==================== fp_alu_cmd_ctrl
Fig. 1: fp_alu_cmd_ctrl, logic cells by family
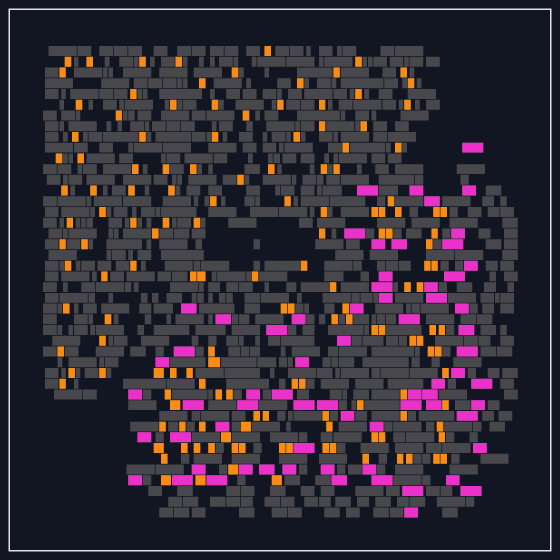

==> config.mk <==
export PLATFORM = sky130hd
export DESIGN_NAME = fp_alu_cmd_ctrl
export DESIGN_NICKNAME = d
export VERILOG_FILES = /design/src/rtl/fp_alu_cmd_ctrl.sv
export SDC_FILE = /design/constraint.sdc
export NUM_CORES = 1
export LEC_CHECK = 0
export CAP_MARGIN = 20
export CORE_MARGIN = 8
export CORE_UTILIZATION = 41
export CTS_CLUSTER_DIAMETER = 60
export CTS_CLUSTER_SIZE = 24
export DETAILED_ROUTE_END_ITERATION = 10
export GPL_TIMING_DRIVEN = 0
export PLACE_DENSITY = 0.73
export SYNTH_ARGS = -nofsm -noshare
export SYNTH_HDL_FRONTEND = slang
export SYNTH_SLANG_ARGS = --single-unit
export TNS_END_PERCENT = 5
==> constraint.sdc <==
create_clock -name clk_i -period 1.8 [get_ports clk_i]
set_input_delay 0.36 -clock clk_i [delete_from_list [all_inputs] [get_ports clk_i]]
set_output_delay 0.36 -clock clk_i [all_outputs]
set_load 0.01 [all_outputs]
==> src/rtl/fp_alu_cmd_ctrl.sv <==
// Command front-end for the combinational fp_alu: registers operands, waits a settle window,
// captures the result into a 2-deep response FIFO. Optional FP_ALU_EXC_FLAGS_EN adds rsp_flags_o.
module fp_alu_cmd_ctrl #(
    parameter int unsigned SETTLE_CYCLES = 2
) (
    input  logic        clk_i,
    input  logic        rst_i,
    input  logic        cmd_valid_i,
    output logic        cmd_ready_o,
    input  logic [31:0] cmd_a_i,
    input  logic [31:0] cmd_b_i,
    input  logic [1:0]  cmd_op_i,
    input  logic        cmd_sub_i,
    output logic [31:0] alu_a_o,
    output logic [31:0] alu_b_o,
    output logic [1:0]  alu_opcode_o,
    output logic        alu_add_sub_o,
    input  logic [31:0] alu_result_i,
    output logic        rsp_valid_o,
    input  logic        rsp_ready_i,
    output logic [31:0] rsp_result_o,
    output logic        rsp_err_o,
`ifdef FP_ALU_EXC_FLAGS_EN
    output logic [2:0]  rsp_flags_o,
`endif
    output logic        busy_o
);

    // state   | meaning
    // ST_IDLE | waiting for a command; accepts only while the response buffer has room
    // ST_WAIT | alu_* held stable while the settle counter runs down, then capture

    typedef enum logic {
        ST_IDLE = 1'b0,
        ST_WAIT = 1'b1
    } state_t;

    localparam logic [3:0]  SETTLE_LOAD = 4'(SETTLE_CYCLES - 1);
    localparam logic [31:0] QNAN        = 32'h7FC0_0000;

    state_t            state_q;
    logic [3:0]        cnt_q;
    logic              err_q;
    logic [31:0]       alu_a_q;
    logic [31:0]       alu_b_q;
    logic [1:0]        alu_op_q;
    logic              alu_sub_q;

    logic [1:0][31:0]  buf_res_q;
    logic [1:0]        buf_err_q;
    logic              wptr_q;
    logic              rptr_q;
    logic [1:0]        count_q;
    logic [1:0]        count_d;

    logic              accept;
    logic              push;
    logic              pop;
    logic [31:0]       cap_res;

`ifdef FP_ALU_EXC_FLAGS_EN
    logic [1:0][2:0]   buf_flags_q;
    logic [2:0]        cap_flags;

    function automatic logic [2:0] classify(input logic [31:0] v);
        logic exp_ones;
        logic exp_zero;
        logic man_zero;
        exp_ones = (v[30:23] == 8'hFF);
        exp_zero = (v[30:23] == 8'h00);
        man_zero = (v[22:0] == 23'd0);
        return {exp_ones && !man_zero, exp_ones && man_zero, exp_zero && man_zero};
    endfunction

    assign cap_flags   = err_q ? 3'b100 : classify(cap_res);
    assign rsp_flags_o = buf_flags_q[rptr_q];
`endif

    // Ready never looks at cmd_valid_i, so a master may wait on it without a loop.
    assign cmd_ready_o = (state_q == ST_IDLE) && (count_q < 2'd2) && !rst_i;
    assign accept      = cmd_valid_i && cmd_ready_o;
    assign push        = (state_q == ST_WAIT) && (cnt_q == 4'd0);
    assign pop         = rsp_valid_o && rsp_ready_i;
    assign cap_res     = err_q ? QNAN : alu_result_i;

    always_comb begin
        count_d = count_q;
        case ({push, pop})
            2'b10:   count_d = count_q + 2'd1;
            2'b01:   count_d = count_q - 2'd1;
            default: count_d = count_q;
        endcase
    end

    always_ff @(posedge clk_i) begin
        if (rst_i) begin
            state_q     <= ST_IDLE;
            cnt_q       <= '0;
            err_q       <= 1'b0;
            alu_a_q     <= '0;
            alu_b_q     <= '0;
            alu_op_q    <= '0;
            alu_sub_q   <= 1'b0;
            buf_res_q   <= '0;
            buf_err_q   <= '0;
            wptr_q      <= 1'b0;
            rptr_q      <= 1'b0;
            count_q     <= '0;
`ifdef FP_ALU_EXC_FLAGS_EN
            buf_flags_q <= '0;
`endif
        end else begin
            case (state_q)
                ST_IDLE: begin
                    if (accept) begin
                        alu_a_q   <= cmd_a_i;
                        alu_b_q   <= cmd_b_i;
                        alu_op_q  <= cmd_op_i;
                        alu_sub_q <= cmd_sub_i;
                        err_q     <= (cmd_op_i == 2'b11);
                        cnt_q     <= SETTLE_LOAD;
                        state_q   <= ST_WAIT;
                    end
                end
                ST_WAIT: begin
                    if (cnt_q != 4'd0) begin
                        cnt_q <= cnt_q - 4'd1;
                    end else begin
                        state_q <= ST_IDLE;
                    end
                end
                default: state_q <= ST_IDLE;
            endcase

            if (push) begin
                buf_res_q[wptr_q]   <= cap_res;
                buf_err_q[wptr_q]   <= err_q;
`ifdef FP_ALU_EXC_FLAGS_EN
                buf_flags_q[wptr_q] <= cap_flags;
`endif
                wptr_q              <= ~wptr_q;
            end
            if (pop) begin
                rptr_q <= ~rptr_q;
            end
            count_q <= count_d;
        end
    end

    assign alu_a_o       = alu_a_q;
    assign alu_b_o       = alu_b_q;
    assign alu_opcode_o  = alu_op_q;
    assign alu_add_sub_o = alu_sub_q;
    assign rsp_valid_o   = (count_q != 2'd0);
    assign rsp_result_o  = buf_res_q[rptr_q];
    assign rsp_err_o     = buf_err_q[rptr_q];
    assign busy_o        = (state_q == ST_WAIT);

endmodule
==================== id_scanner
**config.mk**
```make
export PLATFORM = sky130hd
export DESIGN_NAME = id_scanner
export DESIGN_NICKNAME = d
export VERILOG_FILES = /design/src/rtl/id_scanner.sv
export SDC_FILE = /design/constraint.sdc
export NUM_CORES = 1
export LEC_CHECK = 0
export CORE_ASPECT_RATIO = 1.75
export CORE_UTILIZATION = 55
export CTS_CLUSTER_SIZE = 8
export DETAILED_ROUTE_END_ITERATION = 16
export GPL_TIMING_DRIVEN = 0
export PLACE_DENSITY = 0.81
export SLEW_MARGIN = 20
export SYNTH_ARGS = -nofsm -noshare
export SYNTH_HDL_FRONTEND = slang
export SYNTH_SLANG_ARGS = --single-unit
```
**constraint.sdc**
```tcl
create_clock -name clk -period 3.56 [get_ports clk]
set_input_delay 0.712 -clock clk [delete_from_list [all_inputs] [get_ports clk]]
set_output_delay 0.712 -clock clk [all_outputs]
set_load 0.02 [all_outputs]
```
**src/rtl/id_scanner.sv**
```systemverilog
// id_scanner: streaming identifier recogniser for the lexer path.
// Takes one ASCII character on each edge where char_valid is high. It tracks
// whether the current token is an identifier. When an identifier ends it reports
// the token length, an overflow flag and a saturating identifier count.
module id_scanner #(
  parameter int unsigned MAX_LEN          = 32,
  parameter int unsigned LEN_W            = 6,
  parameter int unsigned CNT_W            = 16,
  parameter bit          ALLOW_UNDERSCORE = 1'b1
) (
  input  logic             clk,
  input  logic             reset,
  input  logic             char_valid,
  input  logic [7:0]       char,
  output logic             in_id,
  output logic             ends_digit,
  output logic             tok_done,
  output logic [LEN_W-1:0] tok_len,
  output logic             tok_ovf,
  output logic [CNT_W-1:0] tok_count
);

  typedef enum logic [1:0] {IDLE, ID_ALPHA, ID_DIGIT, BAD} state_t;

  state_t           state;
  logic [LEN_W-1:0] cur_len;
  logic             ovf;

  logic is_let;
  logic is_dig;
  logic is_und;
  logic is_start;
  logic is_del;

  // Character classification; a character that is not a letter, digit or enabled underscore is a delimiter
  always_comb begin
    is_let   = ((char >= 8'h41) && (char <= 8'h5A)) || ((char >= 8'h61) && (char <= 8'h7A));
    is_dig   = (char >= 8'h30) && (char <= 8'h39);
    is_und   = ALLOW_UNDERSCORE && (char == 8'h5F);
    is_start = is_let || is_und;
    is_del   = !(is_start || is_dig);
  end

  // Token FSM; it also registers the per-char flags and the termination results
  always_ff @(posedge clk or posedge reset) begin
    if (reset) begin
      state      <= IDLE;
      cur_len    <= '0;
      ovf        <= 1'b0;
      in_id      <= 1'b0;
      ends_digit <= 1'b0;
      tok_done   <= 1'b0;
      tok_len    <= '0;
      tok_ovf    <= 1'b0;
      tok_count  <= '0;
    end else begin
      tok_done <= 1'b0;
      if (char_valid) begin
        case (state)
          IDLE: begin
            if (is_start) begin
              state      <= ID_ALPHA;
              in_id      <= 1'b1;
              ends_digit <= 1'b0;
              cur_len    <= LEN_W'(1);
            end else if (is_dig) begin
              state <= BAD;
            end
          end
          ID_ALPHA, ID_DIGIT: begin
            if (!is_del) begin
              state      <= is_dig ? ID_DIGIT : ID_ALPHA;
              ends_digit <= is_dig;
              // once the length is saturated, any further char marks overflow
              if (cur_len == LEN_W'(MAX_LEN)) ovf <= 1'b1;
              else                            cur_len <= cur_len + LEN_W'(1);
            end else begin
              state      <= IDLE;
              in_id      <= 1'b0;
              ends_digit <= 1'b0;
              tok_done   <= 1'b1;
              tok_len    <= cur_len;
              tok_ovf    <= ovf;
              if (!ovf && (tok_count != {CNT_W{1'b1}})) tok_count <= tok_count + CNT_W'(1);
              cur_len    <= '0;
              ovf        <= 1'b0;
            end
          end
          BAD: begin
            if (is_del) state <= IDLE;
          end
          default: state <= IDLE;
        endcase
      end
    end
  end

endmodule

```
==================== mac_rx_client
<file path="src/rtl/mac_rx_pkg.sv">
// Shared types and helpers for the MAC RX client receive path.
package mac_rx_pkg;

  typedef enum logic [1:0] {
    StIdle,
    StRecv,
    StCommit,
    StDrop
  } mac_rx_state_e;

  // Valid-byte encoding carried with the EOP word.
  localparam logic [1:0] BenFour  = 2'b00;
  localparam logic [1:0] BenOne   = 2'b01;
  localparam logic [1:0] BenTwo   = 2'b10;
  localparam logic [1:0] BenThree = 2'b11;

  // Number of valid bytes (1..4) in the final word of a packet.
  function automatic logic [2:0] ben_bytes(input logic [1:0] ben);
    logic [2:0] bytes;
    bytes = 3'd4;
    case (ben)
      BenOne:   bytes = 3'd1;
      BenTwo:   bytes = 3'd2;
      BenThree: bytes = 3'd3;
      default:  bytes = 3'd4;
    endcase
    return bytes;
  endfunction

endpackage

</file>
<file path="src/rtl/mac_rx_client.sv">
// Consumer side of the MAC RX client interface: requests packets, writes their words into the
// packet buffer and publishes one base/length descriptor per good packet. Bad packets are drained
// and counted.
module mac_rx_client
  import mac_rx_pkg::*;
#(
  parameter int unsigned ADDR_W        = 15,
  parameter logic [15:0] MAX_PKT_WORDS = 16'd5000,
  parameter logic [15:0] TIMEOUT_CYC   = 16'd1024
) (
  input  logic              mac_clk_i,
  input  logic              mac_rst_i,
  input  logic [31:0]       mac_rxd_i,
  input  logic [1:0]        mac_ben_i,
  input  logic              mac_rxda_i,
  input  logic              mac_rxsop_i,
  input  logic              mac_rxeop_i,
  input  logic              mac_rxdv_i,
  output logic              mac_rxrqrd_o,
  input  logic [ADDR_W:0]   buf_free_i,
  output logic              buf_wr_en_o,
  output logic [ADDR_W-1:0] buf_wr_addr_o,
  output logic [31:0]       buf_wr_data_o,
  output logic              pkt_valid_o,
  input  logic              pkt_ready_i,
  output logic [ADDR_W-1:0] pkt_base_o,
  output logic [15:0]       pkt_len_o,
  output logic [15:0]       drop_cnt_o
);

  mac_rx_state_e     state_q, state_d;
  logic              rqrd_q;
  logic              wr_en_q;
  logic [ADDR_W-1:0] wr_addr_q;
  logic [31:0]       wr_data_q;
  logic [ADDR_W-1:0] wr_ptr_q;   // base of the packet in flight
  logic [15:0]       offset_q;   // words accepted so far
  logic [1:0]        ben_q;
  logic [15:0]       tmo_q;
  logic              pkt_valid_q;
  logic [ADDR_W-1:0] pkt_base_q;
  logic [15:0]       pkt_len_q;
  logic [15:0]       drop_cnt_q;

  logic        free_ok;
  logic        in_rx;
  logic        tmo_hit;
  logic        bad_word;
  logic        wr_accept;
  logic        drop_done;
  logic [15:0] commit_len;

  assign free_ok    = (32'(buf_free_i) >= 32'(MAX_PKT_WORDS));
  assign in_rx      = (state_q == StRecv) || (state_q == StDrop);
  assign tmo_hit    = in_rx && !mac_rxdv_i && (tmo_q == TIMEOUT_CYC - 16'd1);
  // First word must open the packet, later words must not, and the size cap is hard.
  assign bad_word   = ((offset_q == 16'd0) && !mac_rxsop_i) ||
                      ((offset_q != 16'd0) && mac_rxsop_i) ||
                      (offset_q == MAX_PKT_WORDS);
  assign commit_len = ((offset_q - 16'd1) << 2) + 16'(ben_bytes(ben_q));

  // Next-state decode plus write-accept and drop-completion strobes.
  always_comb begin
    state_d   = state_q;
    wr_accept = 1'b0;
    drop_done = 1'b0;
    unique case (state_q)
      StIdle: begin
        if (mac_rxda_i && !pkt_valid_q && free_ok) state_d = StRecv;
      end
      StRecv: begin
        if (mac_rxdv_i) begin
          if (bad_word) begin
            if (mac_rxeop_i) begin
              drop_done = 1'b1;
              state_d   = StIdle;
            end else begin
              state_d = StDrop;
            end
          end else begin
            wr_accept = 1'b1;
            if (mac_rxeop_i) state_d = StCommit;
          end
        end else if (tmo_hit) begin
          drop_done = 1'b1;
          state_d   = StIdle;
        end
      end
      StCommit: state_d = StIdle;
      StDrop: begin
        if ((mac_rxdv_i && mac_rxeop_i) || tmo_hit) begin
          drop_done = 1'b1;
          state_d   = StIdle;
        end
      end
      default: state_d = StIdle;
    endcase
  end

  // State, buffer write pipeline, descriptor and counters.
  always_ff @(posedge mac_clk_i or negedge mac_rst_i) begin
    if (!mac_rst_i) begin
      state_q     <= StIdle;
      rqrd_q      <= 1'b0;
      wr_en_q     <= 1'b0;
      wr_addr_q   <= '0;
      wr_data_q   <= '0;
      wr_ptr_q    <= '0;
      offset_q    <= '0;
      ben_q       <= '0;
      tmo_q       <= '0;
      pkt_valid_q <= 1'b0;
      pkt_base_q  <= '0;
      pkt_len_q   <= '0;
      drop_cnt_q  <= '0;
    end else begin
      state_q <= state_d;
      rqrd_q  <= (state_d == StRecv) || (state_d == StDrop);
      wr_en_q <= wr_accept;
      if (wr_accept) begin
        wr_addr_q <= wr_ptr_q + ADDR_W'(offset_q);
        wr_data_q <= mac_rxd_i;
      end
      if (state_q == StIdle) begin
        offset_q <= '0;
      end else if (wr_accept) begin
        offset_q <= offset_q + 16'd1;
      end
      if (wr_accept && mac_rxeop_i) ben_q <= mac_ben_i;
      tmo_q <= (in_rx && !mac_rxdv_i && !tmo_hit) ? tmo_q + 16'd1 : '0;
      // The pointer only moves on commit, so a drop implicitly rewinds to the base.
      if (state_q == StCommit) begin
        pkt_valid_q <= 1'b1;
        pkt_base_q  <= wr_ptr_q;
        pkt_len_q   <= commit_len;
        wr_ptr_q    <= wr_ptr_q + ADDR_W'(offset_q);
      end else if (pkt_ready_i) begin
        pkt_valid_q <= 1'b0;
      end
      if (drop_done && (drop_cnt_q != 16'hFFFF)) drop_cnt_q <= drop_cnt_q + 16'd1;
    end
  end

  assign mac_rxrqrd_o  = rqrd_q;
  assign buf_wr_en_o   = wr_en_q;
  assign buf_wr_addr_o = wr_addr_q;
  assign buf_wr_data_o = wr_data_q;
  assign pkt_valid_o   = pkt_valid_q;
  assign pkt_base_o    = pkt_base_q;
  assign pkt_len_o     = pkt_len_q;
  assign drop_cnt_o    = drop_cnt_q;

endmodule
</file>
<file path="config.mk">
export PLATFORM = sky130hd
export DESIGN_NAME = mac_rx_client
export DESIGN_NICKNAME = d
export VERILOG_FILES = /design/src/rtl/mac_rx_pkg.sv /design/src/rtl/mac_rx_client.sv
export SDC_FILE = /design/constraint.sdc
export NUM_CORES = 1
export LEC_CHECK = 0
export CAP_MARGIN = 40
export CORE_MARGIN = 10
export CORE_UTILIZATION = 30
export CTS_BUF_LIST = sky130_fd_sc_hd__clkbuf_16
export DETAILED_ROUTE_END_ITERATION = 12
export GPL_TIMING_DRIVEN = 0
export PLACE_DENSITY_LB_ADDON = 0.08
export SYNTH_ARGS = -nofsm -noshare
export SYNTH_HDL_FRONTEND = slang
export SYNTH_SLANG_ARGS = --single-unit
</file>
<file path="constraint.sdc">
create_clock -name mac_clk_i -period 3.5 [get_ports mac_clk_i]
set_clock_uncertainty 0.05 [all_clocks]
set_input_delay 1.05 -clock mac_clk_i [delete_from_list [all_inputs] [get_ports mac_clk_i]]
set_output_delay 1.05 -clock mac_clk_i [all_outputs]
set_load 0.005 [all_outputs]
</file>
==================== eth_dma_rx_mq
--- src/rtl/libeth.sv ---
// Shared definitions for the Ethernet RX DMA blocks: FSM encoding and
// command-word field layout.
package libeth;

    typedef enum logic [1:0] {
        ST_IDLE = 2'd0,
        ST_CMD  = 2'd1,
        ST_DATA = 2'd2,
        ST_DROP = 2'd3
    } rx_state_e;

    localparam int CMD_W             = 64;
    localparam int LEN_LSB           = 0;
    localparam int LEN_W             = 16;
    localparam int QSEL_LSB_DEFAULT  = 48;
    localparam int NWORDS_W          = 12;
    localparam logic [15:0] DROP_MAX = 16'hFFFF;

endpackage

--- src/rtl/eth_dma_rx_mq.sv ---
// RX DMA frame steering: accepts a command plus data words from the MAC and
// forwards them to one of NQ destination queues, or drops the frame.
module eth_dma_rx_mq
    import libeth::*;
#(
    parameter int NQ       = 4,
    parameter int DW       = 32,
    parameter int QSEL_LSB = QSEL_LSB_DEFAULT,
    parameter int DROP_EN  = 1
) (
    input  logic              clk,
    input  logic              reset,
    input  logic [CMD_W-1:0]  in_cmd_bits,
    input  logic              in_cmd_val,
    output logic              in_cmd_rdy,
    input  logic [DW-1:0]     in_data_bits,
    input  logic              in_data_val,
    output logic              in_data_rdy,
    output logic [CMD_W-1:0]  out_cmd_bits,
    output logic [NQ-1:0]     out_cmd_val,
    input  logic [NQ-1:0]     out_cmd_rdy,
    output logic [DW-1:0]     out_data_bits,
    output logic [NQ-1:0]     out_data_val,
    input  logic [NQ-1:0]     out_data_rdy,
    output logic [15:0]       drop_count,
    output logic              busy
);

    localparam int QW       = $clog2(NQ);
    localparam int BPW_LOG2 = $clog2(DW / 8);
    localparam logic [LEN_W:0] LEN_RND = (LEN_W + 1)'((DW / 8) - 1);

    rx_state_e              state_q, state_d;
    logic [CMD_W-1:0]       cmd_q, cmd_d;
    logic [QW-1:0]          q_q, q_d;
    logic [NWORDS_W-1:0]    cnt_q, cnt_d;
    logic [15:0]            drop_q, drop_d;

    logic [QW-1:0]          in_q;
    logic [LEN_W:0]         len_rnd;
    logic [NWORDS_W-1:0]    nwords_in;
    logic [NQ-1:0]          q_oh;
    logic                   drop_now;
    logic                   data_hs;

    // Round the byte length up to whole words before shifting down.
    assign in_q      = in_cmd_bits[QSEL_LSB +: QW];
    assign len_rnd   = {1'b0, in_cmd_bits[LEN_LSB +: LEN_W]} + LEN_RND;
    assign nwords_in = len_rnd[BPW_LOG2 +: NWORDS_W];
    assign q_oh      = NQ'(1) << q_q;
    assign drop_now  = (DROP_EN != 0) && !out_cmd_rdy[in_q];
    assign data_hs   = in_data_val && ((state_q == ST_DROP) ||
                                       (state_q == ST_DATA && out_data_rdy[q_q]));

    always_ff @(posedge clk or negedge reset) begin
        if (!reset) begin
            state_q <= ST_IDLE;
            cmd_q   <= '0;
            q_q     <= '0;
            cnt_q   <= '0;
            drop_q  <= '0;
        end else begin
            state_q <= state_d;
            cmd_q   <= cmd_d;
            q_q     <= q_d;
            cnt_q   <= cnt_d;
            drop_q  <= drop_d;
        end
    end

    always_comb begin
        state_d = state_q;
        cmd_d   = cmd_q;
        q_d     = q_q;
        cnt_d   = cnt_q;
        drop_d  = drop_q;
        case (state_q)
            ST_IDLE: begin
                if (in_cmd_val) begin
                    cmd_d = in_cmd_bits;
                    q_d   = in_q;
                    cnt_d = nwords_in;
                    if (drop_now) begin
                        state_d = (nwords_in == '0) ? ST_IDLE : ST_DROP;
                        if (drop_q != DROP_MAX) begin
                            drop_d = drop_q + 16'd1;
                        end
                    end else begin
                        state_d = ST_CMD;
                    end
                end
            end
            ST_CMD: begin
                if (out_cmd_rdy[q_q]) begin
                    state_d = (cnt_q == '0) ? ST_IDLE : ST_DATA;
                end
            end
            ST_DATA, ST_DROP: begin
                if (data_hs) begin
                    cnt_d = cnt_q - NWORDS_W'(1);
                    if (cnt_q == NWORDS_W'(1)) begin
                        state_d = ST_IDLE;
                    end
                end
            end
            default: state_d = ST_IDLE;
        endcase
    end

    // Handshake outputs are gated by reset so nothing is offered while it is held.
    always_comb begin
        in_cmd_rdy   = 1'b0;
        in_data_rdy  = 1'b0;
        out_cmd_val  = '0;
        out_data_val = '0;
        busy         = 1'b0;
        if (reset) begin
            busy = (state_q != ST_IDLE);
            case (state_q)
                ST_IDLE: in_cmd_rdy = 1'b1;
                ST_CMD:  out_cmd_val = q_oh;
                ST_DATA: begin
                    out_data_val = in_data_val ? q_oh : '0;
                    in_data_rdy  = out_data_rdy[q_q];
                end
                ST_DROP: in_data_rdy = 1'b1;
                default: ;
            endcase
        end
    end

    assign out_cmd_bits  = cmd_q;
    assign out_data_bits = in_data_bits;
    assign drop_count    = drop_q;

endmodule
--- config.mk ---
export PLATFORM = sky130hd
export DESIGN_NAME = eth_dma_rx_mq
export DESIGN_NICKNAME = d
export VERILOG_FILES = /design/src/rtl/libeth.sv /design/src/rtl/eth_dma_rx_mq.sv
export SDC_FILE = /design/constraint.sdc
export NUM_CORES = 1
export LEC_CHECK = 0
export ABC_AREA = 1
export CORE_ASPECT_RATIO = 0.9
export CORE_UTILIZATION = 45
export CTS_BUF_LIST = sky130_fd_sc_hd__clkbuf_16
export CTS_CLUSTER_SIZE = 8
export DETAILED_ROUTE_END_ITERATION = 8
export PLACE_DENSITY = 0.95
export SLEW_MARGIN = 10
export SYNTH_ARGS = -nofsm -noshare
export SYNTH_HDL_FRONTEND = slang
export SYNTH_SLANG_ARGS = --single-unit
--- constraint.sdc ---
create_clock -name clk -period 2.9 [get_ports clk]
set_input_delay 0.87 -clock clk [delete_from_list [all_inputs] [get_ports clk]]
set_output_delay 0.87 -clock clk [all_outputs]
set_load 0.005 [all_outputs]

## Gallery

Signal wires by layer.
image #1
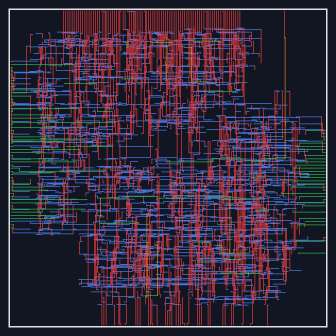
image #2
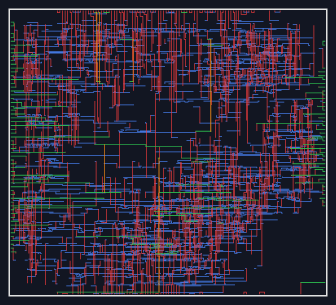
image #3
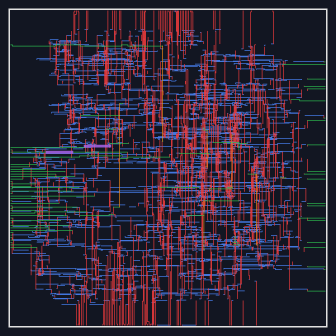
image #4
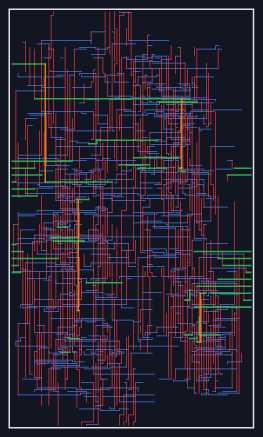
- image #1 = fp_alu_cmd_ctrl
- image #4 = id_scanner
- image #3 = mac_rx_client
- image #2 = eth_dma_rx_mq
Of these, least wire: image #4

Fig. 2: fp_alu_cmd_ctrl, clock routing
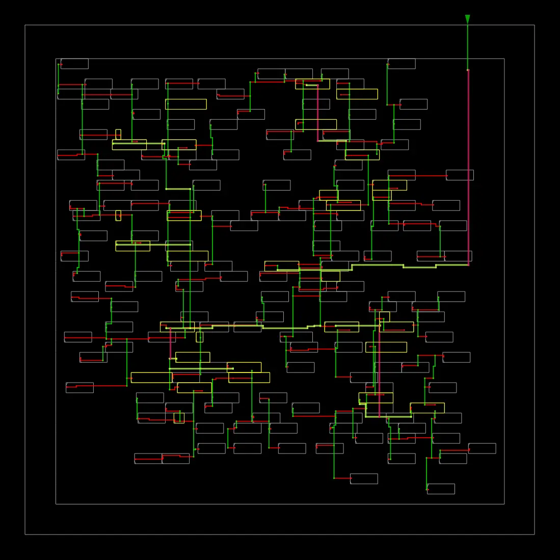
cts bufs inserted: 17
clkbuf count: 22
Clock Latency Late Sink: 0.42 ns
Power Clock: 4.19 mW
Final Skew: 0.00652 ns

Notes on Fig. 1 above:
multiplexers: drawn in magenta, cells 68, most used mux2i_1. inverting AOI/OAI gates: drawn in orange, cells 148, most used a21oi_1, where spread over the die.

==> results.cfg, fp_alu_cmd_ctrl <==
; synthesis and place-and-route metrics
[outcome]
status = complete, but fails checks
violations = negative setup slack

[synthesis]
xor_share = 0.00439
synth.distinct_cells = 34
yosysWarningCount = 0
async_flop_share = 0
ys_sh_mux = 0.121
adder_share = 0.00418
avgSynthCellArea_um2 = 8.88

[sta]
timing.final.ws_setup_ns = -0.124
rsz0062_at_grt = yes
max_slew_margin = 0.641
finalSetupViolCount = 32

[die]
dieArea_um2 = 18700

[drt]
postRouteAntennaNets = 0

[final_layout]
drive_above_1_share = 0.187
syn_to_final_growth_pct = 55.4

[setup_path]
regToRegEndpoint = count_q[1]
r2r_start = cnt_q[0]

[global_route]
gr-usage-met1 = 0.233

[power]
power_density_nw_per_um2 = 979
ir_worst_vdd_mv = 0.669

[clock_network]
clockRootBuffer = clkbuf_16
[fp_alu_cmd_ctrl: cell type report]
type                       instances  area, µm²  area share
multi-input combinational        471       2960       0.318
timing repair buffer             212       2180       0.235
inverter                           3       11.3     0.00121
buffer                            57        355      0.0382
tap                              184        230      0.0247
sequential                       143       2870       0.308
clock buffer                      22        474      0.0509
clock inverter                    10        230      0.0247
[fp_alu_cmd_ctrl: logic make-up (layout without fill, tap and decap cells)]
kind of cell | after synthesis | after routing
fa+ha+maj | 2 | 2
compound gates | 150 | 150
xor+xnor | 3 | 3
simple gates | 248 | 248
mux | 68 | 68
flops | 143 | 143
buf+inv | 61 | 304
[fp_alu_cmd_ctrl: state kept, by name, summed over array words and instances (netlist names), 2 cells and up]
signal	flops
alu_opcode_o	2
cnt_q	4
count_q	2
alu_b_o	32
buf_res_q	64
alu_a_o	32
buf_err_q	2
[fp_alu_cmd_ctrl: power by group through the flow]
stage	Sequential, mW	Clock, mW	Combinational (mW)
global route	3.42	4.36	1.63
global placement	3.45	0	1.30
detailed placement	3.46	0	1.31
finish	3.40	4.19	1.53
floorplan	3.48	0	0.590
CTS	3.40	4.22	1.46
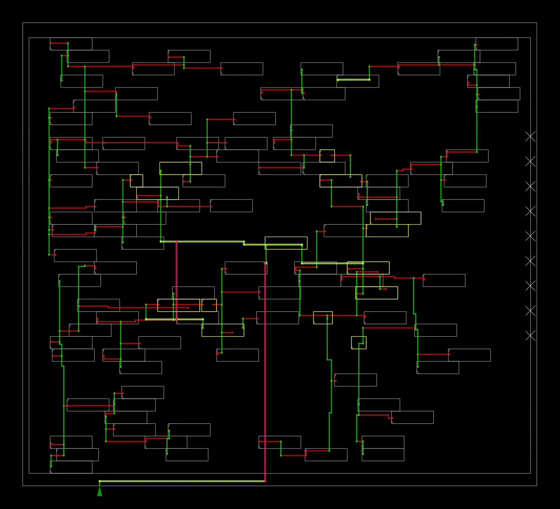
Fig. 3. Clock routing (eth_dma_rx_mq).
Power Clock: 1.20 mW
flip-flops: 94
clock sinks: 94
Final Skew: 0.00992 ns

==> results.cfg, eth_dma_rx_mq <==
; synthesis and place-and-route metrics
[setup_path]
crit_type = input port to primary output
reg2reg_depth = 11
crit_fanout = 2
r2r_start = state_q[1]
worstSetupEndpointType = primary output
regToRegEndpoint = drop_count[7]

[sta]
rsz0062_at_grt = no
fin_crit_ns = 2.78
finalSetupViolCount = 0

[final_layout]
dominant_cells = registers
post-route-util = 0.651
comb_area_um2 = 2050
sh_comb_area = 0.302
nNetsFinal = 912
comb_cells = 470
n_clock_buffer = 9

[power]
combinationalPowerShare = 0.445
seq_power_share = 0.361
ir_worst_vdd_mv = 0.465

[global_route]
grt_pass1_vias = 4348
overflow = 0
grt_pass1_wl_mm = 20.4
antenna_found_initial = 0

[drt]
m1WireLength_mm = 5.33
drt_iter0_drc = 236
route.detailed.drc = 9

[clock_network]
clk_pin_slew_worst_paths_ns = 0.07
htreeDepth = 3
cts_max_path_buffers = 2

[run]
warnings = 27

[synthesis]
avgSynthCellArea_um2 = 7.40
ys_ff = 94
syn_nets = 776

[die]
num_tap_cells = 129
die_y_um = 101

[outcome]
status = complete, but fails checks
violations = design-rule violations
## eth_dma_rx_mq: per-stage QoR
stage	std cells	area, µm²	hold slack (ns)	setup slack, ns
after floorplan	665	4920	0.465	0.761
after global placement	918	6480	0.453	-0.172
after detailed placement	918	6480	0.458	-0.215
after CTS	934	6780	0.477	0.0113
after global routing	934	6780	0.494	0.0462
final	934	6780	0.471	0.123
## eth_dma_rx_mq: timing repair
| item | in CTS | in global routing |
|---|---|---|
| resized | 5 | 3 |
| setup buffers | 1 | 0 |
| hold buffers | 0 | 0 |
| endpoints found under the setup margin | 5 | 3 |
| pin swaps | 6 | 2 |
## eth_dma_rx_mq: power groups by stage
stage	registers, mW	logic (mW)	clock network, mW
after floorplan	2.25	1.32	0
after global placement	2.22	2.68	0
after detailed placement	2.24	2.77	0
after CTS	2.24	2.78	1.23
after global routing	2.31	3.08	1.28
final	2.24	2.75	1.20
## eth_dma_rx_mq: sequential cells by signal, indices dropped and copies added, names as in the netlist
name,count
out_cmd_bits,64
state_q,2
cnt_q,12
drop_count,16
## eth_dma_rx_mq: worst max-delay path: cells and delay by family
kind                   cells  cell delay, ns
buffers and inverters      3            0.57
AND-OR/OR-AND              1            0.13
AND/OR/NAND/NOR            3            0.34
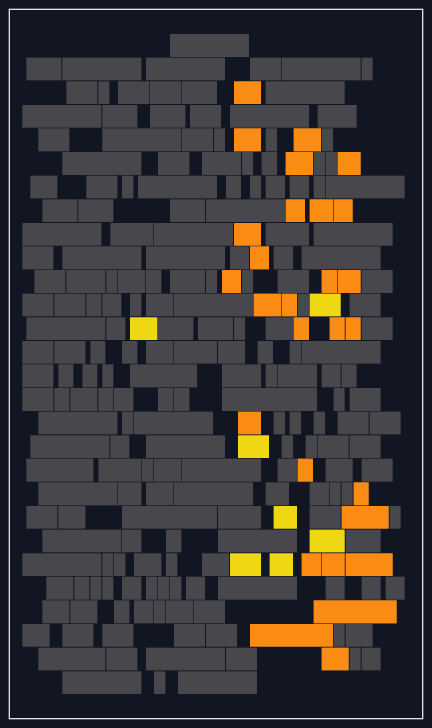
Fig. 4. Logic cells by family (id_scanner).
inverting AOI/OAI gates: drawn in orange, cells 28, most used o21ai_0. AND-OR and OR-AND gates: drawn in yellow, cells 7.

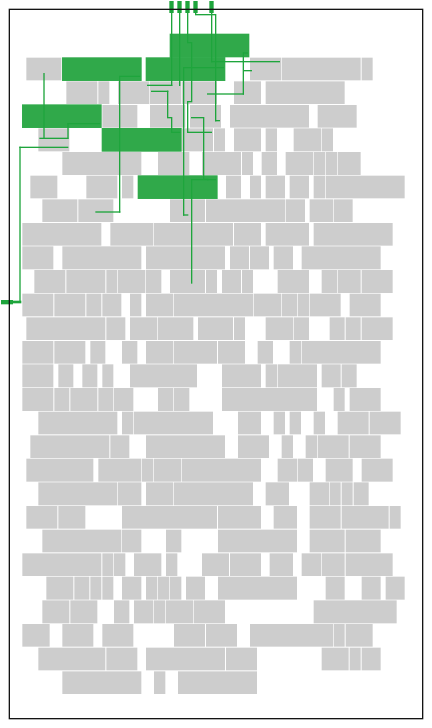
Fig. 5. Wires at chosen ports, followed through buffers (id_scanner).
`tok_len`: drawn in green, bits 6, direction output, edge 5 top, 1 left, end cells 6, buffers 6, wire 190 µm.

==> results.cfg, id_scanner <==
; synthesis and place-and-route metrics
[final_layout]
signal_buffers = 41
inverters = 15
clkCellAreaFrac = 0.0524
largest_reg_flops = 16

[die]
fp.coreArea_um2 = 3430

[outcome]
status = complete, no violations

[synthesis]
syn_nets = 205
yosysWarningCount = 0
synthCells = 189
xor_share = 0.0660

[drt]
postRouteAntennaNets = 0
drtPass1Iterations = 4

[clock_network]
htreeDepth = 2
numCtsBuffers = 5

[setup_path]
cp_slowest_cell = or4_4
worstSetupEndpointType = register

[power]
combinationalPowerShare = 0.405

[sta]
finalSetupViolCount = 0
post-route-period-util = 0.827
worst_pin_slew_ns = 0.992

[placement]
place.gp.congestion = 0.882
-- id_scanner: synth_stat cells, types with 3 or more instances --
cell      number
nand4_1        4
ha_1           5
xor2_1        14
nand3_1        6
nor4_4         3
nand2_1       17
buf_2          3
nor3_1         8
o21ai_0        6
dfrtp_1       35
nand2b_1       3
inv_1         15
o22ai_1        4
a311oi_1       4
mux2_2         8
nor4_1         5
nor2_1         8
-- id_scanner: how the worst max path moves through the flow --
stage                 end  depth (start not counted)
2_1_floorplan  cur_len[2]                          6
3_3_place_gp   cur_len[2]                          7
3_5_place_dp   cur_len[2]                          7
4_1_cts        cur_len[2]                          7
5_1_grt        cur_len[3]                          7
6_report       cur_len[2]                          7
-- id_scanner: per-stage QoR --
step / std cells / power (mW) / area [µm²]
after global routing: 277 / 1.73 / 2530
after detailed placement: 269 / 1.22 / 2400
final: 277 / 1.64 / 2530
after global placement: 269 / 1.18 / 2400
after CTS: 277 / 1.65 / 2530
after floorplan: 189 / 0.986 / 1990
-- id_scanner: routing by layer --
metal | up-vias | routed length, µm
li1 | 782 | -
met1 | 831 | 1830
met2 | 64 | 2880
met3 | 8 | 249
met4 | 0 | 68
met5 | - | 0
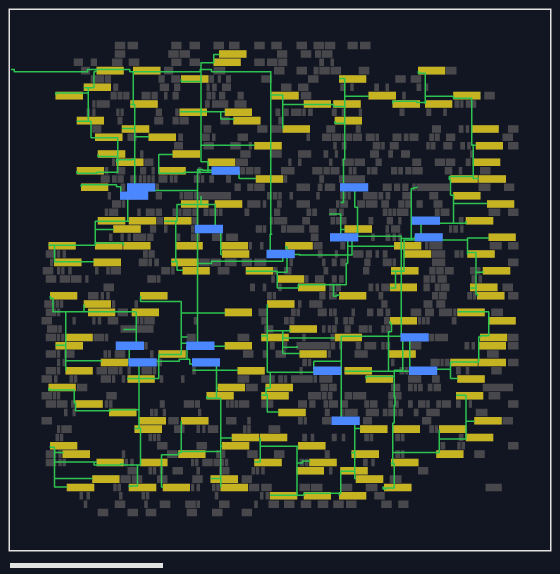
Fig. 6. Routed clock nets over the placement (mac_rx_client).
Bar = 50 µm.
clock wires: drawn in green, length 2220 µm. flip-flops: drawn in yellow, count 148. cells driving clock nets: drawn in blue, count 17.
There are 18 routed clock nets.

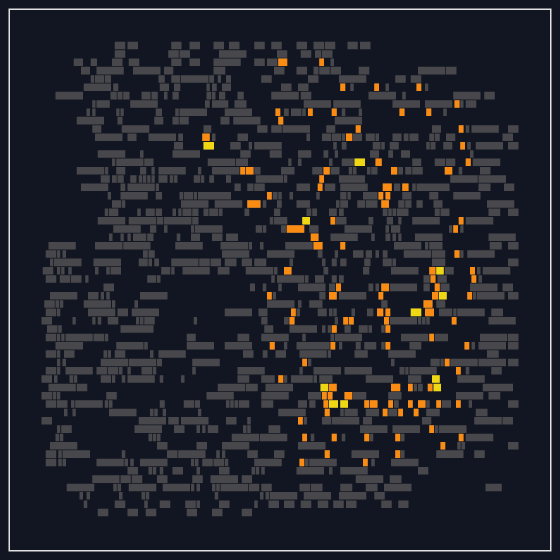
Fig. 7. Logic cells by family (mac_rx_client).
inverting AOI/OAI gates: drawn in orange, cells 106, most used o21ai_0. AND-OR and OR-AND gates: drawn in yellow, cells 11, most used a21o_1.
non-filler cells, final: 1262
Comb area share: 0.346
most instantiated logic cell after routing: nand2_1

==> results.cfg, mac_rx_client <==
; synthesis and place-and-route metrics
[setup_path]
critical_path_buf_inv_count = 2
crit_fanout = 10

[clock_network]
cts_max_path_buffers = 2
htreeDepth = 4
clk_latency_ns = 0.42

[sta]
holdWs_ns = 0.420
max_slew_margin = 0.495
post-route-period-util = 0.849
fin_crit_ns = 2.97

[power]
p_comb_mw = 2.24
switchingPower_mw = 2.07

[final_layout]
n_clock_buffer = 17
design_area_um2 = 9850

[outcome]
status = complete, no violations

[drt]
m1WireLength_mm = 8.93

[placement]
dp_slack_ns = 0.232

[hold_path]
worstHoldStart = buf_wr_data_o[3]
-- mac_rx_client: cell usage in the layout, fill, tap and decap left out, types with 14 or more instances in the layout --
cell and count:
a21oi_1 14, and3_1 14, clkbuf_1 23, clkbuf_16 17
clkdlybuf4s50_1 149, dfrtp_1 148, ha_1 21, inv_1 15
mux2_2 24, nand2_1 172, nand3_1 22, nand4_1 14
nor2_1 47, nor3_1 23, o21ai_0 62, xnor2_1 30
xor2_1 34
-- mac_rx_client: cells in the mapped netlist (3+ instances only) --
cell	instances	area, µm²
a31oi_1	7	43.8
or3_1	4	25.0
a21oi_1	14	70.1
inv_1	14	52.6
nor2_1	47	176
mux2i_1	4	40.0
nor2b_1	3	18.8
xnor2_1	30	263
nand3_1	22	110
nor3_1	23	115
nand2_1	172	646
buf_2	7	35.0
mux2_2	24	270
nor4_1	5	31.3
nand2b_1	6	37.5
a21o_1	6	45.0
o31ai_1	6	45.0
and2_1	4	25.0
dfrtp_1	148	3700
and3_1	14	87.6
ha_1	21	263
clkbuf_1	23	86.3
o21ai_0	62	310
nand4_1	14	87.6
xor2_1	34	298

==================== pu_demultiplexer
Fig. 8: pu_demultiplexer, logic cells by family
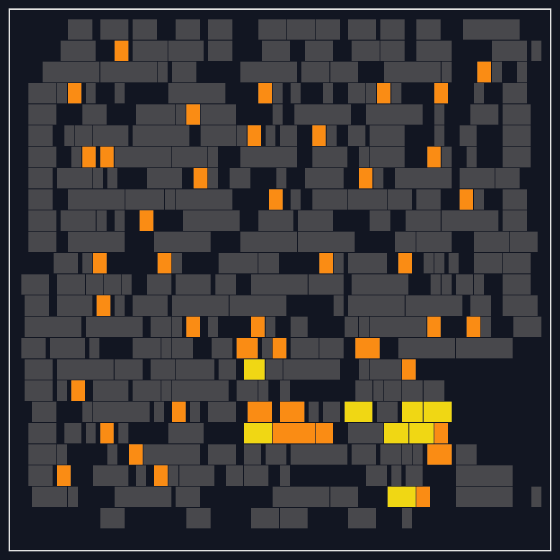

<file path="src/rtl/pu_demultiplexer_pkg.sv">
// Shared definitions for pu_demultiplexer.
//   state_t          : controller state encoding (3 bits)
//   ATTR_INVALID_BIT : attribute bit that flags an invalid bus value
package pu_demultiplexer_pkg;

  typedef enum logic [2:0] {
    S_EMPTY = 3'd0,  // nothing loaded
    S_SEL   = 3'd1,  // selector loaded, waiting for data
    S_DATA  = 3'd2,  // data loaded, waiting for selector
    S_FULL  = 3'd3,  // both loaded, no slot emitted yet
    S_DRAIN = 3'd4   // emitting slots 1..NOUT-1
  } state_t;

  localparam int ATTR_INVALID_BIT = 0;

endpackage

</file>
<file path="src/rtl/pu_demultiplexer.sv">
// pu_demultiplexer: routes one data word to one of 2**SEL_WIDTH output slots.
// A selector and a data word are loaded from the shared bus (either order).
// The slots are then read out one per out_active strobe in order 0..NOUT-1.
// The selected slot carries the data word and every other slot carries 0.
// Ports:
//   clk         : clock, rising edge
//   rst         : synchronous active-high reset
//   data_active : latch data_in as the data word
//   sel_active  : latch data_in as the selector (wins over data_active)
//   out_active  : read strobe; emit current slot and advance
//   data_in     : signed bus input
//   attr_in     : unused
//   data_out    : signed slot value (0 when out_active is low)
//   attr_out    : bit 0 = invalid flag, other bits always 0
module pu_demultiplexer
  import pu_demultiplexer_pkg::*;
#(
  parameter int DATA_WIDTH = 32,
  parameter int ATTR_WIDTH = 4,
  parameter int SEL_WIDTH  = 1
) (
  input  logic                  clk,
  input  logic                  rst,
  input  logic                  data_active,
  input  logic                  sel_active,
  input  logic                  out_active,
  input  logic [DATA_WIDTH-1:0] data_in,
  input  logic [ATTR_WIDTH-1:0] attr_in,
  output logic [DATA_WIDTH-1:0] data_out,
  output logic [ATTR_WIDTH-1:0] attr_out
);

  localparam int NOUT = 2**SEL_WIDTH;
  localparam logic [SEL_WIDTH:0] LAST_IDX = (SEL_WIDTH+1)'(NOUT-1);
  localparam logic signed [DATA_WIDTH-1:0] MAX_SEL = DATA_WIDTH'(NOUT-1);

  logic [DATA_WIDTH-1:0] r_data;
  logic [SEL_WIDTH-1:0]  r_sel;
  logic                  r_sel_oor;
  logic [SEL_WIDTH:0]    r_rd_idx;
  state_t                r_state;

  state_t                w_state_next;
  logic [SEL_WIDTH:0]    w_rd_idx_next;
  logic                  w_ld_sel;
  logic                  w_ld_data;
  logic                  w_ld_any;
  logic                  w_oor;
  logic [SEL_WIDTH:0]    w_slot;
  logic                  w_hit;
  logic                  w_drainable;
  logic signed [DATA_WIDTH-1:0] w_din_s;
  logic                  w_unused_attr;

  assign w_unused_attr = ^attr_in;

  // A selector strobe drops a simultaneous data strobe.
  assign w_ld_sel  = sel_active;
  assign w_ld_data = data_active & ~sel_active;
  assign w_ld_any  = w_ld_sel | w_ld_data;

  // Range check uses the whole signed bus word, not just the low selector bits.
  assign w_din_s = data_in;
  assign w_oor   = w_din_s[DATA_WIDTH-1] | (w_din_s > MAX_SEL);

  // In S_FULL the counter has not moved yet, so the slot being emitted is 0.
  assign w_slot      = (r_state == S_FULL) ? '0 : r_rd_idx;
  assign w_hit       = (w_slot == {1'b0, r_sel}) & ~r_sel_oor;
  assign w_drainable = (r_state == S_FULL) | (r_state == S_DRAIN);

  always_comb begin
    data_out = '0;
    attr_out = '0;
    if (out_active) begin
      if (w_drainable) begin
        data_out                   = w_hit ? r_data : '0;
        attr_out[ATTR_INVALID_BIT] = r_sel_oor;
      end else begin
        attr_out[ATTR_INVALID_BIT] = 1'b1;
      end
    end
  end

  always_comb begin
    w_state_next  = r_state;
    w_rd_idx_next = r_rd_idx;
    unique case (r_state)
      S_EMPTY: begin
        if (w_ld_sel)       w_state_next = S_SEL;
        else if (w_ld_data) w_state_next = S_DATA;
      end
      S_SEL: begin
        if (w_ld_data) w_state_next = S_FULL;
      end
      S_DATA: begin
        if (w_ld_sel) w_state_next = S_FULL;
      end
      S_FULL: begin
        // A load alone just re-latches; a load together with a read
        // starts a fresh transaction after slot 0 has been emitted.
        if (out_active && w_ld_any) begin
          w_state_next  = w_ld_sel ? S_SEL : S_DATA;
          w_rd_idx_next = '0;
        end else if (out_active) begin
          w_state_next  = S_DRAIN;
          w_rd_idx_next = (SEL_WIDTH+1)'(1);
        end
      end
      S_DRAIN: begin
        if (w_ld_any) begin
          w_state_next  = w_ld_sel ? S_SEL : S_DATA;
          w_rd_idx_next = '0;
        end else if (out_active) begin
          if (r_rd_idx == LAST_IDX) begin
            w_state_next  = S_EMPTY;
            w_rd_idx_next = '0;
          end else begin
            w_rd_idx_next = r_rd_idx + 1'b1;
          end
        end
      end
      default: begin
        w_state_next  = S_EMPTY;
        w_rd_idx_next = '0;
      end
    endcase
  end

  always_ff @(posedge clk) begin
    if (rst) begin
      r_state   <= S_EMPTY;
      r_rd_idx  <= '0;
      r_data    <= '0;
      r_sel     <= '0;
      r_sel_oor <= 1'b0;
    end else begin
      r_state  <= w_state_next;
      r_rd_idx <= w_rd_idx_next;
      if (w_ld_sel) begin
        r_sel     <= data_in[SEL_WIDTH-1:0];
        r_sel_oor <= w_oor;
      end
      if (w_ld_data) begin
        r_data <= data_in;
      end
    end
  end

endmodule
</file>
<file path="config.mk">
export PLATFORM = sky130hd
export DESIGN_NAME = pu_demultiplexer
export DESIGN_NICKNAME = d
export VERILOG_FILES = /design/src/rtl/pu_demultiplexer_pkg.sv /design/src/rtl/pu_demultiplexer.sv
export SDC_FILE = /design/constraint.sdc
export NUM_CORES = 1
export LEC_CHECK = 0
export ABC_AREA = 0
export CAP_MARGIN = 20
export CORE_UTILIZATION = 48
export DETAILED_ROUTE_END_ITERATION = 8
export HOLD_SLACK_MARGIN = 0.1
export MAX_ROUTING_LAYER = met4
export PLACE_DENSITY_LB_ADDON = 0.05
export SYNTH_ARGS = -nofsm -noshare
export SYNTH_HDL_FRONTEND = slang
export SYNTH_SLANG_ARGS = --single-unit
</file>
<file path="constraint.sdc">
create_clock -name clk -period 3.72 [get_ports clk]
set_input_delay 1.116 -clock clk [delete_from_list [all_inputs] [get_ports clk]]
set_output_delay 1.116 -clock clk [all_outputs]
set_load 0.01 [all_outputs]
</file>
==================== s3_writeback_regfile
--- config.mk ---
export PLATFORM = sky130hd
export DESIGN_NAME = s3_writeback_regfile
export DESIGN_NICKNAME = d
export VERILOG_FILES = /design/src/rtl/s3_writeback_regfile.sv
export SDC_FILE = /design/constraint.sdc
export NUM_CORES = 2
export LEC_CHECK = 0
export CAP_MARGIN = 25
export CORE_AREA = 2 2 335 337
export DETAILED_ROUTE_END_ITERATION = 10
export DIE_AREA = 0 0 337 339
export PLACE_DENSITY = 0.64
export RECOVER_POWER = 25
export SLEW_MARGIN = 30
export SYNTH_ARGS = -nofsm -noshare
export SYNTH_HDL_FRONTEND = slang
export SYNTH_SLANG_ARGS = --single-unit
--- constraint.sdc ---
create_clock -name clk -period 2.3 [get_ports clk]
set_clock_uncertainty 0.15 [all_clocks]
set_input_delay 0.23 -clock clk [delete_from_list [all_inputs] [get_ports clk]]
set_output_delay 0.23 -clock clk [all_outputs]
set_load 0.02 [all_outputs]
--- src/rtl/s3_writeback_regfile.sv ---
// s3_writeback_regfile
//   Stage-3 writeback register plus a 2**ADDR_W-entry register file with two
//   combinational read ports and a saturating commit counter.
//
//   Ports:
//     clk, rst            clock; synchronous active-high reset
//     ALU_Out             stage-2 ALU result
//     S2_WriteSelect      stage-2 destination register index
//     S2_WriteEnable      stage-2 register-write request
//     ReadSelect1/2       read port indices from decode
//     S3_WriteData        registered writeback data
//     S3_WriteSelect      registered writeback index
//     S3_WriteEnable      registered writeback enable
//     Reg_ReadData1/2     read port data (register 0 reads 0, S3 bypass)
//     Commit_Count        saturating count of committed register writes
module s3_writeback_regfile #(
    parameter int unsigned DATA_W = 32,
    parameter int unsigned ADDR_W = 5
) (
    input  logic              clk,
    input  logic              rst,
    input  logic [DATA_W-1:0] ALU_Out,
    input  logic [ADDR_W-1:0] S2_WriteSelect,
    input  logic              S2_WriteEnable,
    input  logic [ADDR_W-1:0] ReadSelect1,
    input  logic [ADDR_W-1:0] ReadSelect2,
    output logic [DATA_W-1:0] S3_WriteData,
    output logic [ADDR_W-1:0] S3_WriteSelect,
    output logic              S3_WriteEnable,
    output logic [DATA_W-1:0] Reg_ReadData1,
    output logic [DATA_W-1:0] Reg_ReadData2,
    output logic [15:0]       Commit_Count
);

    localparam int unsigned NREGS = 2 ** ADDR_W;

    logic [DATA_W-1:0] wb_data_q, wb_data_d;
    logic [ADDR_W-1:0] wb_sel_q,  wb_sel_d;
    logic              wb_en_q,   wb_en_d;
    logic [DATA_W-1:0] regs_q [NREGS];
    logic [DATA_W-1:0] regs_d [NREGS];
    logic [15:0]       commit_cnt_q, commit_cnt_d;

    logic              commit;

    // Writes to index 0 are dropped here, so register 0 is never loaded and
    // such writes are not counted.
    assign commit = wb_en_q && (wb_sel_q != '0);

    always_comb begin
        wb_data_d    = ALU_Out;
        wb_sel_d     = S2_WriteSelect;
        wb_en_d      = S2_WriteEnable;
        regs_d       = regs_q;
        commit_cnt_d = commit_cnt_q;

        if (commit) begin
            regs_d[wb_sel_q] = wb_data_q;
            if (commit_cnt_q != '1) begin
                commit_cnt_d = commit_cnt_q + 16'd1;
            end
        end

        // Reset overrides the pending commit as well as the new capture.
        if (rst) begin
            wb_data_d    = '0;
            wb_sel_d     = '0;
            wb_en_d      = 1'b0;
            commit_cnt_d = '0;
            for (int unsigned i = 0; i < NREGS; i++) begin
                regs_d[i] = '0;
            end
        end
    end

    always_ff @(posedge clk) begin
        wb_data_q    <= wb_data_d;
        wb_sel_q     <= wb_sel_d;
        wb_en_q      <= wb_en_d;
        regs_q       <= regs_d;
        commit_cnt_q <= commit_cnt_d;
    end

    // Read ports: index 0 first, then the not-yet-committed S3 entry, then
    // the array. Stage-2 inputs are deliberately not bypassed.
    always_comb begin
        Reg_ReadData1 = regs_q[ReadSelect1];
        if (wb_en_q && (wb_sel_q == ReadSelect1)) begin
            Reg_ReadData1 = wb_data_q;
        end
        if (ReadSelect1 == '0) begin
            Reg_ReadData1 = '0;
        end
    end

    always_comb begin
        Reg_ReadData2 = regs_q[ReadSelect2];
        if (wb_en_q && (wb_sel_q == ReadSelect2)) begin
            Reg_ReadData2 = wb_data_q;
        end
        if (ReadSelect2 == '0) begin
            Reg_ReadData2 = '0;
        end
    end

    assign S3_WriteData   = wb_data_q;
    assign S3_WriteSelect = wb_sel_q;
    assign S3_WriteEnable = wb_en_q;
    assign Commit_Count   = commit_cnt_q;

endmodule


## Gallery

Routed clock nets over the placement.
(a)
Bar = 100 µm.
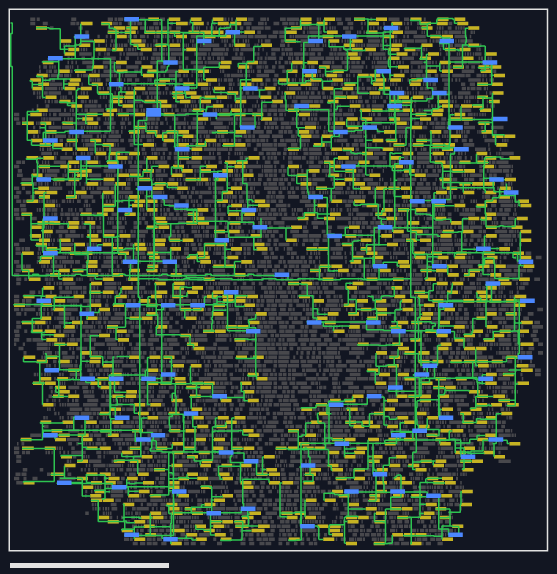
(b)
Bar = 20 µm.
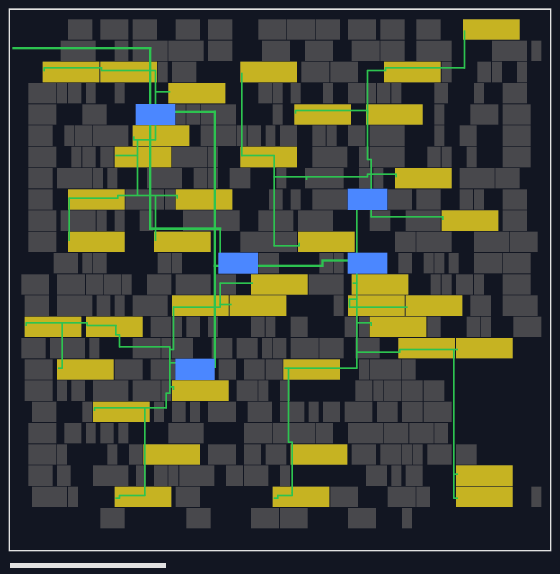
- largest die: (a)
- most sequential cells: (a)
- (b) = pu_demultiplexer
- (a) = s3_writeback_regfile

Key to (a):
flip-flops: drawn in yellow, count 1078. cells driving clock nets: drawn in blue, count 118. clock wires: drawn in green, length 14200 µm.
There are 119 routed clock nets.

Fig. 9: s3_writeback_regfile, wires at chosen ports, followed through buffers
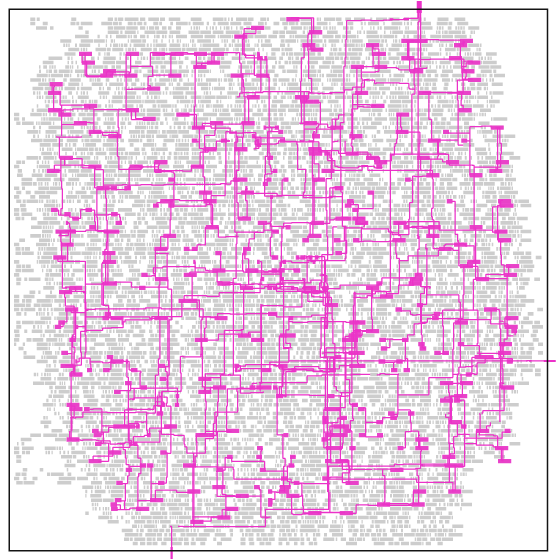
`ReadSelect1`: drawn in magenta, bits 5, direction input, edge 3 top, 1 bottom, 1 right, end cells 424, buffers 114, wire 14200 µm.
PortBufs: 167
Ports: 168

==> results.cfg, s3_writeback_regfile <==
; synthesis and place-and-route metrics
[synthesis]
edf_count = 0
ys_ff = 1078
ys_area_um2 = 55100
adder_share = 0.000227

[sta]
timing.final.ws_setup_ns = -0.924
max_clock_freq_mhz = 310
rsz0062_at_grt = yes
max_slew_margin = 0.254
finalSetupViolCount = 832
fin_crit_ns = 3.22
post-route-period-util = 1.40
final_hold_viol_count = 0

[power]
p_clk_frac = 0.450
cell_internal_pwr_mw = 32.3
ir_worst_vdd_mv = 0.638
power_density_nw_per_um2 = 602
combinationalPowerShare = 0.121

[die]
rows = 122
dieArea_um2 = 114000

[final_layout]
nFillCells = 8708
comb_cells = 4604
stdcell_count = 8752
syn_to_final_growth_pct = 32.8
seq_area_um2 = 21600
n_clock_buffer = 169

[outcome]
violations = negative setup slack
status = complete, but fails checks

[placement]
placed_cells = 8442
place_area_um2 = 66100
dp_slack_ns = -1.32

[global_route]
grt_pass1_wl_mm = 359

[run]
cap_violations = 0

[hold_path]
hold_class = register to register

[setup_path]
max_stage_delay_ns = 0.40
cp_data_arrival_time_ns = 2.84
cp_slowest_cell = dfxtp_4
start_kind = register
rrSetupSlack_ns = -0.29

[drt]
drtPass1Iterations = 7

[clock_network]
clk_latency_ns = 0.74
cts_tree = built
## s3_writeback_regfile: synthesized netlist by cell type, drive strengths merged, types with 11 or more instances
master / n / area share
o22a: 13 / 0.0021
o211ai: 11 / 0.0015
and2: 14 / 0.0016
mux2: 92 / 0.019
clkbuf: 435 / 0.030
mux2i: 233 / 0.042
a211oi: 29 / 0.0040
nor3: 47 / 0.0043
xnor2: 24 / 0.0038
dfxtp: 1078 / 0.39
nand2b: 12 / 0.0014
buf: 227 / 0.031
a21oi: 1024 / 0.093
a22o: 19 / 0.0030
nor2b: 82 / 0.0093
nand3: 35 / 0.0032
nand2: 2083 / 0.14
mux4: 370 / 0.15
a221o: 19 / 0.0035
a221oi: 52 / 0.0085
o22ai: 76 / 0.0086
o21ai: 68 / 0.0062
a2111oi: 22 / 0.0040
a22oi: 71 / 0.0097
nor2: 101 / 0.0072
## s3_writeback_regfile: power by group through the flow
stage                     Sequential (mW)  Clock, mW  Combinational, mW
after floorplan                      19.2          0               2.30
after global placement               19.3          0               4.64
after detailed placement             19.3          0               4.66
after CTS                            18.9       19.7               4.94
after global routing                 18.9       20.5               5.39
final                                18.9       19.8               5.34
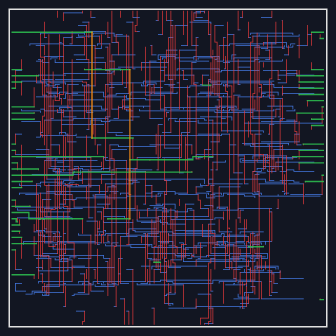
Fig. 10. Signal wires by layer (pu_demultiplexer).
met4: drawn in orange, wire length 55.8 µm. met2: drawn in red, wire length 2390 µm. met1: drawn in blue, wire length 2330 µm. met3: drawn in green, wire length 274 µm.

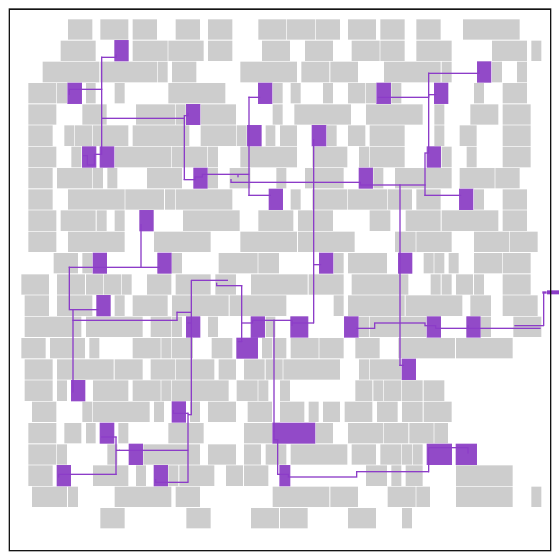
Fig. 11. Wires at chosen ports, followed through buffers (pu_demultiplexer).
`rst`: drawn in purple, bits 1, direction input, edge right, end cells 40, buffers 3, wire 397 µm.
PortBufs: 69
Ports: 77

## Picture notes: Fig. 8
AND-OR and OR-AND gates: drawn in yellow, cells 8, most used o32a_1. inverting AOI/OAI gates: drawn in orange, cells 43, most used a21oi_1, where spread over the die.

==> results.cfg, pu_demultiplexer <==
; synthesis and place-and-route metrics
[placement]
place.gp.congestion = 0.848
dp_slack_ns = -0.144

[final_layout]
drive_above_1_share = 0.177
stdcell_count = 374
comb_cells = 190
post-route-util = 0.680
design_area_um2 = 2960
sh_comb_area = 0.412
dominant_cells = logic gates

[power]
p_clk_frac = 0.293
combinationalPowerShare = 0.254
power.share.switching = 0.295
pg_seq_mw = 0.480

[global_route]
grt_max_degree = 33
grt_pass1_vias = 1819

[setup_path]
crit_fanout = 8
r2r_start = r_state[0]
cp_data_arrival_time_ns = 2.42
crit_start = out_active
max_stage_delay_ns = 0.53
rrSetupSlack_ns = 2.12

[clock_network]
cts_tree = built
cts_hold_buffers = 0
clockRootBuffer = clkbuf_8

[drt]
vias_per_cell = 5.29

[outcome]
status = complete, no violations

[sta]
max_clock_freq_mhz = 283
final_hold_viol_count = 0

[synthesis]
async_flop_share = 0
top_cells_by_count = nand2_1 (66), dfxtp_1 (39), a21oi_1 (35)
yosysWarningCount = 0

[die]
fp.coreArea_um2 = 4350
pu_demultiplexer: cells in the final DEF, fill, tap and decap left out, types with 6 or more instances in the layout:
master,instances
buf_4,10
a21oi_1,35
nor4_1,7
dlygate4sd2_1,29
nand2_1,66
clkdlybuf4s50_1,36
nor2_1,6
clkbuf_8,7
nor3b_2,30
dfxtp_1,39
pu_demultiplexer: sequential cells by signal (all words and copies together) (netlist names):
name / flops
r_state: 3
r_data: 32
r_rd_idx: 2
r_sel: 1
r_sel_oor: 1
pu_demultiplexer: per-layer routing:
metal / global-route usage / up-vias / part of all wire
met3: 0.0482 / 5 / 0.054
met2: 0.353 / 55 / 0.47
met5: - / - / 0
met4: 0.0703 / 0 / 0.011
met1: 0.272 / 919 / 0.46
li1: - / 999 / -
pu_demultiplexer: critical path: cells and delay by family:
kind / cells / cell delay [ns]
simple gates: 2 / 0.29
buf+inv: 3 / 1.01
pu_demultiplexer: kinds of logic after synthesis:
logic type	count (synthesis)
and+or+nand+nor	133
AOI/OAI and AO/OA	51
DFF	39
buffers and inverters	30
muxes	3
other	1

==================== bar_sweep_ctrl_flat
[config.mk]
export PLATFORM = sky130hd
export DESIGN_NAME = bar_sweep_ctrl_flat
export DESIGN_NICKNAME = d
export VERILOG_FILES = /design/src/rtl/bar_sweep_ctrl_if.sv /design/src/rtl/bar_sweep_ctrl.sv /design/src/flat_wrapper.sv
export SDC_FILE = /design/constraint.sdc
export NUM_CORES = 1
export LEC_CHECK = 0
export CAP_MARGIN = 40
export CORE_ASPECT_RATIO = 1.75
export CORE_MARGIN = 5
export CORE_UTILIZATION = 48
export CTS_BUF_LIST = sky130_fd_sc_hd__clkbuf_16
export DETAILED_ROUTE_END_ITERATION = 7
export PLACE_DENSITY = 0.71
export SLEW_MARGIN = 30
export SYNTH_ARGS = -nofsm -noshare
export SYNTH_HDL_FRONTEND = slang
export SYNTH_SLANG_ARGS = --single-unit
[constraint.sdc]
create_clock -name clk -period 5.9 [get_ports clk]
set_input_delay 1.475 -clock clk [delete_from_list [all_inputs] [get_ports clk]]
set_output_delay 1.475 -clock clk [all_outputs]
set_load 0.005 [all_outputs]
[src/rtl/bar_sweep_ctrl_if.sv]
// Configuration bus for bar_sweep_ctrl: one request carries the new sweep
// limits, step and bar width; the sequencer answers with ready and a reject pulse.
//
// Handshake: a transfer happens on every rising clk edge where cfg_valid and
// cfg_ready are both high. The master holds cfg_lo/hi/step/width stable while
// cfg_valid is high. cfg_ready does not depend on cfg_valid. cfg_err is a
// one-cycle pulse in the cycle after a rejected transfer.
interface bar_sweep_ctrl_if #(
  parameter int POS_W = 10
);
  logic             cfg_valid;
  logic             cfg_ready;
  logic [POS_W-1:0] cfg_lo;
  logic [POS_W-1:0] cfg_hi;
  logic [POS_W-1:0] cfg_step;
  logic [POS_W-1:0] cfg_width;
  logic             cfg_err;

  modport master (
    output cfg_valid, cfg_lo, cfg_hi, cfg_step, cfg_width,
    input  cfg_ready, cfg_err
  );

  modport slave (
    input  cfg_valid, cfg_lo, cfg_hi, cfg_step, cfg_width,
    output cfg_ready, cfg_err
  );
endinterface

[src/rtl/bar_sweep_ctrl.sv]
// bar_sweep_ctrl: sequencer for the scanline bar renderer. Moves the bar
// between a lower and upper limit, one step per FRAME_DIV frames, and only
// changes position at frame boundaries so the bar never tears mid-frame.
// Limits, step and width can be reconfigured at runtime over the cfg bus.
//
// Optional feature: define DWELL_EN to hold the bar at each limit for
// DWELL_FRAMES frames before it reverses. Without it the bar reverses
// immediately on reaching a limit.
//
// state_dbg exposes the FSM state: 0 IDLE, 1 WAIT, 2 STEP, 3 DWELL.
module bar_sweep_ctrl #(
  parameter int POS_W         = 10,
  parameter int LO_DEFAULT    = 0,
  parameter int HI_DEFAULT    = 620,
  parameter int STEP_DEFAULT  = 1,
  parameter int WIDTH_DEFAULT = 20,
  parameter int FRAME_DIV     = 1
`ifdef DWELL_EN
  , parameter int DWELL_FRAMES = 30
`endif
) (
  input  logic             clk,
  input  logic             rst_n,
  input  logic             run,
  input  logic             frame_start,
  bar_sweep_ctrl_if.slave  cfg,
  output logic [POS_W-1:0] bar_pos,
  output logic [POS_W-1:0] bar_width,
  output logic             dir,
  output logic             pos_update,
  output logic [1:0]       state_dbg
);

`ifdef DWELL_EN
  typedef enum logic [1:0] {IDLE = 2'd0, WAIT = 2'd1, STEP = 2'd2, DWELL = 2'd3} state_t;
  localparam logic [15:0] DWELL_LAST = 16'(DWELL_FRAMES - 1);
  logic [15:0] dwell_cnt;
`else
  typedef enum logic [1:0] {IDLE = 2'd0, WAIT = 2'd1, STEP = 2'd2} state_t;
`endif

  localparam logic [15:0] FRAME_LAST = 16'(FRAME_DIV - 1);

  state_t           state;
  logic [POS_W-1:0] lo;
  logic [POS_W-1:0] hi;
  logic [POS_W-1:0] step;
  logic [15:0]      frame_cnt;

  logic             cfg_fire;
  logic             cfg_legal;
  logic [POS_W:0]   pos_plus_step;
  logic [POS_W:0]   lo_plus_step;
  logic [POS_W-1:0] next_pos;
  logic             next_dir;
  logic             hit_limit;
  logic [POS_W-1:0] clamp_pos;

  assign state_dbg     = state;
  // No transfer during STEP so a config never races a position update.
  assign cfg.cfg_ready = (state != STEP) && rst_n;
  assign cfg_fire      = cfg.cfg_valid && cfg.cfg_ready;
  assign cfg_legal     = (cfg.cfg_lo < cfg.cfg_hi) && (cfg.cfg_step != '0);

  // Next position and direction for a STEP; one extra bit so sums never wrap.
  always_comb begin
    pos_plus_step = {1'b0, bar_pos} + {1'b0, step};
    lo_plus_step  = {1'b0, lo} + {1'b0, step};
    next_pos      = bar_pos;
    next_dir      = dir;
    hit_limit     = 1'b0;
    if (!dir) begin
      if (pos_plus_step >= {1'b0, hi}) begin
        next_pos  = hi;
        next_dir  = 1'b1;
        hit_limit = 1'b1;
      end else begin
        next_pos = pos_plus_step[POS_W-1:0];
      end
    end else begin
      if ({1'b0, bar_pos} <= lo_plus_step) begin
        next_pos  = lo;
        next_dir  = 1'b0;
        hit_limit = 1'b1;
      end else begin
        next_pos = bar_pos - step;
      end
    end
  end

  // Current position pulled into the limits carried by the incoming config.
  always_comb begin
    clamp_pos = bar_pos;
    if (bar_pos < cfg.cfg_lo) begin
      clamp_pos = cfg.cfg_lo;
    end else if (bar_pos > cfg.cfg_hi) begin
      clamp_pos = cfg.cfg_hi;
    end
  end

  // Sweep FSM with registered outputs; a config transfer takes priority over
  // the frame_start of the same cycle, which is then discarded.
  always_ff @(posedge clk) begin
    if (!rst_n) begin
      state       <= IDLE;
      bar_pos     <= POS_W'(LO_DEFAULT);
      bar_width   <= POS_W'(WIDTH_DEFAULT);
      dir         <= 1'b0;
      lo          <= POS_W'(LO_DEFAULT);
      hi          <= POS_W'(HI_DEFAULT);
      step        <= POS_W'(STEP_DEFAULT);
      frame_cnt   <= '0;
      cfg.cfg_err <= 1'b0;
      pos_update  <= 1'b0;
`ifdef DWELL_EN
      dwell_cnt   <= '0;
`endif
    end else begin
      pos_update  <= 1'b0;
      cfg.cfg_err <= 1'b0;
      if (cfg_fire) begin
        if (cfg_legal) begin
          lo         <= cfg.cfg_lo;
          hi         <= cfg.cfg_hi;
          step       <= cfg.cfg_step;
          bar_width  <= cfg.cfg_width;
          bar_pos    <= clamp_pos;
          pos_update <= (clamp_pos != bar_pos);
          frame_cnt  <= '0;
          state      <= run ? WAIT : IDLE;
        end else begin
          cfg.cfg_err <= 1'b1;
          if (!run) begin
            state     <= IDLE;
            frame_cnt <= '0;
          end else if (state == IDLE) begin
            state <= WAIT;
          end
        end
      end else begin
        case (state)
          IDLE: begin
            if (run) state <= WAIT;
          end
          WAIT: begin
            if (!run) begin
              state     <= IDLE;
              frame_cnt <= '0;
            end else if (frame_start) begin
              if (frame_cnt == FRAME_LAST) begin
                frame_cnt <= '0;
                state     <= STEP;
              end else begin
                frame_cnt <= frame_cnt + 16'd1;
              end
            end
          end
          STEP: begin
            bar_pos    <= next_pos;
            dir        <= next_dir;
            pos_update <= 1'b1;
            if (!run) begin
              state <= IDLE;
            end else begin
`ifdef DWELL_EN
              state     <= hit_limit ? DWELL : WAIT;
              dwell_cnt <= '0;
`else
              state <= WAIT;
`endif
            end
          end
`ifdef DWELL_EN
          DWELL: begin
            if (!run) begin
              state <= IDLE;
            end else if (frame_start) begin
              if (dwell_cnt == DWELL_LAST) begin
                dwell_cnt <= '0;
                state     <= WAIT;
              end else begin
                dwell_cnt <= dwell_cnt + 16'd1;
              end
            end
          end
`endif
          default: state <= IDLE;
        endcase
      end
    end
  end

`ifndef DWELL_EN
  // Limit detection only matters when the bar dwells at a limit.
  logic unused_hit;
  assign unused_hit = hit_limit;
`endif

endmodule
[src/flat_wrapper.sv]
// flat-port wrapper written by rule: the top's interface ports become plain ports
module bar_sweep_ctrl_flat 
#(
  parameter int POS_W         = 10,
  parameter int LO_DEFAULT    = 0,
  parameter int HI_DEFAULT    = 620,
  parameter int STEP_DEFAULT  = 1,
  parameter int WIDTH_DEFAULT = 20,
  parameter int FRAME_DIV     = 1

)
  (clk, rst_n, run, frame_start, bar_pos, bar_width, dir, pos_update, state_dbg, cfg_cfg_valid, cfg_cfg_lo, cfg_cfg_hi, cfg_cfg_step, cfg_cfg_width, cfg_cfg_ready, cfg_cfg_err);
  bar_sweep_ctrl_if #(.POS_W(POS_W)) cfg_i ();
  input  logic clk;
  input  logic rst_n;
  input  logic run;
  input  logic frame_start;
  output logic [POS_W-1:0] bar_pos;
  output logic [POS_W-1:0] bar_width;
  output logic dir;
  output logic pos_update;
  output logic [1:0] state_dbg;
  input wire logic [$bits(cfg_i.cfg_valid)-1:0] cfg_cfg_valid;
  input wire logic [$bits(cfg_i.cfg_lo)-1:0] cfg_cfg_lo;
  input wire logic [$bits(cfg_i.cfg_hi)-1:0] cfg_cfg_hi;
  input wire logic [$bits(cfg_i.cfg_step)-1:0] cfg_cfg_step;
  input wire logic [$bits(cfg_i.cfg_width)-1:0] cfg_cfg_width;
  output wire logic [$bits(cfg_i.cfg_ready)-1:0] cfg_cfg_ready;
  output wire logic [$bits(cfg_i.cfg_err)-1:0] cfg_cfg_err;
  assign cfg_i.cfg_valid = cfg_cfg_valid;
  assign cfg_i.cfg_lo = cfg_cfg_lo;
  assign cfg_i.cfg_hi = cfg_cfg_hi;
  assign cfg_i.cfg_step = cfg_cfg_step;
  assign cfg_i.cfg_width = cfg_cfg_width;
  assign cfg_cfg_ready = cfg_i.cfg_ready;
  assign cfg_cfg_err = cfg_i.cfg_err;
  bar_sweep_ctrl #(.POS_W(POS_W), .LO_DEFAULT(LO_DEFAULT), .HI_DEFAULT(HI_DEFAULT), .STEP_DEFAULT(STEP_DEFAULT), .WIDTH_DEFAULT(WIDTH_DEFAULT), .FRAME_DIV(FRAME_DIV)) u_core (.clk(clk), .rst_n(rst_n), .run(run), .frame_start(frame_start), .cfg(cfg_i), .bar_pos(bar_pos), .bar_width(bar_width), .dir(dir), .pos_update(pos_update), .state_dbg(state_dbg));
endmodule
==================== pipeline_hazard_ctrl
--- config.mk ---
export PLATFORM = sky130hd
export DESIGN_NAME = pipeline_hazard_ctrl
export DESIGN_NICKNAME = d
export VERILOG_FILES = /design/src/rtl/pipeline_hazard_ctrl_pkg.sv /design/src/rtl/pipeline_hazard_ctrl_hazard_detect.sv /design/src/rtl/pipeline_hazard_ctrl.sv
export SDC_FILE = /design/constraint.sdc
export NUM_CORES = 1
export LEC_CHECK = 0
export ABC_AREA = 0
export CORE_MARGIN = 5
export CORE_UTILIZATION = 44
export CTS_BUF_LIST = sky130_fd_sc_hd__clkbuf_8
export DETAILED_ROUTE_END_ITERATION = 6
export HOLD_SLACK_MARGIN = 0.02
export PLACE_DENSITY = 0.87
export SYNTH_ARGS = -nofsm -noshare
export SYNTH_HDL_FRONTEND = slang
export SYNTH_SLANG_ARGS = --single-unit
--- constraint.sdc ---
create_clock -name clk -period 2.1 [get_ports clk]
set_clock_uncertainty 0.2 [all_clocks]
set_input_delay 0.21 -clock clk [delete_from_list [all_inputs] [get_ports clk]]
set_output_delay 0.21 -clock clk [all_outputs]
set_load 0.01 [all_outputs]
--- src/rtl/pipeline_hazard_ctrl_pkg.sv ---
// Shared pipeline defines: word/instruction widths, register address width,
// hazard controller state type and stall counter width.
package pipeline_hazard_ctrl_pkg;

    localparam int WORD_LEN        = 32;
    localparam int INSTRUCTION_LEN = 32;
    localparam int REG_ADDR_LEN    = 3;
    localparam int STALL_CNT_LEN   = 16;

    typedef logic [REG_ADDR_LEN-1:0] reg_addr_t;

    typedef enum logic {
        RUN  = 1'b0,
        MEMW = 1'b1
    } hazard_state_e;

    // Register 0 is hardwired to zero, so it can never carry a dependency.
    function automatic logic srcMatch(input logic vld, input reg_addr_t src, input reg_addr_t dst);
        return vld && (src != '0) && (src == dst);
    endfunction

endpackage

--- src/rtl/pipeline_hazard_ctrl_hazard_detect.sv ---
// Combinational RAW hazard detection between the ID sources and the EX/MEM destinations.
// FORWARDING_EN: only load-use stalls; otherwise any in-flight producer stalls.
module hazard_detect
    import pipeline_hazard_ctrl_pkg::*;
(
    input  logic      id_src1_i,
    input  logic      id_src1_vld_i,
    input  reg_addr_t id_src1_addr_i,
    input  logic      id_src2_vld_i,
    input  reg_addr_t id_src2_addr_i,
    input  reg_addr_t ex_dst_i,
    input  logic      ex_wr_en_i,
    input  logic      ex_mem_read_i,
    input  reg_addr_t mem_dst_i,
    input  logic      mem_wr_en_i,
    output logic      hazard_o
);

    logic exMatch;
    logic memMatch;
    logic unused_in;

    assign exMatch  = srcMatch(id_src1_vld_i, id_src1_addr_i, ex_dst_i)
                    | srcMatch(id_src2_vld_i, id_src2_addr_i, ex_dst_i);
    assign memMatch = srcMatch(id_src1_vld_i, id_src1_addr_i, mem_dst_i)
                    | srcMatch(id_src2_vld_i, id_src2_addr_i, mem_dst_i);

`ifdef FORWARDING_EN
    // ALU results are forwarded, so only a load in EX cannot be bypassed in time.
    assign hazard_o  = ex_mem_read_i & ex_wr_en_i & exMatch;
    assign unused_in = id_src1_i ^ memMatch ^ mem_wr_en_i;
`else
    assign hazard_o  = (ex_wr_en_i & exMatch) | (mem_wr_en_i & memMatch);
    assign unused_in = id_src1_i ^ ex_mem_read_i;
`endif

endmodule

--- src/rtl/pipeline_hazard_ctrl.sv ---
// Pipeline hazard controller: memory-wait FSM, branch flush, data-hazard stall and stall counter.
// Build option: FORWARDING_EN selects load-use-only hazard detection.
module pipeline_hazard_ctrl
    import pipeline_hazard_ctrl_pkg::*;
(
    input  logic                     clk,
    input  logic                     rst,
    input  logic [REG_ADDR_LEN-1:0]  id_src1,
    input  logic [REG_ADDR_LEN-1:0]  id_src2,
    input  logic                     id_src1_vld,
    input  logic                     id_src2_vld,
    input  logic [REG_ADDR_LEN-1:0]  ex_dst,
    input  logic                     ex_wr_en,
    input  logic                     ex_mem_read,
    input  logic [REG_ADDR_LEN-1:0]  mem_dst,
    input  logic                     mem_wr_en,
    input  logic                     br_taken,
    input  logic                     dmem_req,
    input  logic                     dmem_ack,
    output logic                     pc_en,
    output logic                     if_id_en,
    output logic                     id_ex_en,
    output logic                     ex_mem_en,
    output logic                     if_id_flush,
    output logic                     id_ex_bubble,
    output logic [STALL_CNT_LEN-1:0] stall_cnt
);

    hazard_state_e            state_q, state_d;
    logic [STALL_CNT_LEN-1:0] stallCnt_q, stallCnt_d;
    logic                     hazard;
    logic                     memWait;

    hazard_detect u_hazard_detect (
        .id_src1_i      (1'b0),
        .id_src1_vld_i  (id_src1_vld),
        .id_src1_addr_i (id_src1),
        .id_src2_vld_i  (id_src2_vld),
        .id_src2_addr_i (id_src2),
        .ex_dst_i       (ex_dst),
        .ex_wr_en_i     (ex_wr_en),
        .ex_mem_read_i  (ex_mem_read),
        .mem_dst_i      (mem_dst),
        .mem_wr_en_i    (mem_wr_en),
        .hazard_o       (hazard)
    );

    // A zero-wait access (req and ack together) never freezes; the ack cycle itself runs normally.
    always_comb begin
        memWait = 1'b0;
        if (state_q == RUN) begin
            memWait = dmem_req & ~dmem_ack;
        end else begin
            memWait = ~dmem_ack;
        end
        state_d = memWait ? MEMW : RUN;
    end

    // Priority: reset, memory freeze, branch redirect, data hazard, normal flow.
    always_comb begin
        pc_en        = 1'b1;
        if_id_en     = 1'b1;
        id_ex_en     = 1'b1;
        ex_mem_en    = 1'b1;
        if_id_flush  = 1'b0;
        id_ex_bubble = 1'b0;
        if (rst || memWait) begin
            pc_en     = 1'b0;
            if_id_en  = 1'b0;
            id_ex_en  = 1'b0;
            ex_mem_en = 1'b0;
        end else if (br_taken) begin
            if_id_flush  = 1'b1;
            id_ex_bubble = 1'b1;
        end else if (hazard) begin
            pc_en        = 1'b0;
            if_id_en     = 1'b0;
            id_ex_bubble = 1'b1;
        end
    end

    always_comb begin
        stallCnt_d = stallCnt_q;
        if (!pc_en && (stallCnt_q != '1)) begin
            stallCnt_d = stallCnt_q + 1'b1;
        end
    end

    always_ff @(posedge clk or posedge rst) begin
        if (rst) begin
            state_q    <= RUN;
            stallCnt_q <= '0;
        end else begin
            state_q    <= state_d;
            stallCnt_q <= stallCnt_d;
        end
    end

    assign stall_cnt = stallCnt_q;

endmodule

==================== edge_detector_multi
**src/rtl/edge_detector_multi.sv**
```systemverilog
// Multi-channel debounced edge detector: 2-flop sync, per-channel debounce, qualified tick pulses.
// Optional per-channel glitch counters are built only when EDGE_DET_GLITCH_CNT_EN is defined.

module edge_det_chan #(
    parameter int STABLE_COUNT = 3,
    parameter int CNT_W        = 8
) (
    input  logic             clk,
    input  logic             rst,
    input  logic             i_noisy,
    input  logic [1:0]       i_mode,
    input  logic             i_glitch_clr,
    output logic             o_level,
    output logic             o_tick,
    output logic [CNT_W-1:0] o_glitch_cnt
);
    localparam int DW = (STABLE_COUNT < 1) ? 1 : $clog2(STABLE_COUNT + 1);
    localparam logic [DW-1:0] LAST = DW'(STABLE_COUNT - 1);

    logic          r_sync1, r_sync2;
    logic          r_level, r_tick;
    logic [DW-1:0] r_cnt;

    logic w_diff, w_accept, w_qual;
    assign w_diff   = r_sync2 ^ r_level;
    // Accept on the edge where the counter would reach STABLE_COUNT.
    assign w_accept = w_diff && (r_cnt == LAST);
    // New level is the synchronised value: bit0 qualifies rising, bit1 falling.
    assign w_qual   = r_sync2 ? i_mode[0] : i_mode[1];

    always_ff @(posedge clk or posedge rst) begin
        if (rst) begin
            r_sync1 <= 1'b0;
            r_sync2 <= 1'b0;
            r_level <= 1'b0;
            r_tick  <= 1'b0;
            r_cnt   <= '0;
        end else begin
            r_sync1 <= i_noisy;
            r_sync2 <= r_sync1;
            r_tick  <= w_accept && w_qual;
            if (w_accept) begin
                r_level <= ~r_level;
                r_cnt   <= '0;
            end else if (w_diff) begin
                r_cnt   <= r_cnt + 1'b1;
            end else begin
                r_cnt   <= '0;
            end
        end
    end

    assign o_level = r_level;
    assign o_tick  = r_tick;

`ifdef EDGE_DET_GLITCH_CNT_EN
    logic             w_reject;
    logic [CNT_W-1:0] r_gcnt;
    // A partial count abandoned because the input fell back to level is a glitch.
    assign w_reject = !w_diff && (r_cnt != '0);

    always_ff @(posedge clk or posedge rst) begin
        if (rst)
            r_gcnt <= '0;
        else if (i_glitch_clr)
            r_gcnt <= '0;
        else if (w_reject && (r_gcnt != {CNT_W{1'b1}}))
            r_gcnt <= r_gcnt + 1'b1;
    end

    assign o_glitch_cnt = r_gcnt;
`else
    logic w_unused_clr;
    assign w_unused_clr = i_glitch_clr;
    assign o_glitch_cnt = '0;
`endif
endmodule

module edge_detector_multi #(
    parameter int CHANNELS     = 4,
    parameter int STABLE_COUNT = 3,
    parameter int CNT_W        = 8
) (
    input  logic                      clk,
    input  logic                      rst,
    input  logic [CHANNELS-1:0]       noisy_in,
    input  logic [2*CHANNELS-1:0]     edge_mode,
    input  logic                      glitch_clr,
    output logic [CHANNELS-1:0]       level,
    output logic [CHANNELS-1:0]       tick,
    output logic [CHANNELS*CNT_W-1:0] glitch_cnt
);
    for (genvar c = 0; c < CHANNELS; c++) begin : g_chan
        edge_det_chan #(
            .STABLE_COUNT(STABLE_COUNT),
            .CNT_W       (CNT_W)
        ) u_chan (
            .clk         (clk),
            .rst         (rst),
            .i_noisy     (noisy_in[c]),
            .i_mode      (edge_mode[2*c +: 2]),
            .i_glitch_clr(glitch_clr),
            .o_level     (level[c]),
            .o_tick      (tick[c]),
            .o_glitch_cnt(glitch_cnt[c*CNT_W +: CNT_W])
        );
    end
endmodule

```
**config.mk**
```make
export PLATFORM = sky130hd
export DESIGN_NAME = edge_detector_multi
export DESIGN_NICKNAME = d
export VERILOG_FILES = /design/src/rtl/edge_detector_multi.sv
export SDC_FILE = /design/constraint.sdc
export NUM_CORES = 1
export LEC_CHECK = 0
export ABC_AREA = 1
export CORE_UTILIZATION = 42
export DETAILED_ROUTE_END_ITERATION = 7
export PLACE_DENSITY = 0.8
export REMOVE_ABC_BUFFERS = 1
export SLEW_MARGIN = 20
export SYNTH_ARGS = -nofsm -noshare
export SYNTH_HDL_FRONTEND = slang
export SYNTH_SLANG_ARGS = --single-unit
```
**constraint.sdc**
```tcl
create_clock -name clk -period 1.2 [get_ports clk]
set_input_delay 0.24 -clock clk [delete_from_list [all_inputs] [get_ports clk]]
set_output_delay 0.24 -clock clk [all_outputs]
set_load 0.01 [all_outputs]
```
==================== fetch_unit
**src/rtl/fetch_unit_pkg.sv**
```systemverilog
// -----------------------------------------------------------------------------
// fetch_unit_pkg
// Shared definitions for the instruction fetch unit.
//   - fetch_state_e : FSM state encoding (IDLE / RUN / FLUSH)
//   - DEF_*         : default parameter values used by fetch_unit
// -----------------------------------------------------------------------------
package fetch_unit_pkg;

   typedef enum logic [1:0] {
      ST_IDLE  = 2'd0,
      ST_RUN   = 2'd1,
      ST_FLUSH = 2'd2
   } fetch_state_e;

   localparam int DEF_PC_WIDTH    = 10;
   localparam int DEF_INSTR_WIDTH = 32;
   localparam int DEF_DEPTH       = 4;
   localparam int DEF_RESET_PC    = 0;

endpackage : fetch_unit_pkg

```
**src/rtl/fetch_queue.sv**
```systemverilog
// -----------------------------------------------------------------------------
// fetch_queue
// Circular FIFO holding fetched {pc, instruction} entries.
// Ports:
//   clock, reset   : rising-edge clock, synchronous active-high reset
//   push/push_data : write an entry at the tail (accepted when not full, or
//                    when a pop happens in the same cycle)
//   pop            : drop the head entry (ignored when empty)
//   flush          : empty the queue; wins over push and pop
//   head_data      : current head entry (meaningful when !empty)
//   full, empty    : occupancy flags
//   count          : number of stored entries (0..DEPTH)
// DEPTH must be a power of two so the pointers wrap naturally.
// -----------------------------------------------------------------------------
module fetch_queue #(
   parameter int DEPTH = 4,
   parameter int WIDTH = 42
) (
   input  logic                     clock,
   input  logic                     reset,
   input  logic                     push,
   input  logic [WIDTH-1:0]         push_data,
   input  logic                     pop,
   input  logic                     flush,
   output logic [WIDTH-1:0]         head_data,
   output logic                     full,
   output logic                     empty,
   output logic [$clog2(DEPTH):0]   count
);

   localparam int AW    = $clog2(DEPTH);
   localparam int CNT_W = AW + 1;
   localparam logic [AW-1:0]    PTR_ONE = AW'(1);
   localparam logic [CNT_W-1:0] CNT_ONE = CNT_W'(1);
   localparam logic [CNT_W-1:0] FULL_V  = CNT_W'(DEPTH);

   logic [WIDTH-1:0] mem_q [DEPTH];
   logic [WIDTH-1:0] mem_d [DEPTH];
   logic [AW-1:0]    wr_ptr_q, wr_ptr_d;
   logic [AW-1:0]    rd_ptr_q, rd_ptr_d;
   logic [CNT_W-1:0] count_q, count_d;
   logic             push_ok, pop_ok;

   assign empty     = (count_q == '0);
   assign full      = (count_q == FULL_V);
   assign count     = count_q;
   assign head_data = mem_q[rd_ptr_q];

   // A push into a full queue is legal when the head leaves in the same cycle.
   assign pop_ok  = pop && !empty && !flush;
   assign push_ok = push && (!full || pop_ok) && !flush;

   always_comb begin
      wr_ptr_d = wr_ptr_q;
      rd_ptr_d = rd_ptr_q;
      count_d  = count_q;
      mem_d    = mem_q;
      if (flush) begin
         wr_ptr_d = '0;
         rd_ptr_d = '0;
         count_d  = '0;
      end else begin
         if (push_ok) begin
            mem_d[wr_ptr_q] = push_data;
            wr_ptr_d        = wr_ptr_q + PTR_ONE;
         end
         if (pop_ok) begin
            rd_ptr_d = rd_ptr_q + PTR_ONE;
         end
         case ({push_ok, pop_ok})
            2'b10:   count_d = count_q + CNT_ONE;
            2'b01:   count_d = count_q - CNT_ONE;
            default: count_d = count_q;
         endcase
      end
   end

   always_ff @(posedge clock) begin
      if (reset) begin
         wr_ptr_q <= '0;
         rd_ptr_q <= '0;
         count_q  <= '0;
      end else begin
         wr_ptr_q <= wr_ptr_d;
         rd_ptr_q <= rd_ptr_d;
         count_q  <= count_d;
      end
   end

   // Storage carries no reset; entries are only observed when counted valid.
   always_ff @(posedge clock) begin
      mem_q <= mem_d;
   end

endmodule : fetch_queue

```
**src/rtl/fetch_unit.sv**
```systemverilog
// -----------------------------------------------------------------------------
// fetch_unit
// Sequential instruction prefetcher: issues word reads to an instruction
// memory with fixed 1-cycle read latency and buffers responses in a FIFO
// toward a valid/ready consumer. A redirect flushes everything and restarts
// fetching at the new target.
//
// Ports:
//   clock, reset                : rising-edge clock, synchronous active-high reset
//   im_enable/im_read/im_address: memory strobe (read == enable) and word address
//   im_rdata                    : memory data, valid the cycle after the strobe
//   instr_valid/instr_ready     : downstream handshake
//   instr_data/instr_pc         : delivered instruction and its address
//   redirect_valid/redirect_pc  : single-cycle branch/jump redirect
//
// Handshake: an instruction transfers in any cycle where instr_valid and
// instr_ready are both high; while instr_valid is high and instr_ready is low
// instr_data/instr_pc hold their values. There is no ready toward the memory.
//
// Build option: define FETCH_BYPASS_EN to forward a response straight to the
// output when the queue is empty (one cycle less latency).
// -----------------------------------------------------------------------------
module fetch_unit
   import fetch_unit_pkg::*;
#(
   parameter int PC_WIDTH    = DEF_PC_WIDTH,
   parameter int INSTR_WIDTH = DEF_INSTR_WIDTH,
   parameter int DEPTH       = DEF_DEPTH,
   parameter int RESET_PC    = DEF_RESET_PC
) (
   input  logic                   clock,
   input  logic                   reset,
   output logic                   im_enable,
   output logic                   im_read,
   output logic [PC_WIDTH-1:0]    im_address,
   input  logic [INSTR_WIDTH-1:0] im_rdata,
   output logic                   instr_valid,
   input  logic                   instr_ready,
   output logic [INSTR_WIDTH-1:0] instr_data,
   output logic [PC_WIDTH-1:0]    instr_pc,
   input  logic                   redirect_valid,
   input  logic [PC_WIDTH-1:0]    redirect_pc
);

   localparam int ENTRY_W = PC_WIDTH + INSTR_WIDTH;
   localparam int CNT_W   = $clog2(DEPTH) + 1;
   localparam logic [PC_WIDTH-1:0] RESET_PC_V = PC_WIDTH'(RESET_PC);
   localparam logic [PC_WIDTH-1:0] PC_ONE     = PC_WIDTH'(1);
   localparam logic [CNT_W:0]      DEPTH_V    = (CNT_W + 1)'(DEPTH);

   fetch_state_e        state_q, state_d;
   logic [PC_WIDTH-1:0] fetch_pc_q, fetch_pc_d;
   logic [PC_WIDTH-1:0] inflight_pc_q, inflight_pc_d;
   logic                inflight_q, inflight_d;

   logic                issue;
   logic                resp_live;
   logic                bypass;
   logic                q_push, q_pop, q_full, q_empty;
   logic [CNT_W-1:0]    q_count;
   logic [CNT_W:0]      outstanding;
   logic [ENTRY_W-1:0]  q_head;

   // ---------------- FSM: state register ----------------
   always_ff @(posedge clock) begin
      if (reset) begin
         state_q       <= ST_IDLE;
         fetch_pc_q    <= RESET_PC_V;
         inflight_q    <= 1'b0;
         inflight_pc_q <= RESET_PC_V;
      end else begin
         state_q       <= state_d;
         fetch_pc_q    <= fetch_pc_d;
         inflight_q    <= inflight_d;
         inflight_pc_q <= inflight_pc_d;
      end
   end

   // ---------------- FSM: next state ----------------
   always_comb begin
      state_d = state_q;
      if (redirect_valid) begin
         state_d = ST_FLUSH;
      end else begin
         case (state_q)
            ST_IDLE:  state_d = ST_RUN;
            ST_RUN:   state_d = ST_RUN;
            ST_FLUSH: state_d = ST_RUN;
            default:  state_d = ST_IDLE;
         endcase
      end
   end

   // ---------------- FSM: outputs ----------------
   // Credit counts what is already buffered plus the read still in flight;
   // a pop in this same cycle does not free a slot until next cycle.
   always_comb begin
      outstanding = {1'b0, q_count} + {{CNT_W{1'b0}}, inflight_q};
      issue       = !reset && (state_q == ST_RUN) && !redirect_valid &&
                    !q_full && (outstanding < DEPTH_V);
   end

   assign im_enable  = issue;
   assign im_read    = issue;
   assign im_address = reset ? RESET_PC_V : fetch_pc_q;

   // ---------------- fetch PC / in-flight tracking ----------------
   always_comb begin
      fetch_pc_d    = fetch_pc_q;
      inflight_d    = issue;
      inflight_pc_d = inflight_pc_q;
      if (redirect_valid) begin
         fetch_pc_d = redirect_pc;
      end else if (issue) begin
         fetch_pc_d    = fetch_pc_q + PC_ONE;
         inflight_pc_d = fetch_pc_q;
      end
   end

   // A response arriving in a redirect cycle belongs to the old path.
   assign resp_live = inflight_q && !redirect_valid && !reset;

`ifdef FETCH_BYPASS_EN
   assign bypass = resp_live && q_empty;
`else
   assign bypass = 1'b0;
`endif

   assign instr_valid = !reset && (!q_empty || bypass);
   assign q_pop       = !q_empty && instr_valid && instr_ready && !redirect_valid;
   // A bypassed response consumed on the spot never enters the queue.
   assign q_push      = resp_live && !(bypass && instr_ready);

   always_comb begin
      instr_data = '0;
      instr_pc   = '0;
      if (!reset) begin
         if (!q_empty) begin
            instr_data = q_head[INSTR_WIDTH-1:0];
            instr_pc   = q_head[ENTRY_W-1:INSTR_WIDTH];
         end else if (bypass) begin
            instr_data = im_rdata;
            instr_pc   = inflight_pc_q;
         end
      end
   end

   fetch_queue #(
      .DEPTH (DEPTH),
      .WIDTH (ENTRY_W)
   ) u_queue (
      .clock     (clock),
      .reset     (reset),
      .push      (q_push),
      .push_data ({inflight_pc_q, im_rdata}),
      .pop       (q_pop),
      .flush     (redirect_valid),
      .head_data (q_head),
      .full      (q_full),
      .empty     (q_empty),
      .count     (q_count)
   );

endmodule : fetch_unit
```
**config.mk**
```make
export PLATFORM = sky130hd
export DESIGN_NAME = fetch_unit
export DESIGN_NICKNAME = d
export VERILOG_FILES = /design/src/rtl/fetch_unit_pkg.sv /design/src/rtl/fetch_queue.sv /design/src/rtl/fetch_unit.sv
export SDC_FILE = /design/constraint.sdc
export NUM_CORES = 1
export LEC_CHECK = 0
export ABC_AREA = 1
export CORE_ASPECT_RATIO = 0.6
export CORE_MARGIN = 3
export CORE_UTILIZATION = 36
export DETAILED_ROUTE_END_ITERATION = 16
export PLACE_DENSITY = 0.63
export SLEW_MARGIN = 15
export SYNTH_ARGS = -nofsm -noshare
export SYNTH_HDL_FRONTEND = slang
export SYNTH_SLANG_ARGS = --single-unit
export TNS_END_PERCENT = 100
```
**constraint.sdc**
```tcl
create_clock -name clock -period 5 [get_ports clock]
set_input_delay 1 -clock clock [delete_from_list [all_inputs] [get_ports clock]]
set_output_delay 1 -clock clock [all_outputs]
set_load 0.03 [all_outputs]
```
Fig. 12: pipeline_hazard_ctrl, logic cells by family
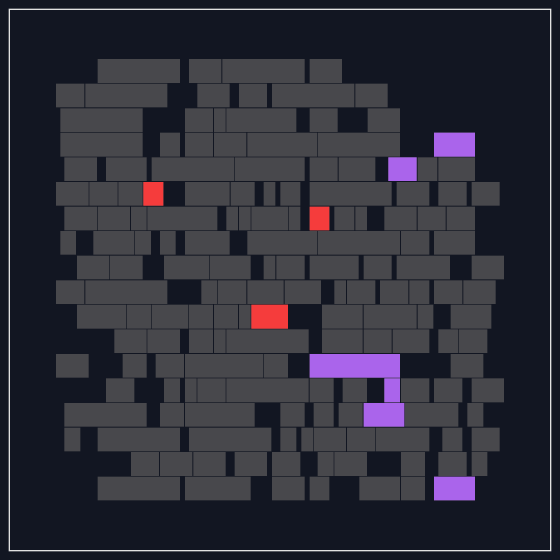
AND and OR gates: drawn in red, cells 3, most used and3_1. inverting AOI/OAI gates: drawn in purple, cells 6, most used o31ai_2.

==> results.cfg, pipeline_hazard_ctrl <==
; synthesis and place-and-route metrics
[final_layout]
comb_cells = 79
nonClkBufAreaFrac = 0.299
largest_reg_flops = 16
diodes = 0
design_area_um2 = 1870
stdcell_count = 194
inverters = 3

[power]
switchingPower_mw = 0.541
power_density_nw_per_um2 = 804
p_leak_nw = 0.800

[synthesis]
xor_share = 0.209
top_cells_by_count = dfrtp_1 (17), xnor2_1 (13), xor2_1 (13)
synthSimpleGateAreaFrac = 0.253
syn_nets = 126
seq_area_frac_synth = 0.390
synth_stat.cells = 103
ys_ff = 17

[clock_network]
cts_resized = 49
cts_max_path_buffers = 2
htreeDepth = 1

[setup_path]
cp_data_arrival_time_ns = 2.04
max_stage_delay_ns = 0.41
cp_slowest_cell = dfrtp_1
cp.required_ns = 2.03
critical_path_buf_inv_count = 2

[global_route]
antenna_found_initial = 0
grt_util_all_layers = 0.197

[placement]
dp_slack_ns = -0.603
place_area_um2 = 1620
place_hpwl_mm = 2.32

[sta]
setup_tns_ns = -0.00912
fin_crit_ns = 2.11
timing.final.ws_setup_ns = -0.00912
finalSetupViolCount = 1
post-route-period-util = 1.00

[die]
num_tap_cells = 30
fp.coreArea_um2 = 2430
die_y_um = 59.8

[outcome]
status = complete, but fails checks
violations = negative setup slack

[run]
cap_violations = 0
warnings = 28

[drt]
drtPass1Iterations = 4
postRouteAntennaNets = 0

[hold_path]
worstHoldStart = stall_cnt[11]
==> pipeline_hazard_ctrl: per-layer routing <==
layer	global-route usage	share of wire
met3	0.0389	0.061
met4	0.0570	0.014
met1	0.213	0.38
met2	0.380	0.55
met5	0	0
==> pipeline_hazard_ctrl: how the worst max path moves through the flow <==
stage / from / end / slack (ns) / cells past startpoint
final: stall_cnt[6] / stall_cnt[1] / -0.009 / 8
after CTS: id_src1[0] / stall_cnt[12] / -0.01 / 10
after global routing: stall_cnt[6] / stall_cnt[1] / -0.06 / 8
after detailed placement: id_src2[1] / pc_en / -0.60 / 5
after global placement: id_src1[1] / if_id_en / -0.52 / 7
after floorplan: stall_cnt[2] / stall_cnt[13] / 0.19 / 5
==> pipeline_hazard_ctrl: power by group through the flow <==
| stage | Clock (mW) | Combinational [mW] | Sequential (mW) |
|---|---|---|---|
| 4_1_cts | 0.242 | 0.712 | 0.533 |
| 3_3_place_gp | 0 | 0.650 | 0.534 |
| 2_1_floorplan | 0 | 0.252 | 0.580 |
| 3_5_place_dp | 0 | 0.669 | 0.537 |
| 6_report | 0.243 | 0.719 | 0.540 |
| 5_1_grt | 0.261 | 0.777 | 0.558 |
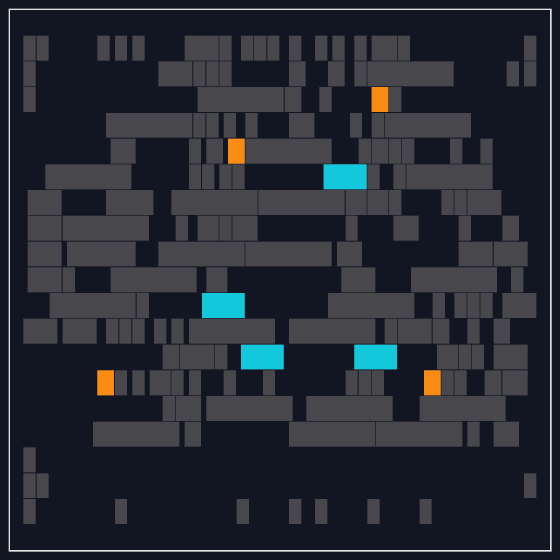
Fig. 13. Logic cells by family (edge_detector_multi).
adder and majority cells: drawn in cyan, cells 4, most used ha_1, where middle. inverting AOI/OAI gates: drawn in orange, cells 4, most used o21ai_0.

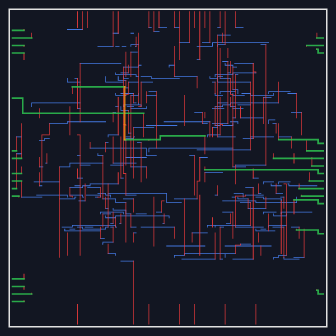
Fig. 14. Signal wires by layer (edge_detector_multi).
met4: drawn in orange, wire length 9.50 µm. met3: drawn in green, wire length 153 µm. met1: drawn in blue, wire length 616 µm. met2: drawn in red, wire length 767 µm.
GRT Overall Usage: 0.108
final WL: 1.54 mm
routed length per instance: 7.80 µm
vias: 767

==> results.cfg, edge_detector_multi <==
; synthesis and place-and-route metrics
[drt]
vias_per_cell = 3.87
route.detailed.drc = 14

[placement]
io_buffers = 21
place_hpwl_mm = 1.15

[sta]
clock-skew-final_ns = 0.00199

[setup_path]
crit_type = register to primary output
cp_data_arrival_time_ns = 0.91

[outcome]
status = complete, but fails checks
violations = design-rule violations

[final_layout]
nFillCells = 274

[power]
pg_clk_mw = 0.419

[synthesis]
ys_ff = 24
top_cells_by_count = buf_4 (40), dfrtp_1 (24), inv_1 (21)

[clock_network]
clk_latency_ns = 0.31

[run]
warnings = 26
-- edge_detector_multi: registers in the layout, indices dropped and copies added, names as in the netlist --
signal                 cells
g_chan.u_chan.r_cnt        8
g_chan.u_chan.o_level      4
g_chan.u_chan.o_tick       4
g_chan.u_chan.r_sync1      4
g_chan.u_chan.r_sync2      4
-- edge_detector_multi: timing repair --
action / in CTS / in global routing
setup buffers: 4 / 2
setup endpoints to repair: 8 / 7
gates resized: 18 / 7
-- edge_detector_multi: how the worst max path moves through the flow --
stage	startpoint	endpoint	slack [ns]	cells after the start
after floorplan	g_chan[0].u_chan.r_cnt[0]	g_chan[0].u_chan.r_cnt[1]	0.24	4
after global placement	g_chan[0].u_chan.o_level	level[0]	0.07	1
after detailed placement	g_chan[3].u_chan.o_level	level[3]	0.06	1
after CTS	g_chan[3].u_chan.o_level	level[3]	0.0009	1
after global routing	g_chan[1].u_chan.o_tick	tick[1]	0.0007	1
final	g_chan[1].u_chan.o_tick	tick[1]	0.05	1
-- edge_detector_multi: worst min-delay path, delay by kind of cell --
kind | cells | cell delay (ns)
buffers and inverters | 3 | 0.66
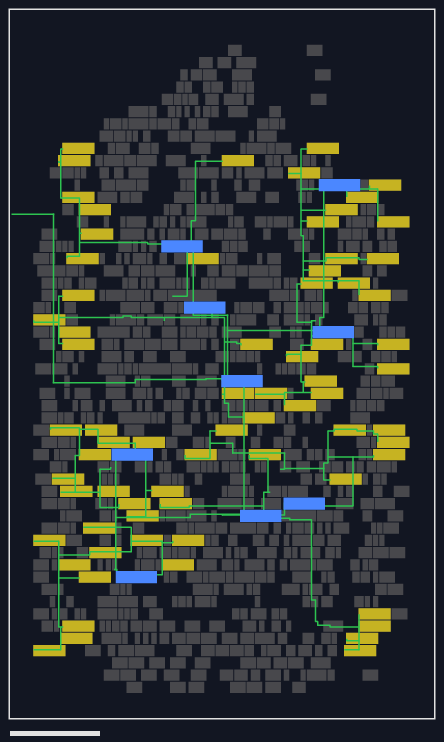
Fig. 15. Routed clock nets over the placement (bar_sweep_ctrl_flat).
Bar = 20 µm.
clock wires: drawn in green, length 1050 µm. cells driving clock nets: drawn in blue, count 9. flip-flops: drawn in yellow, count 71.
There are 10 routed clock nets.
Power Clock: 0.542 mW
Final Skew: 0.00569 ns

==> results.cfg, bar_sweep_ctrl_flat <==
; synthesis and place-and-route metrics
[global_route]
grt_max_degree = 56

[synthesis]
adder_share = 0.176
edf_count = 0
compound_area_frac = 0.230
ys_area_um2 = 5940
ys_top_cells_by_area = dfxtp_1 (24%), ha_1 (17%), nand2_1 (7.6%), xor2_1 (4.3%), o21ai_0 (3.7%)
synth.distinct_cells = 64
yosysTopAreaCell = dfxtp_1
synthSimpleGateAreaFrac = 0.201
yosysWarningCount = 0

[placement]
placed_cells = 977
io_buffers = 70
place_area_um2 = 6770

[setup_path]
crit_path_end = u_core.bar_pos[0]
crit_cells = 15
crit_fanout = 17

[sta]
final_hold_viol_count = 0

[final_layout]
diodes = 0
nNetsFinal = 950
seq_area_um2 = 1420

[clock_network]
cts_max_path_buffers = 2
cts_setup_buffers = 0
htreeDepth = 3
cts_hold_buffers = 0

[power]
combinationalPowerShare = 0.321
power.share.switching = 0.340
cell_internal_pwr_mw = 1.05
p_clk_frac = 0.341
finalPower_mw = 1.59
p_leak_nw = 2.91

[hold_path]
min_to = u_core.bar_width[9]

[run]
cap_violations = 0

[outcome]
status = complete, no violations

[drt]
wl_mm = 18.4

[die]
dieArea_um2 = 14800
## bar_sweep_ctrl_flat: sequential cells by signal, summed over array words and instances, names as in the netlist
signal and flops:
u_core.dir 1, u_core.pos_update 1, u_core.bar_width 10, u_core.hi 10, u_core.frame_cnt 16, u_core.step 10, u_core.bar_pos 10, u_core.cfg.cfg_err 1
u_core.lo 10, u_core.state_dbg 2
## bar_sweep_ctrl_flat: layout by cell type, fill, tap and decap left out, drive strengths merged, types with 19 or more instances in the layout
master / Yosys / routed
clkdlybuf4s50: 0 / 69
a21oi: 43 / 43
xor2: 29 / 29
a21boi: 32 / 32
nand2: 120 / 120
ha: 79 / 79
nor2: 49 / 49
nand3: 19 / 19
o21ai: 45 / 45
inv: 53 / 55
dfxtp: 71 / 71
xnor2: 19 / 19
## bar_sweep_ctrl_flat: cell families after synthesis
| family | count (synthesis) |
|---|---|
| adders and majority gates | 82 |
| DFF | 71 |
| buffers and inverters | 89 |
| AOI/OAI and AO/OA | 203 |
| and+or+nand+nor | 261 |
| muxes | 13 |
| xor gates and xnor gates | 48 |
## bar_sweep_ctrl_flat: per-layer routing
layer	track usage	part of all wire
met1	0.247	0.35
met2	0.469	0.52
met3	0.0426	0.045
met4	0.191	0.083
met5	0	0
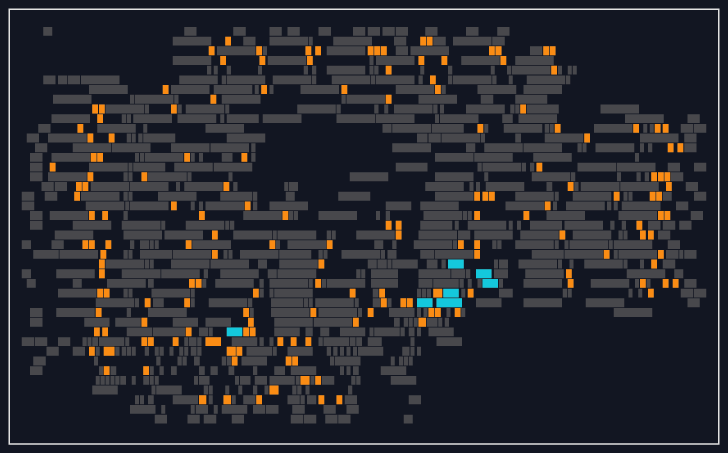
Fig. 16. Logic cells by family (fetch_unit).
adder and majority cells: drawn in cyan, cells 7, most used ha_1. inverting AOI/OAI gates: drawn in orange, cells 165, most used o21ai_0, where spread over the die.

==> results.cfg, fetch_unit <==
; synthesis and place-and-route metrics
[outcome]
status = complete, no violations

[clock_network]
htreeDepth = 4

[power]
combinationalPowerShare = 0.032
seq_power_share = 0.543
power.share.switching = 0.206

[setup_path]
r2r_start = u_queue.count[1]
cp_data_arrival_time_ns = 3.08

[placement]
place_hpwl_mm = 11.5

[final_layout]
syn_to_final_growth_pct = 24.1
nFillCells = 1966

[sta]
max_clock_freq_mhz = 245
setup_tns_ns = 0

[die]
num_tap_cells = 279
die_w_um = 199

[global_route]
gr-usage-met3 = 0.0318

[drt]
vias_per_cell = 4.86
wl_met2_mm = 7.31
top_layer = met4

[synthesis]
adder_share = 0.0119
seq_area_frac_synth = 0.704

[hold_path]
min_to = state_q[0]
fetch_unit: stage by stage:
step                       util  cells  cell area (µm²)
after floorplan               -    716             8020
after global placement    0.436   1072             9350
after global routing      0.464   1104             9950
after detailed placement  0.436   1072             9350
final                     0.464   1104             9950
after CTS                 0.464   1104             9950
fetch_unit: worst max-delay path: stages:
cell and delay (ns):
clkdlybuf4s50_1 0.42, inv_1 0.34, nand2_2 0.08, buf_4 0.29, a21oi_1 0.22, clkdlybuf4s50_1 0.70
fetch_unit: synthesized netlist by cell type (all sizes together):
master	count	area [µm²]
ha	6	75.1
a22oi	1	7.51
edfxtp	168	5040
a31oi	3	18.8
clkinv	1	3.75
nand2	49	191
nand4	2	12.5
o211ai	2	15.0
nor3	3	15.0
xor2	3	26.3
and3	1	6.26
o21ai	102	514
o31ai	1	7.51
dfxtp	30	601
nand3	13	65.1
xnor2	1	8.76
a211oi	1	12.5
fa	1	20.0
inv	32	120
clkbuf	22	82.6
buf	17	103
a21oi	55	275
nor2	202	793
fetch_unit: cell families after synthesis:
family	after synthesis
and+or+nand+nor	270
buffers and inverters	72
DFF	198
adders and majority gates	7
xor gates and xnor gates	4
AOI/OAI and AO/OA	165

==================== regfile_dump_unit
Fig. 17: regfile_dump_unit, wires at chosen ports, followed through buffers
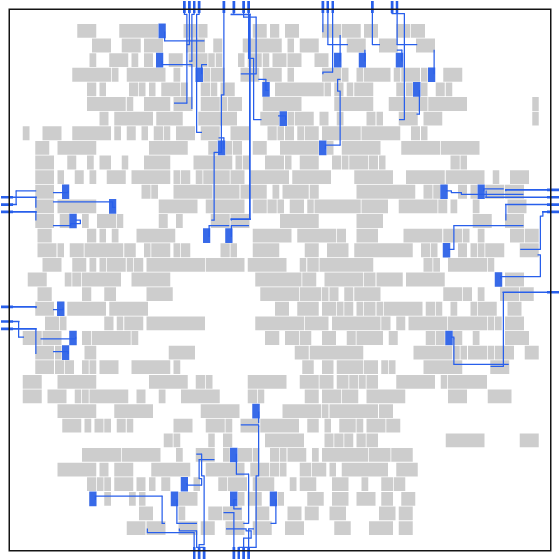

$ cat src/rtl/cpu_types_pkg.sv
// Shared CPU types: register-file word/select types and the state encoding
// of the register dump reader, kept here so benches can decode the state.
package cpu_types_pkg;

  localparam int WORD_BITS = 32;
  localparam int REG_BITS  = 5;

  typedef logic [WORD_BITS-1:0] word_t;
  typedef logic [REG_BITS-1:0]  regbits_t;

  typedef enum logic [2:0] {
    IDLE  = 3'd0,
    LOAD  = 3'd1,
    EMIT0 = 3'd2,
    EMIT1 = 3'd3,
    CKSUM = 3'd4,
    DONE  = 3'd5
  } regdump_state_t;

endpackage

$ cat src/rtl/regfile_dump_unit.sv
// Register file dump reader: on start, reads registers two at a time through
// rsel1/rsel2, buffers each pair and streams (index, data) beats over a
// valid/ready handshake. Never writes the register file.
// Optional feature: define REGDUMP_CHECKSUM_EN to append one XOR checksum beat
// after the last data beat (the checksum beat then carries out_last).
module regfile_dump_unit
  import cpu_types_pkg::*;
#(
  parameter int NREGS  = 32,
  parameter int WORD_W = 32
) (
  input  logic              clk,
  input  logic              rst,
  input  logic              start,
  output logic              busy,
  output logic              done,
  output regbits_t          rsel1,
  output regbits_t          rsel2,
  input  logic [WORD_W-1:0] rdat1,
  input  logic [WORD_W-1:0] rdat2,
  output logic              out_valid,
  input  logic              out_ready,
  output regbits_t          out_idx,
  output logic [WORD_W-1:0] out_data,
  output logic              out_last,
  output logic              out_cksum
);

  // Pair counter covers the upper index bits; the low bit selects the port.
  localparam int PAIR_W = REG_BITS - 1;
  localparam logic [PAIR_W-1:0] LAST_PAIR = PAIR_W'(NREGS / 2 - 1);

  regdump_state_t    state_reg;
  logic [PAIR_W-1:0] pair_reg;
  logic [WORD_W-1:0] buf0_reg;
  logic [WORD_W-1:0] buf1_reg;
  logic              busy_reg;
  logic              done_reg;
  logic              valid_reg;
  logic              last_pair;
`ifdef REGDUMP_CHECKSUM_EN
  logic [WORD_W-1:0] cksum_reg;
`endif

  assign last_pair = (pair_reg == LAST_PAIR);

  // Read selects follow the pair counter in every state; the datapath only
  // honours them while busy is high.
  assign rsel1     = {pair_reg, 1'b0};
  assign rsel2     = {pair_reg, 1'b1};
  assign busy      = busy_reg;
  assign done      = done_reg;
  assign out_valid = valid_reg;

  // Dump sequencer: state, pair counter, pair buffer and control flags.
  always_ff @(posedge clk) begin
    if (rst) begin
      state_reg <= IDLE;
      pair_reg  <= '0;
      buf0_reg  <= '0;
      buf1_reg  <= '0;
      busy_reg  <= 1'b0;
      done_reg  <= 1'b0;
      valid_reg <= 1'b0;
`ifdef REGDUMP_CHECKSUM_EN
      cksum_reg <= '0;
`endif
    end else begin
      done_reg <= 1'b0;
      case (state_reg)
        IDLE: begin
          if (start) begin
            state_reg <= LOAD;
            pair_reg  <= '0;
            busy_reg  <= 1'b1;
`ifdef REGDUMP_CHECKSUM_EN
            cksum_reg <= '0;
`endif
          end
        end
        LOAD: begin
          buf0_reg  <= rdat1;
          buf1_reg  <= rdat2;
          valid_reg <= 1'b1;
          state_reg <= EMIT0;
        end
        EMIT0: begin
          if (out_ready) begin
`ifdef REGDUMP_CHECKSUM_EN
            cksum_reg <= cksum_reg ^ buf0_reg;
`endif
            state_reg <= EMIT1;
          end
        end
        EMIT1: begin
          if (out_ready) begin
`ifdef REGDUMP_CHECKSUM_EN
            cksum_reg <= cksum_reg ^ buf1_reg;
`endif
            if (last_pair) begin
`ifdef REGDUMP_CHECKSUM_EN
              state_reg <= CKSUM;
`else
              state_reg <= DONE;
              valid_reg <= 1'b0;
              done_reg  <= 1'b1;
`endif
            end else begin
              pair_reg  <= pair_reg + 1'b1;
              valid_reg <= 1'b0;
              state_reg <= LOAD;
            end
          end
        end
`ifdef REGDUMP_CHECKSUM_EN
        CKSUM: begin
          if (out_ready) begin
            valid_reg <= 1'b0;
            done_reg  <= 1'b1;
            state_reg <= DONE;
          end
        end
`endif
        DONE: begin
          busy_reg  <= 1'b0;
          pair_reg  <= '0;
          state_reg <= IDLE;
        end
        default: begin
          busy_reg  <= 1'b0;
          valid_reg <= 1'b0;
          state_reg <= IDLE;
        end
      endcase
    end
  end

  // Beat payload decoded from the registered state and buffers, so it is
  // inherently stable while a beat is stalled.
  always_comb begin
    out_idx   = '0;
    out_data  = '0;
    out_last  = 1'b0;
    out_cksum = 1'b0;
    case (state_reg)
      EMIT0: begin
        out_idx  = rsel1;
        out_data = buf0_reg;
      end
      EMIT1: begin
        out_idx  = rsel2;
        out_data = buf1_reg;
`ifndef REGDUMP_CHECKSUM_EN
        out_last = last_pair;
`endif
      end
`ifdef REGDUMP_CHECKSUM_EN
      CKSUM: begin
        out_data  = cksum_reg;
        out_cksum = 1'b1;
        out_last  = 1'b1;
      end
`endif
      default: begin
        out_idx = '0;
      end
    endcase
  end

endmodule

$ cat config.mk
export PLATFORM = sky130hd
export DESIGN_NAME = regfile_dump_unit
export DESIGN_NICKNAME = d
export VERILOG_FILES = /design/src/rtl/cpu_types_pkg.sv /design/src/rtl/regfile_dump_unit.sv
export SDC_FILE = /design/constraint.sdc
export NUM_CORES = 1
export LEC_CHECK = 0
export CAP_MARGIN = 20
export CORE_MARGIN = 2
export CORE_UTILIZATION = 35
export DETAILED_ROUTE_END_ITERATION = 10
export GPL_TIMING_DRIVEN = 1
export MAX_ROUTING_LAYER = met4
export PLACE_DENSITY = 0.66
export SYNTH_ARGS = -nofsm -noshare
export SYNTH_HDL_FRONTEND = slang
export SYNTH_SLANG_ARGS = --single-unit
$ cat constraint.sdc
create_clock -name clk -period 2 [get_ports clk]
set_input_delay 0.6 -clock clk [delete_from_list [all_inputs] [get_ports clk]]
set_output_delay 0.6 -clock clk [all_outputs]
set_load 0.03 [all_outputs]
==================== pipe_reg_stage
$ cat src/rtl/pipe_reg_stage.sv
// pipe_reg_stage
//   Elastic pipeline register: DEPTH slices of WIDTH bits joined by a
//   valid/ready handshake. Bubbles collapse under back-pressure, a
//   synchronous flush drops every in-flight word, and the number of valid
//   slices is reported on occupancy.
//   in_ready is a combinational function of out_ready and the slice valids.
//   Downstream logic must not make out_ready depend on in_valid.
module pipe_reg_stage #(
   parameter  int                 WIDTH     = 28,
   parameter  int                 DEPTH     = 2,
   parameter  logic [WIDTH-1:0]   RESET_VAL = '0,
   localparam int                 CW        = $clog2(DEPTH + 1)
) (
   input  logic              clk,
   input  logic              rstn,
   input  logic              flush,
   input  logic              in_valid,
   output logic              in_ready,
   input  logic [WIDTH-1:0]  in_data,
   output logic              out_valid,
   input  logic              out_ready,
   output logic [WIDTH-1:0]  out_data,
   output logic [CW-1:0]     occupancy
);

   // Slice state: valid bit and data word for each slice.
   // Slice DEPTH-1 is the output slice.
   logic [DEPTH-1:0]  r_v;
   logic [WIDTH-1:0]  r_d [DEPTH];

   // Combinational helpers
   logic [DEPTH-1:0]  w_rdy;          // slice k may load this edge
   logic [DEPTH-1:0]  w_up_v;         // valid presented to slice k
   logic [WIDTH-1:0]  w_up_d [DEPTH]; // data presented to slice k

   // Slice k can load when the slice itself or any slice downstream of it
   // has a hole, or when the output is being drained. This is the unrolled
   // form of r[k] = !v[k] | r[k+1], computed directly from the registered
   // valids so no signal depends on itself.
   function automatic logic slice_ready(input logic [DEPTH-1:0] v,
                                        input logic             o_rdy,
                                        input int               k);
      logic rdy;
      rdy = o_rdy;
      for (int j = 0; j < DEPTH; j++) begin
         if ((j >= k) && !v[j]) begin
            rdy = 1'b1;
         end else begin
            rdy = rdy;
         end
      end
      return rdy;
   endfunction

   // Number of set valid bits.
   function automatic logic [CW-1:0] popcount(input logic [DEPTH-1:0] v);
      logic [CW-1:0] cnt;
      cnt = '0;
      for (int j = 0; j < DEPTH; j++) begin
         cnt = cnt + CW'(v[j]);
      end
      return cnt;
   endfunction

   // Ready chain derived from the slice valids and the downstream ready.
   always_comb begin
      w_rdy = '0;
      for (int k = 0; k < DEPTH; k++) begin
         w_rdy[k] = slice_ready(r_v, out_ready, k);
      end
   end

   // Upstream source of every slice.
   // Slice 0 sees the input port, and each later slice sees its predecessor.
   always_comb begin
      w_up_v    = '0;
      w_up_d[0] = in_data;
      w_up_v[0] = in_valid;
      for (int k = 1; k < DEPTH; k++) begin
         w_up_v[k] = r_v[k-1];
         w_up_d[k] = r_d[k-1];
      end
   end

   // Slice valid bits.
   // Flush clears all valids and overrides any load in the same cycle.
   always_ff @(posedge clk or negedge rstn) begin
      if (!rstn) begin
         r_v <= '0;
      end else if (flush) begin
         r_v <= '0;
      end else begin
         for (int k = 0; k < DEPTH; k++) begin
            if (w_rdy[k]) begin
               r_v[k] <= w_up_v[k];
            end
         end
      end
   end

   // Slice data words.
   // A slice captures new data only when a valid word moves into it; otherwise
   // it keeps its last word, so out_data holds its value while the stage is empty.
   always_ff @(posedge clk or negedge rstn) begin
      if (!rstn) begin
         for (int k = 0; k < DEPTH; k++) begin
            r_d[k] <= RESET_VAL;
         end
      end else if (!flush) begin
         for (int k = 0; k < DEPTH; k++) begin
            if (w_rdy[k] && w_up_v[k]) begin
               r_d[k] <= w_up_d[k];
            end
         end
      end
   end

   // Port outputs: the output slice and the input-side ready.
   // Occupancy is decoded from the registered valids, so it is stable for the whole cycle.
   always_comb begin
      in_ready  = w_rdy[0] & ~flush;
      out_valid = r_v[DEPTH-1];
      out_data  = r_d[DEPTH-1];
      occupancy = popcount(r_v);
   end

endmodule

$ cat config.mk
export PLATFORM = sky130hd
export DESIGN_NAME = pipe_reg_stage
export DESIGN_NICKNAME = d
export VERILOG_FILES = /design/src/rtl/pipe_reg_stage.sv
export SDC_FILE = /design/constraint.sdc
export NUM_CORES = 1
export LEC_CHECK = 0
export CORE_UTILIZATION = 52
export DETAILED_ROUTE_END_ITERATION = 12
export PLACE_DENSITY = 0.84
export SYNTH_ARGS = -nofsm -noshare
export SYNTH_HDL_FRONTEND = slang
export SYNTH_SLANG_ARGS = --single-unit
export TNS_END_PERCENT = 30
$ cat constraint.sdc
create_clock -name clk -period 3.2 [get_ports clk]
set_input_delay 0.32 -clock clk [delete_from_list [all_inputs] [get_ports clk]]
set_output_delay 0.32 -clock clk [all_outputs]
set_load 0.02 [all_outputs]
Fig. 18: pipe_reg_stage, routed clock nets over the placement
Bar = 20 µm.
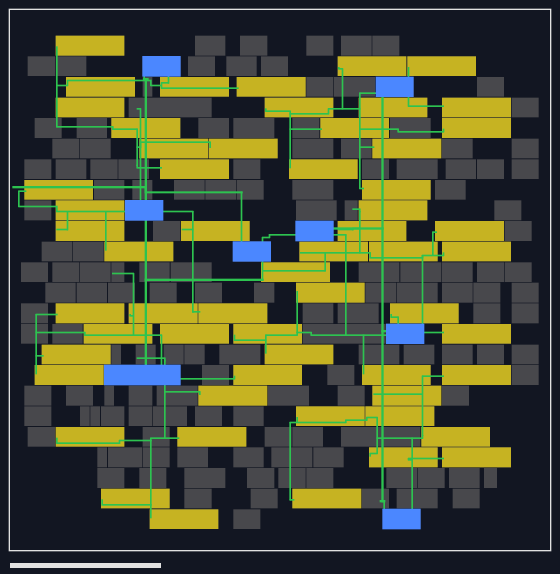
flip-flops: drawn in yellow, count 58. cells driving clock nets: drawn in blue, count 9. clock wires: drawn in green, length 693 µm.
Position of the flops: spread over the die. There are 10 routed clock nets.

==> results.cfg, pipe_reg_stage <==
; synthesis and place-and-route metrics
[synthesis]
top_cells_by_count = dfrtp_1 (58), mux2_2 (36), buf_4 (29)
top_area_frac = 0.580
avgSynthCellArea_um2 = 15.8
yosysTopAreaCell = dfrtp_1
seq_area_frac_synth = 0.580
yosysWarningCount = 0
ys_area_um2 = 2500
syn-cell-area_um2 = 2500

[die]
fp.coreArea_um2 = 4470
fp_util = 0.559

[final_layout]
diodes = 0
seq_area_um2 = 1450
n_clock_buffer = 11
comb_cells = 66
nonClkBufAreaFrac = 0.210
syn_to_final_growth_pct = 27.0

[run]
cap_violations = 0

[setup_path]
r2r_start = r_v[0]
start_kind = input port
regToRegEndpoint = r_d[38]
critical_path_buf_inv_count = 2

[clock_network]
cts_tree = built
htreeDepth = 3
cts_resized = 0
clk_pin_slew_worst_paths_ns = 0.06
cts_max_path_buffers = 2

[power]
power.share.switching = 0.270
cell_internal_pwr_mw = 1.72
finalPower_mw = 2.36
switchingPower_mw = 0.637

[sta]
post-route-period-util = 0.684
max_clock_freq_mhz = 457
fin_crit_ns = 2.19

[hold_path]
hold_class = input port to async pin

[outcome]
status = complete, but fails checks
violations = design-rule violations

[drt]
route.detailed.drc = 4
postRouteAntennaNets = 0

[global_route]
grt_pass1_wl_mm = 7.19
grt_max_degree = 54

[placement]
io_buffers = 64
==> pipe_reg_stage: cells by family after synthesis <==
| kind of cell | Yosys count | synth area share |
|---|---|---|
| multiplexers | 56 | 0.282 |
| buffers and inverters | 34 | 0.112 |
| adder cells (fa/ha/maj) | 1 | 0.00500 |
| AND/OR/NAND/NOR | 9 | 0.0210 |
| flip-flops | 58 | 0.580 |
==> pipe_reg_stage: layout by cell type (no fill, tap or decap) <==
cell / count
buf_4: 4
and3b_1: 1
nor3b_2: 1
ha_1: 1
clkinv_2: 2
and2b_2: 1
bufinv_16: 2
clkinvlp_4: 1
clkdlybuf4s50_1: 63
clkbuf_1: 1
mux2_4: 20
mux2_2: 36
buf_2: 1
or3b_1: 1
dfrtp_1: 58
clkbuf_8: 10
nor2_1: 5
==> pipe_reg_stage: routing by layer <==
metal  up-vias  global-route usage  wire length (µm)
li1        599                   -                 -
met1       655               0.249              1980
met2        47               0.291              2010
met3         8              0.0633               243
met4         0               0.100                93
met5         -                   0                 0
==> pipe_reg_stage: flip-flops by register name, summed over array words and instances, names as in the netlist <==
register	flops
r_v	2
out_data	28
r_d	28
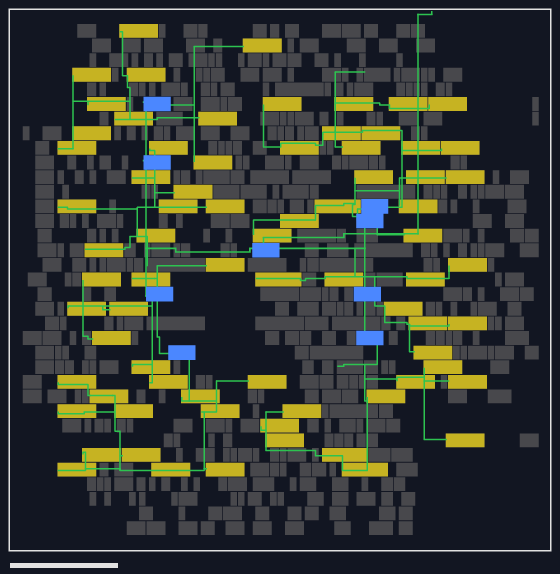
Fig. 19. Routed clock nets over the placement (regfile_dump_unit).
Bar = 20 µm.
flip-flops: drawn in yellow, count 74. cells driving clock nets: drawn in blue, count 9. clock wires: drawn in green, length 905 µm.
There are 10 routed clock nets. Position of the flops: spread over the die.
Final Skew: 0.0103 ns
Clock Latency Late Sink: 0.33 ns
Clock power frac: 0.406
Power Clock: 1.60 mW

About Fig. 17:
`rdat2`: drawn in blue, bits 32, direction input, edge 14 top, 7 bottom, 6 left, 5 right, end cells 32, buffers 32, wire 698 µm.

==> results.cfg, regfile_dump_unit <==
; synthesis and place-and-route metrics
[placement]
place_area_um2 = 4380
dp_slack_ns = 0.0156

[outcome]
violations = negative setup slack
status = complete, but fails checks

[final_layout]
syn_to_final_growth_pct = 54.0
final_layout_top_logic_cell = nand2_1
drive_above_1_share = 0.195
diodes = 0
design_area_um2 = 5010

[synthesis]
seq_area_frac_synth = 0.455

[die]
dieArea_um2 = 10100
rows = 35

[global_route]
overflow = 0

[setup_path]
crit_type = register to primary output
reg2reg_depth = 8

[sta]
timing.final.ws_setup_ns = -0.0404
fin_crit_ns = 2.04
finalSetupViolCount = 13

[clock_network]
clockRootBuffer = clkbuf_8
cts_hold_buffers = 0

[power]
ir_worst_vdd_mv = 0.429
p_leak_nw = 1.98
## regfile_dump_unit: kinds of logic after synthesis
kind of cell / Yosys count / share of synthesized area
AOI/OAI and AO/OA: 76 / 0.122
buffers and inverters: 39 / 0.0680
and+or+nand+nor: 196 / 0.247
muxes: 33 / 0.101
other: 2 / 0.00231
adders and majority gates: 1 / 0.00384
DFF: 74 / 0.455
## regfile_dump_unit: power by group
group,total [mW],internal (mW),switching [mW],leakage [nW]
registers,1.61,1.56,0.0533,0.606
clock network,1.60,1.06,0.540,0.143
logic,0.730,0.373,0.358,1.23
total,3.94,2.99,0.951,1.98
## regfile_dump_unit: layout make-up
class | count | share of cell area
clock inverter | 4 | 0.0240
multi-input combinational | 309 | 0.325
clock buffer | 12 | 0.0329
sequential | 74 | 0.298
timing repair buffer | 147 | 0.289
tap | 111 | 0.0277
inverter | 4 | 0.00299
## regfile_dump_unit: metal layers
metal	vias up	part of all wire	track usage
met2	85	0.50	0.283
met5	-	0	-
met1	1483	0.44	0.232
met4	0	0.019	0.0643
met3	14	0.042	0.0279
li1	1609	-	-

==> screenshots <==
Logic cells by family.
picture 1
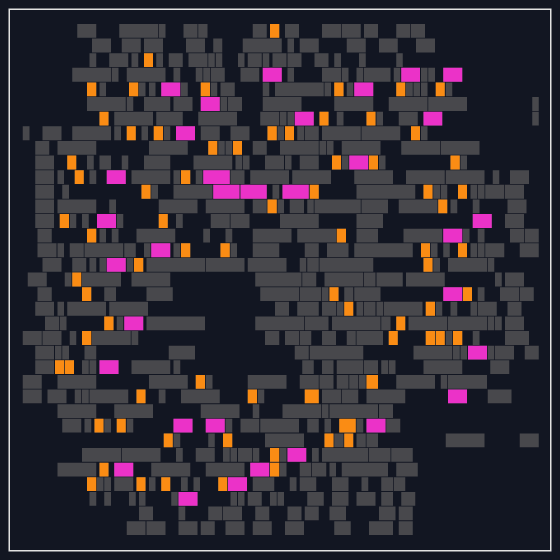
picture 2
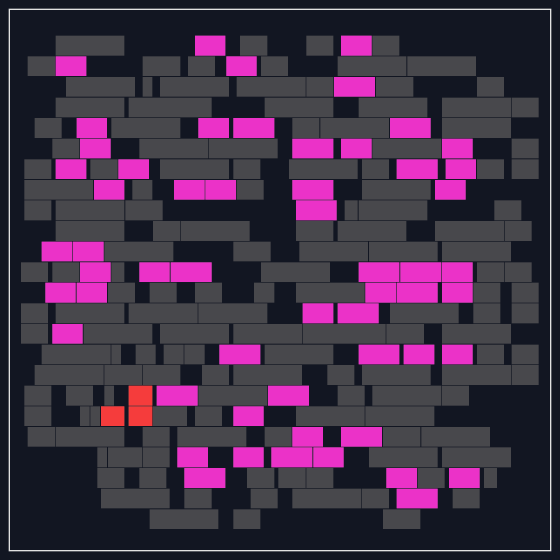
- picture 2 = pipe_reg_stage
- picture 1 = regfile_dump_unit
Of these, most cells: picture 1



## Gallery

Logic cells by family.
shot_01.png
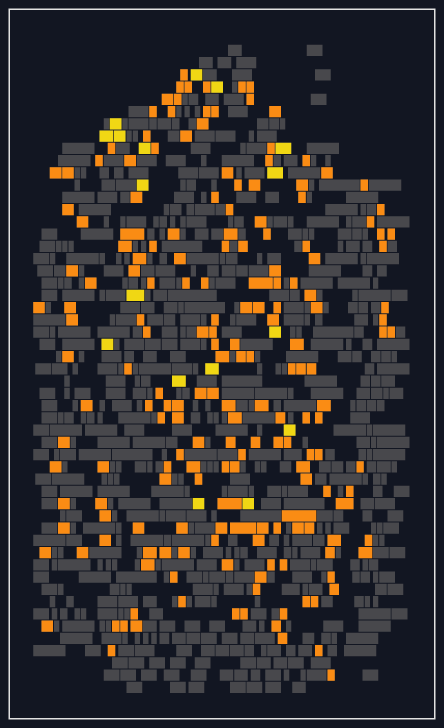
shot_02.png
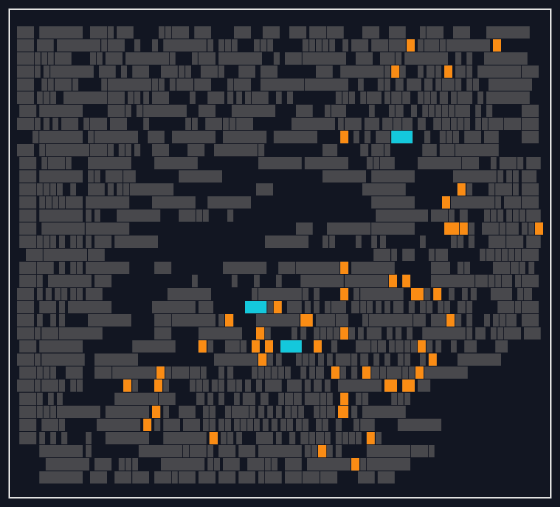
shot_03.png
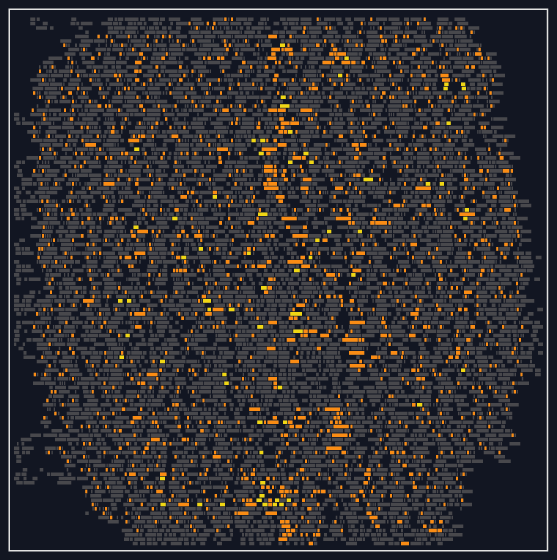
eth_dma_rx_mq -> shot_02.png
bar_sweep_ctrl_flat -> shot_01.png
s3_writeback_regfile -> shot_03.png

Key to shot_03.png:
inverting AOI/OAI gates: drawn in orange, cells 1387, most used a21oi_1, where spread over the die. AND-OR and OR-AND gates: drawn in yellow, cells 68, most used a22o_1.


## Gallery

Wires at chosen ports, followed through buffers.
Plate I
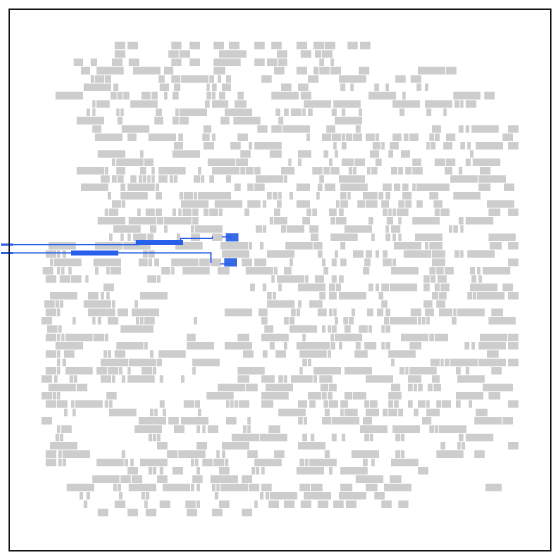
Plate II
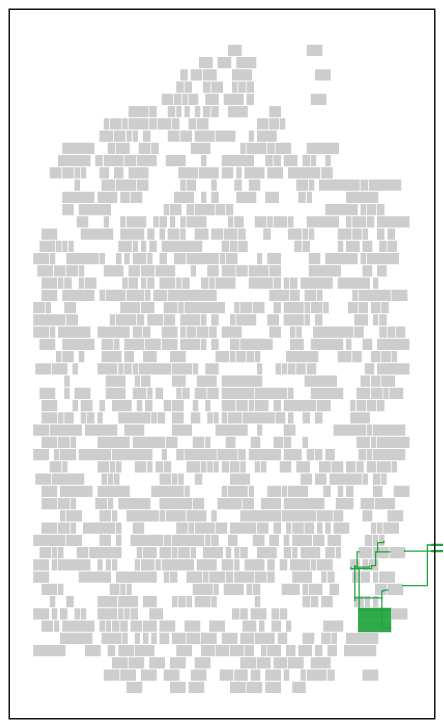
Plate III
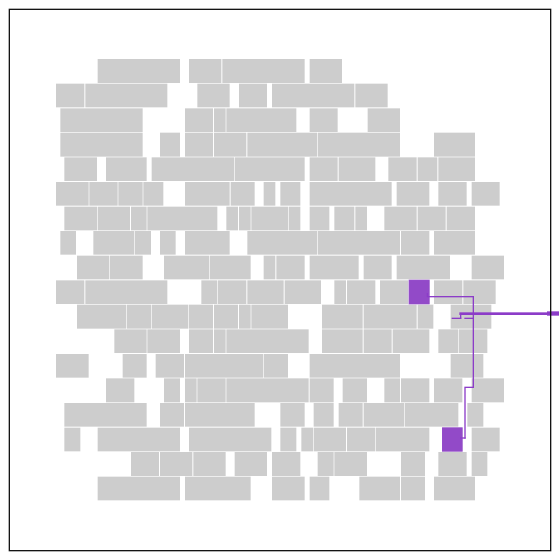
Plate IV
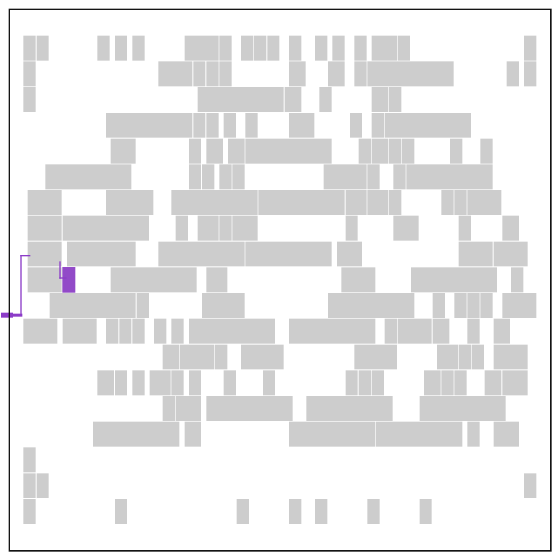
Plate V
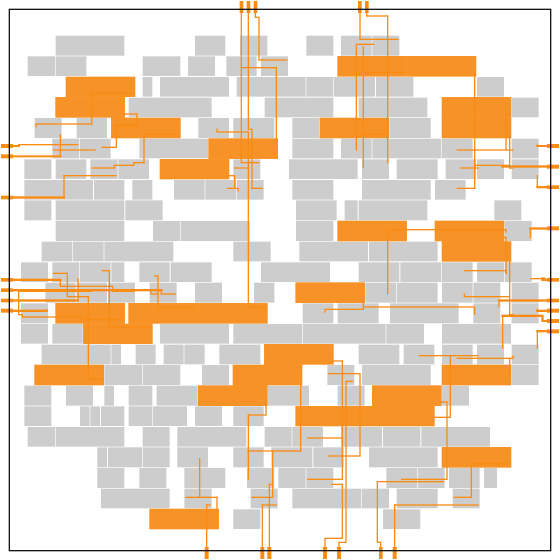
edge_detector_multi: Plate IV
bar_sweep_ctrl_flat: Plate II
mac_rx_client: Plate I
pipe_reg_stage: Plate V
pipeline_hazard_ctrl: Plate III
The one with the most cells is Plate I.

Key to Plate II:
`state_dbg`: drawn in green, bits 2, direction output, edge right, end cells 2, buffers 2, wire 88.3 µm.

Power figures rest on the tool's default switching activity, not on a simulated workload.
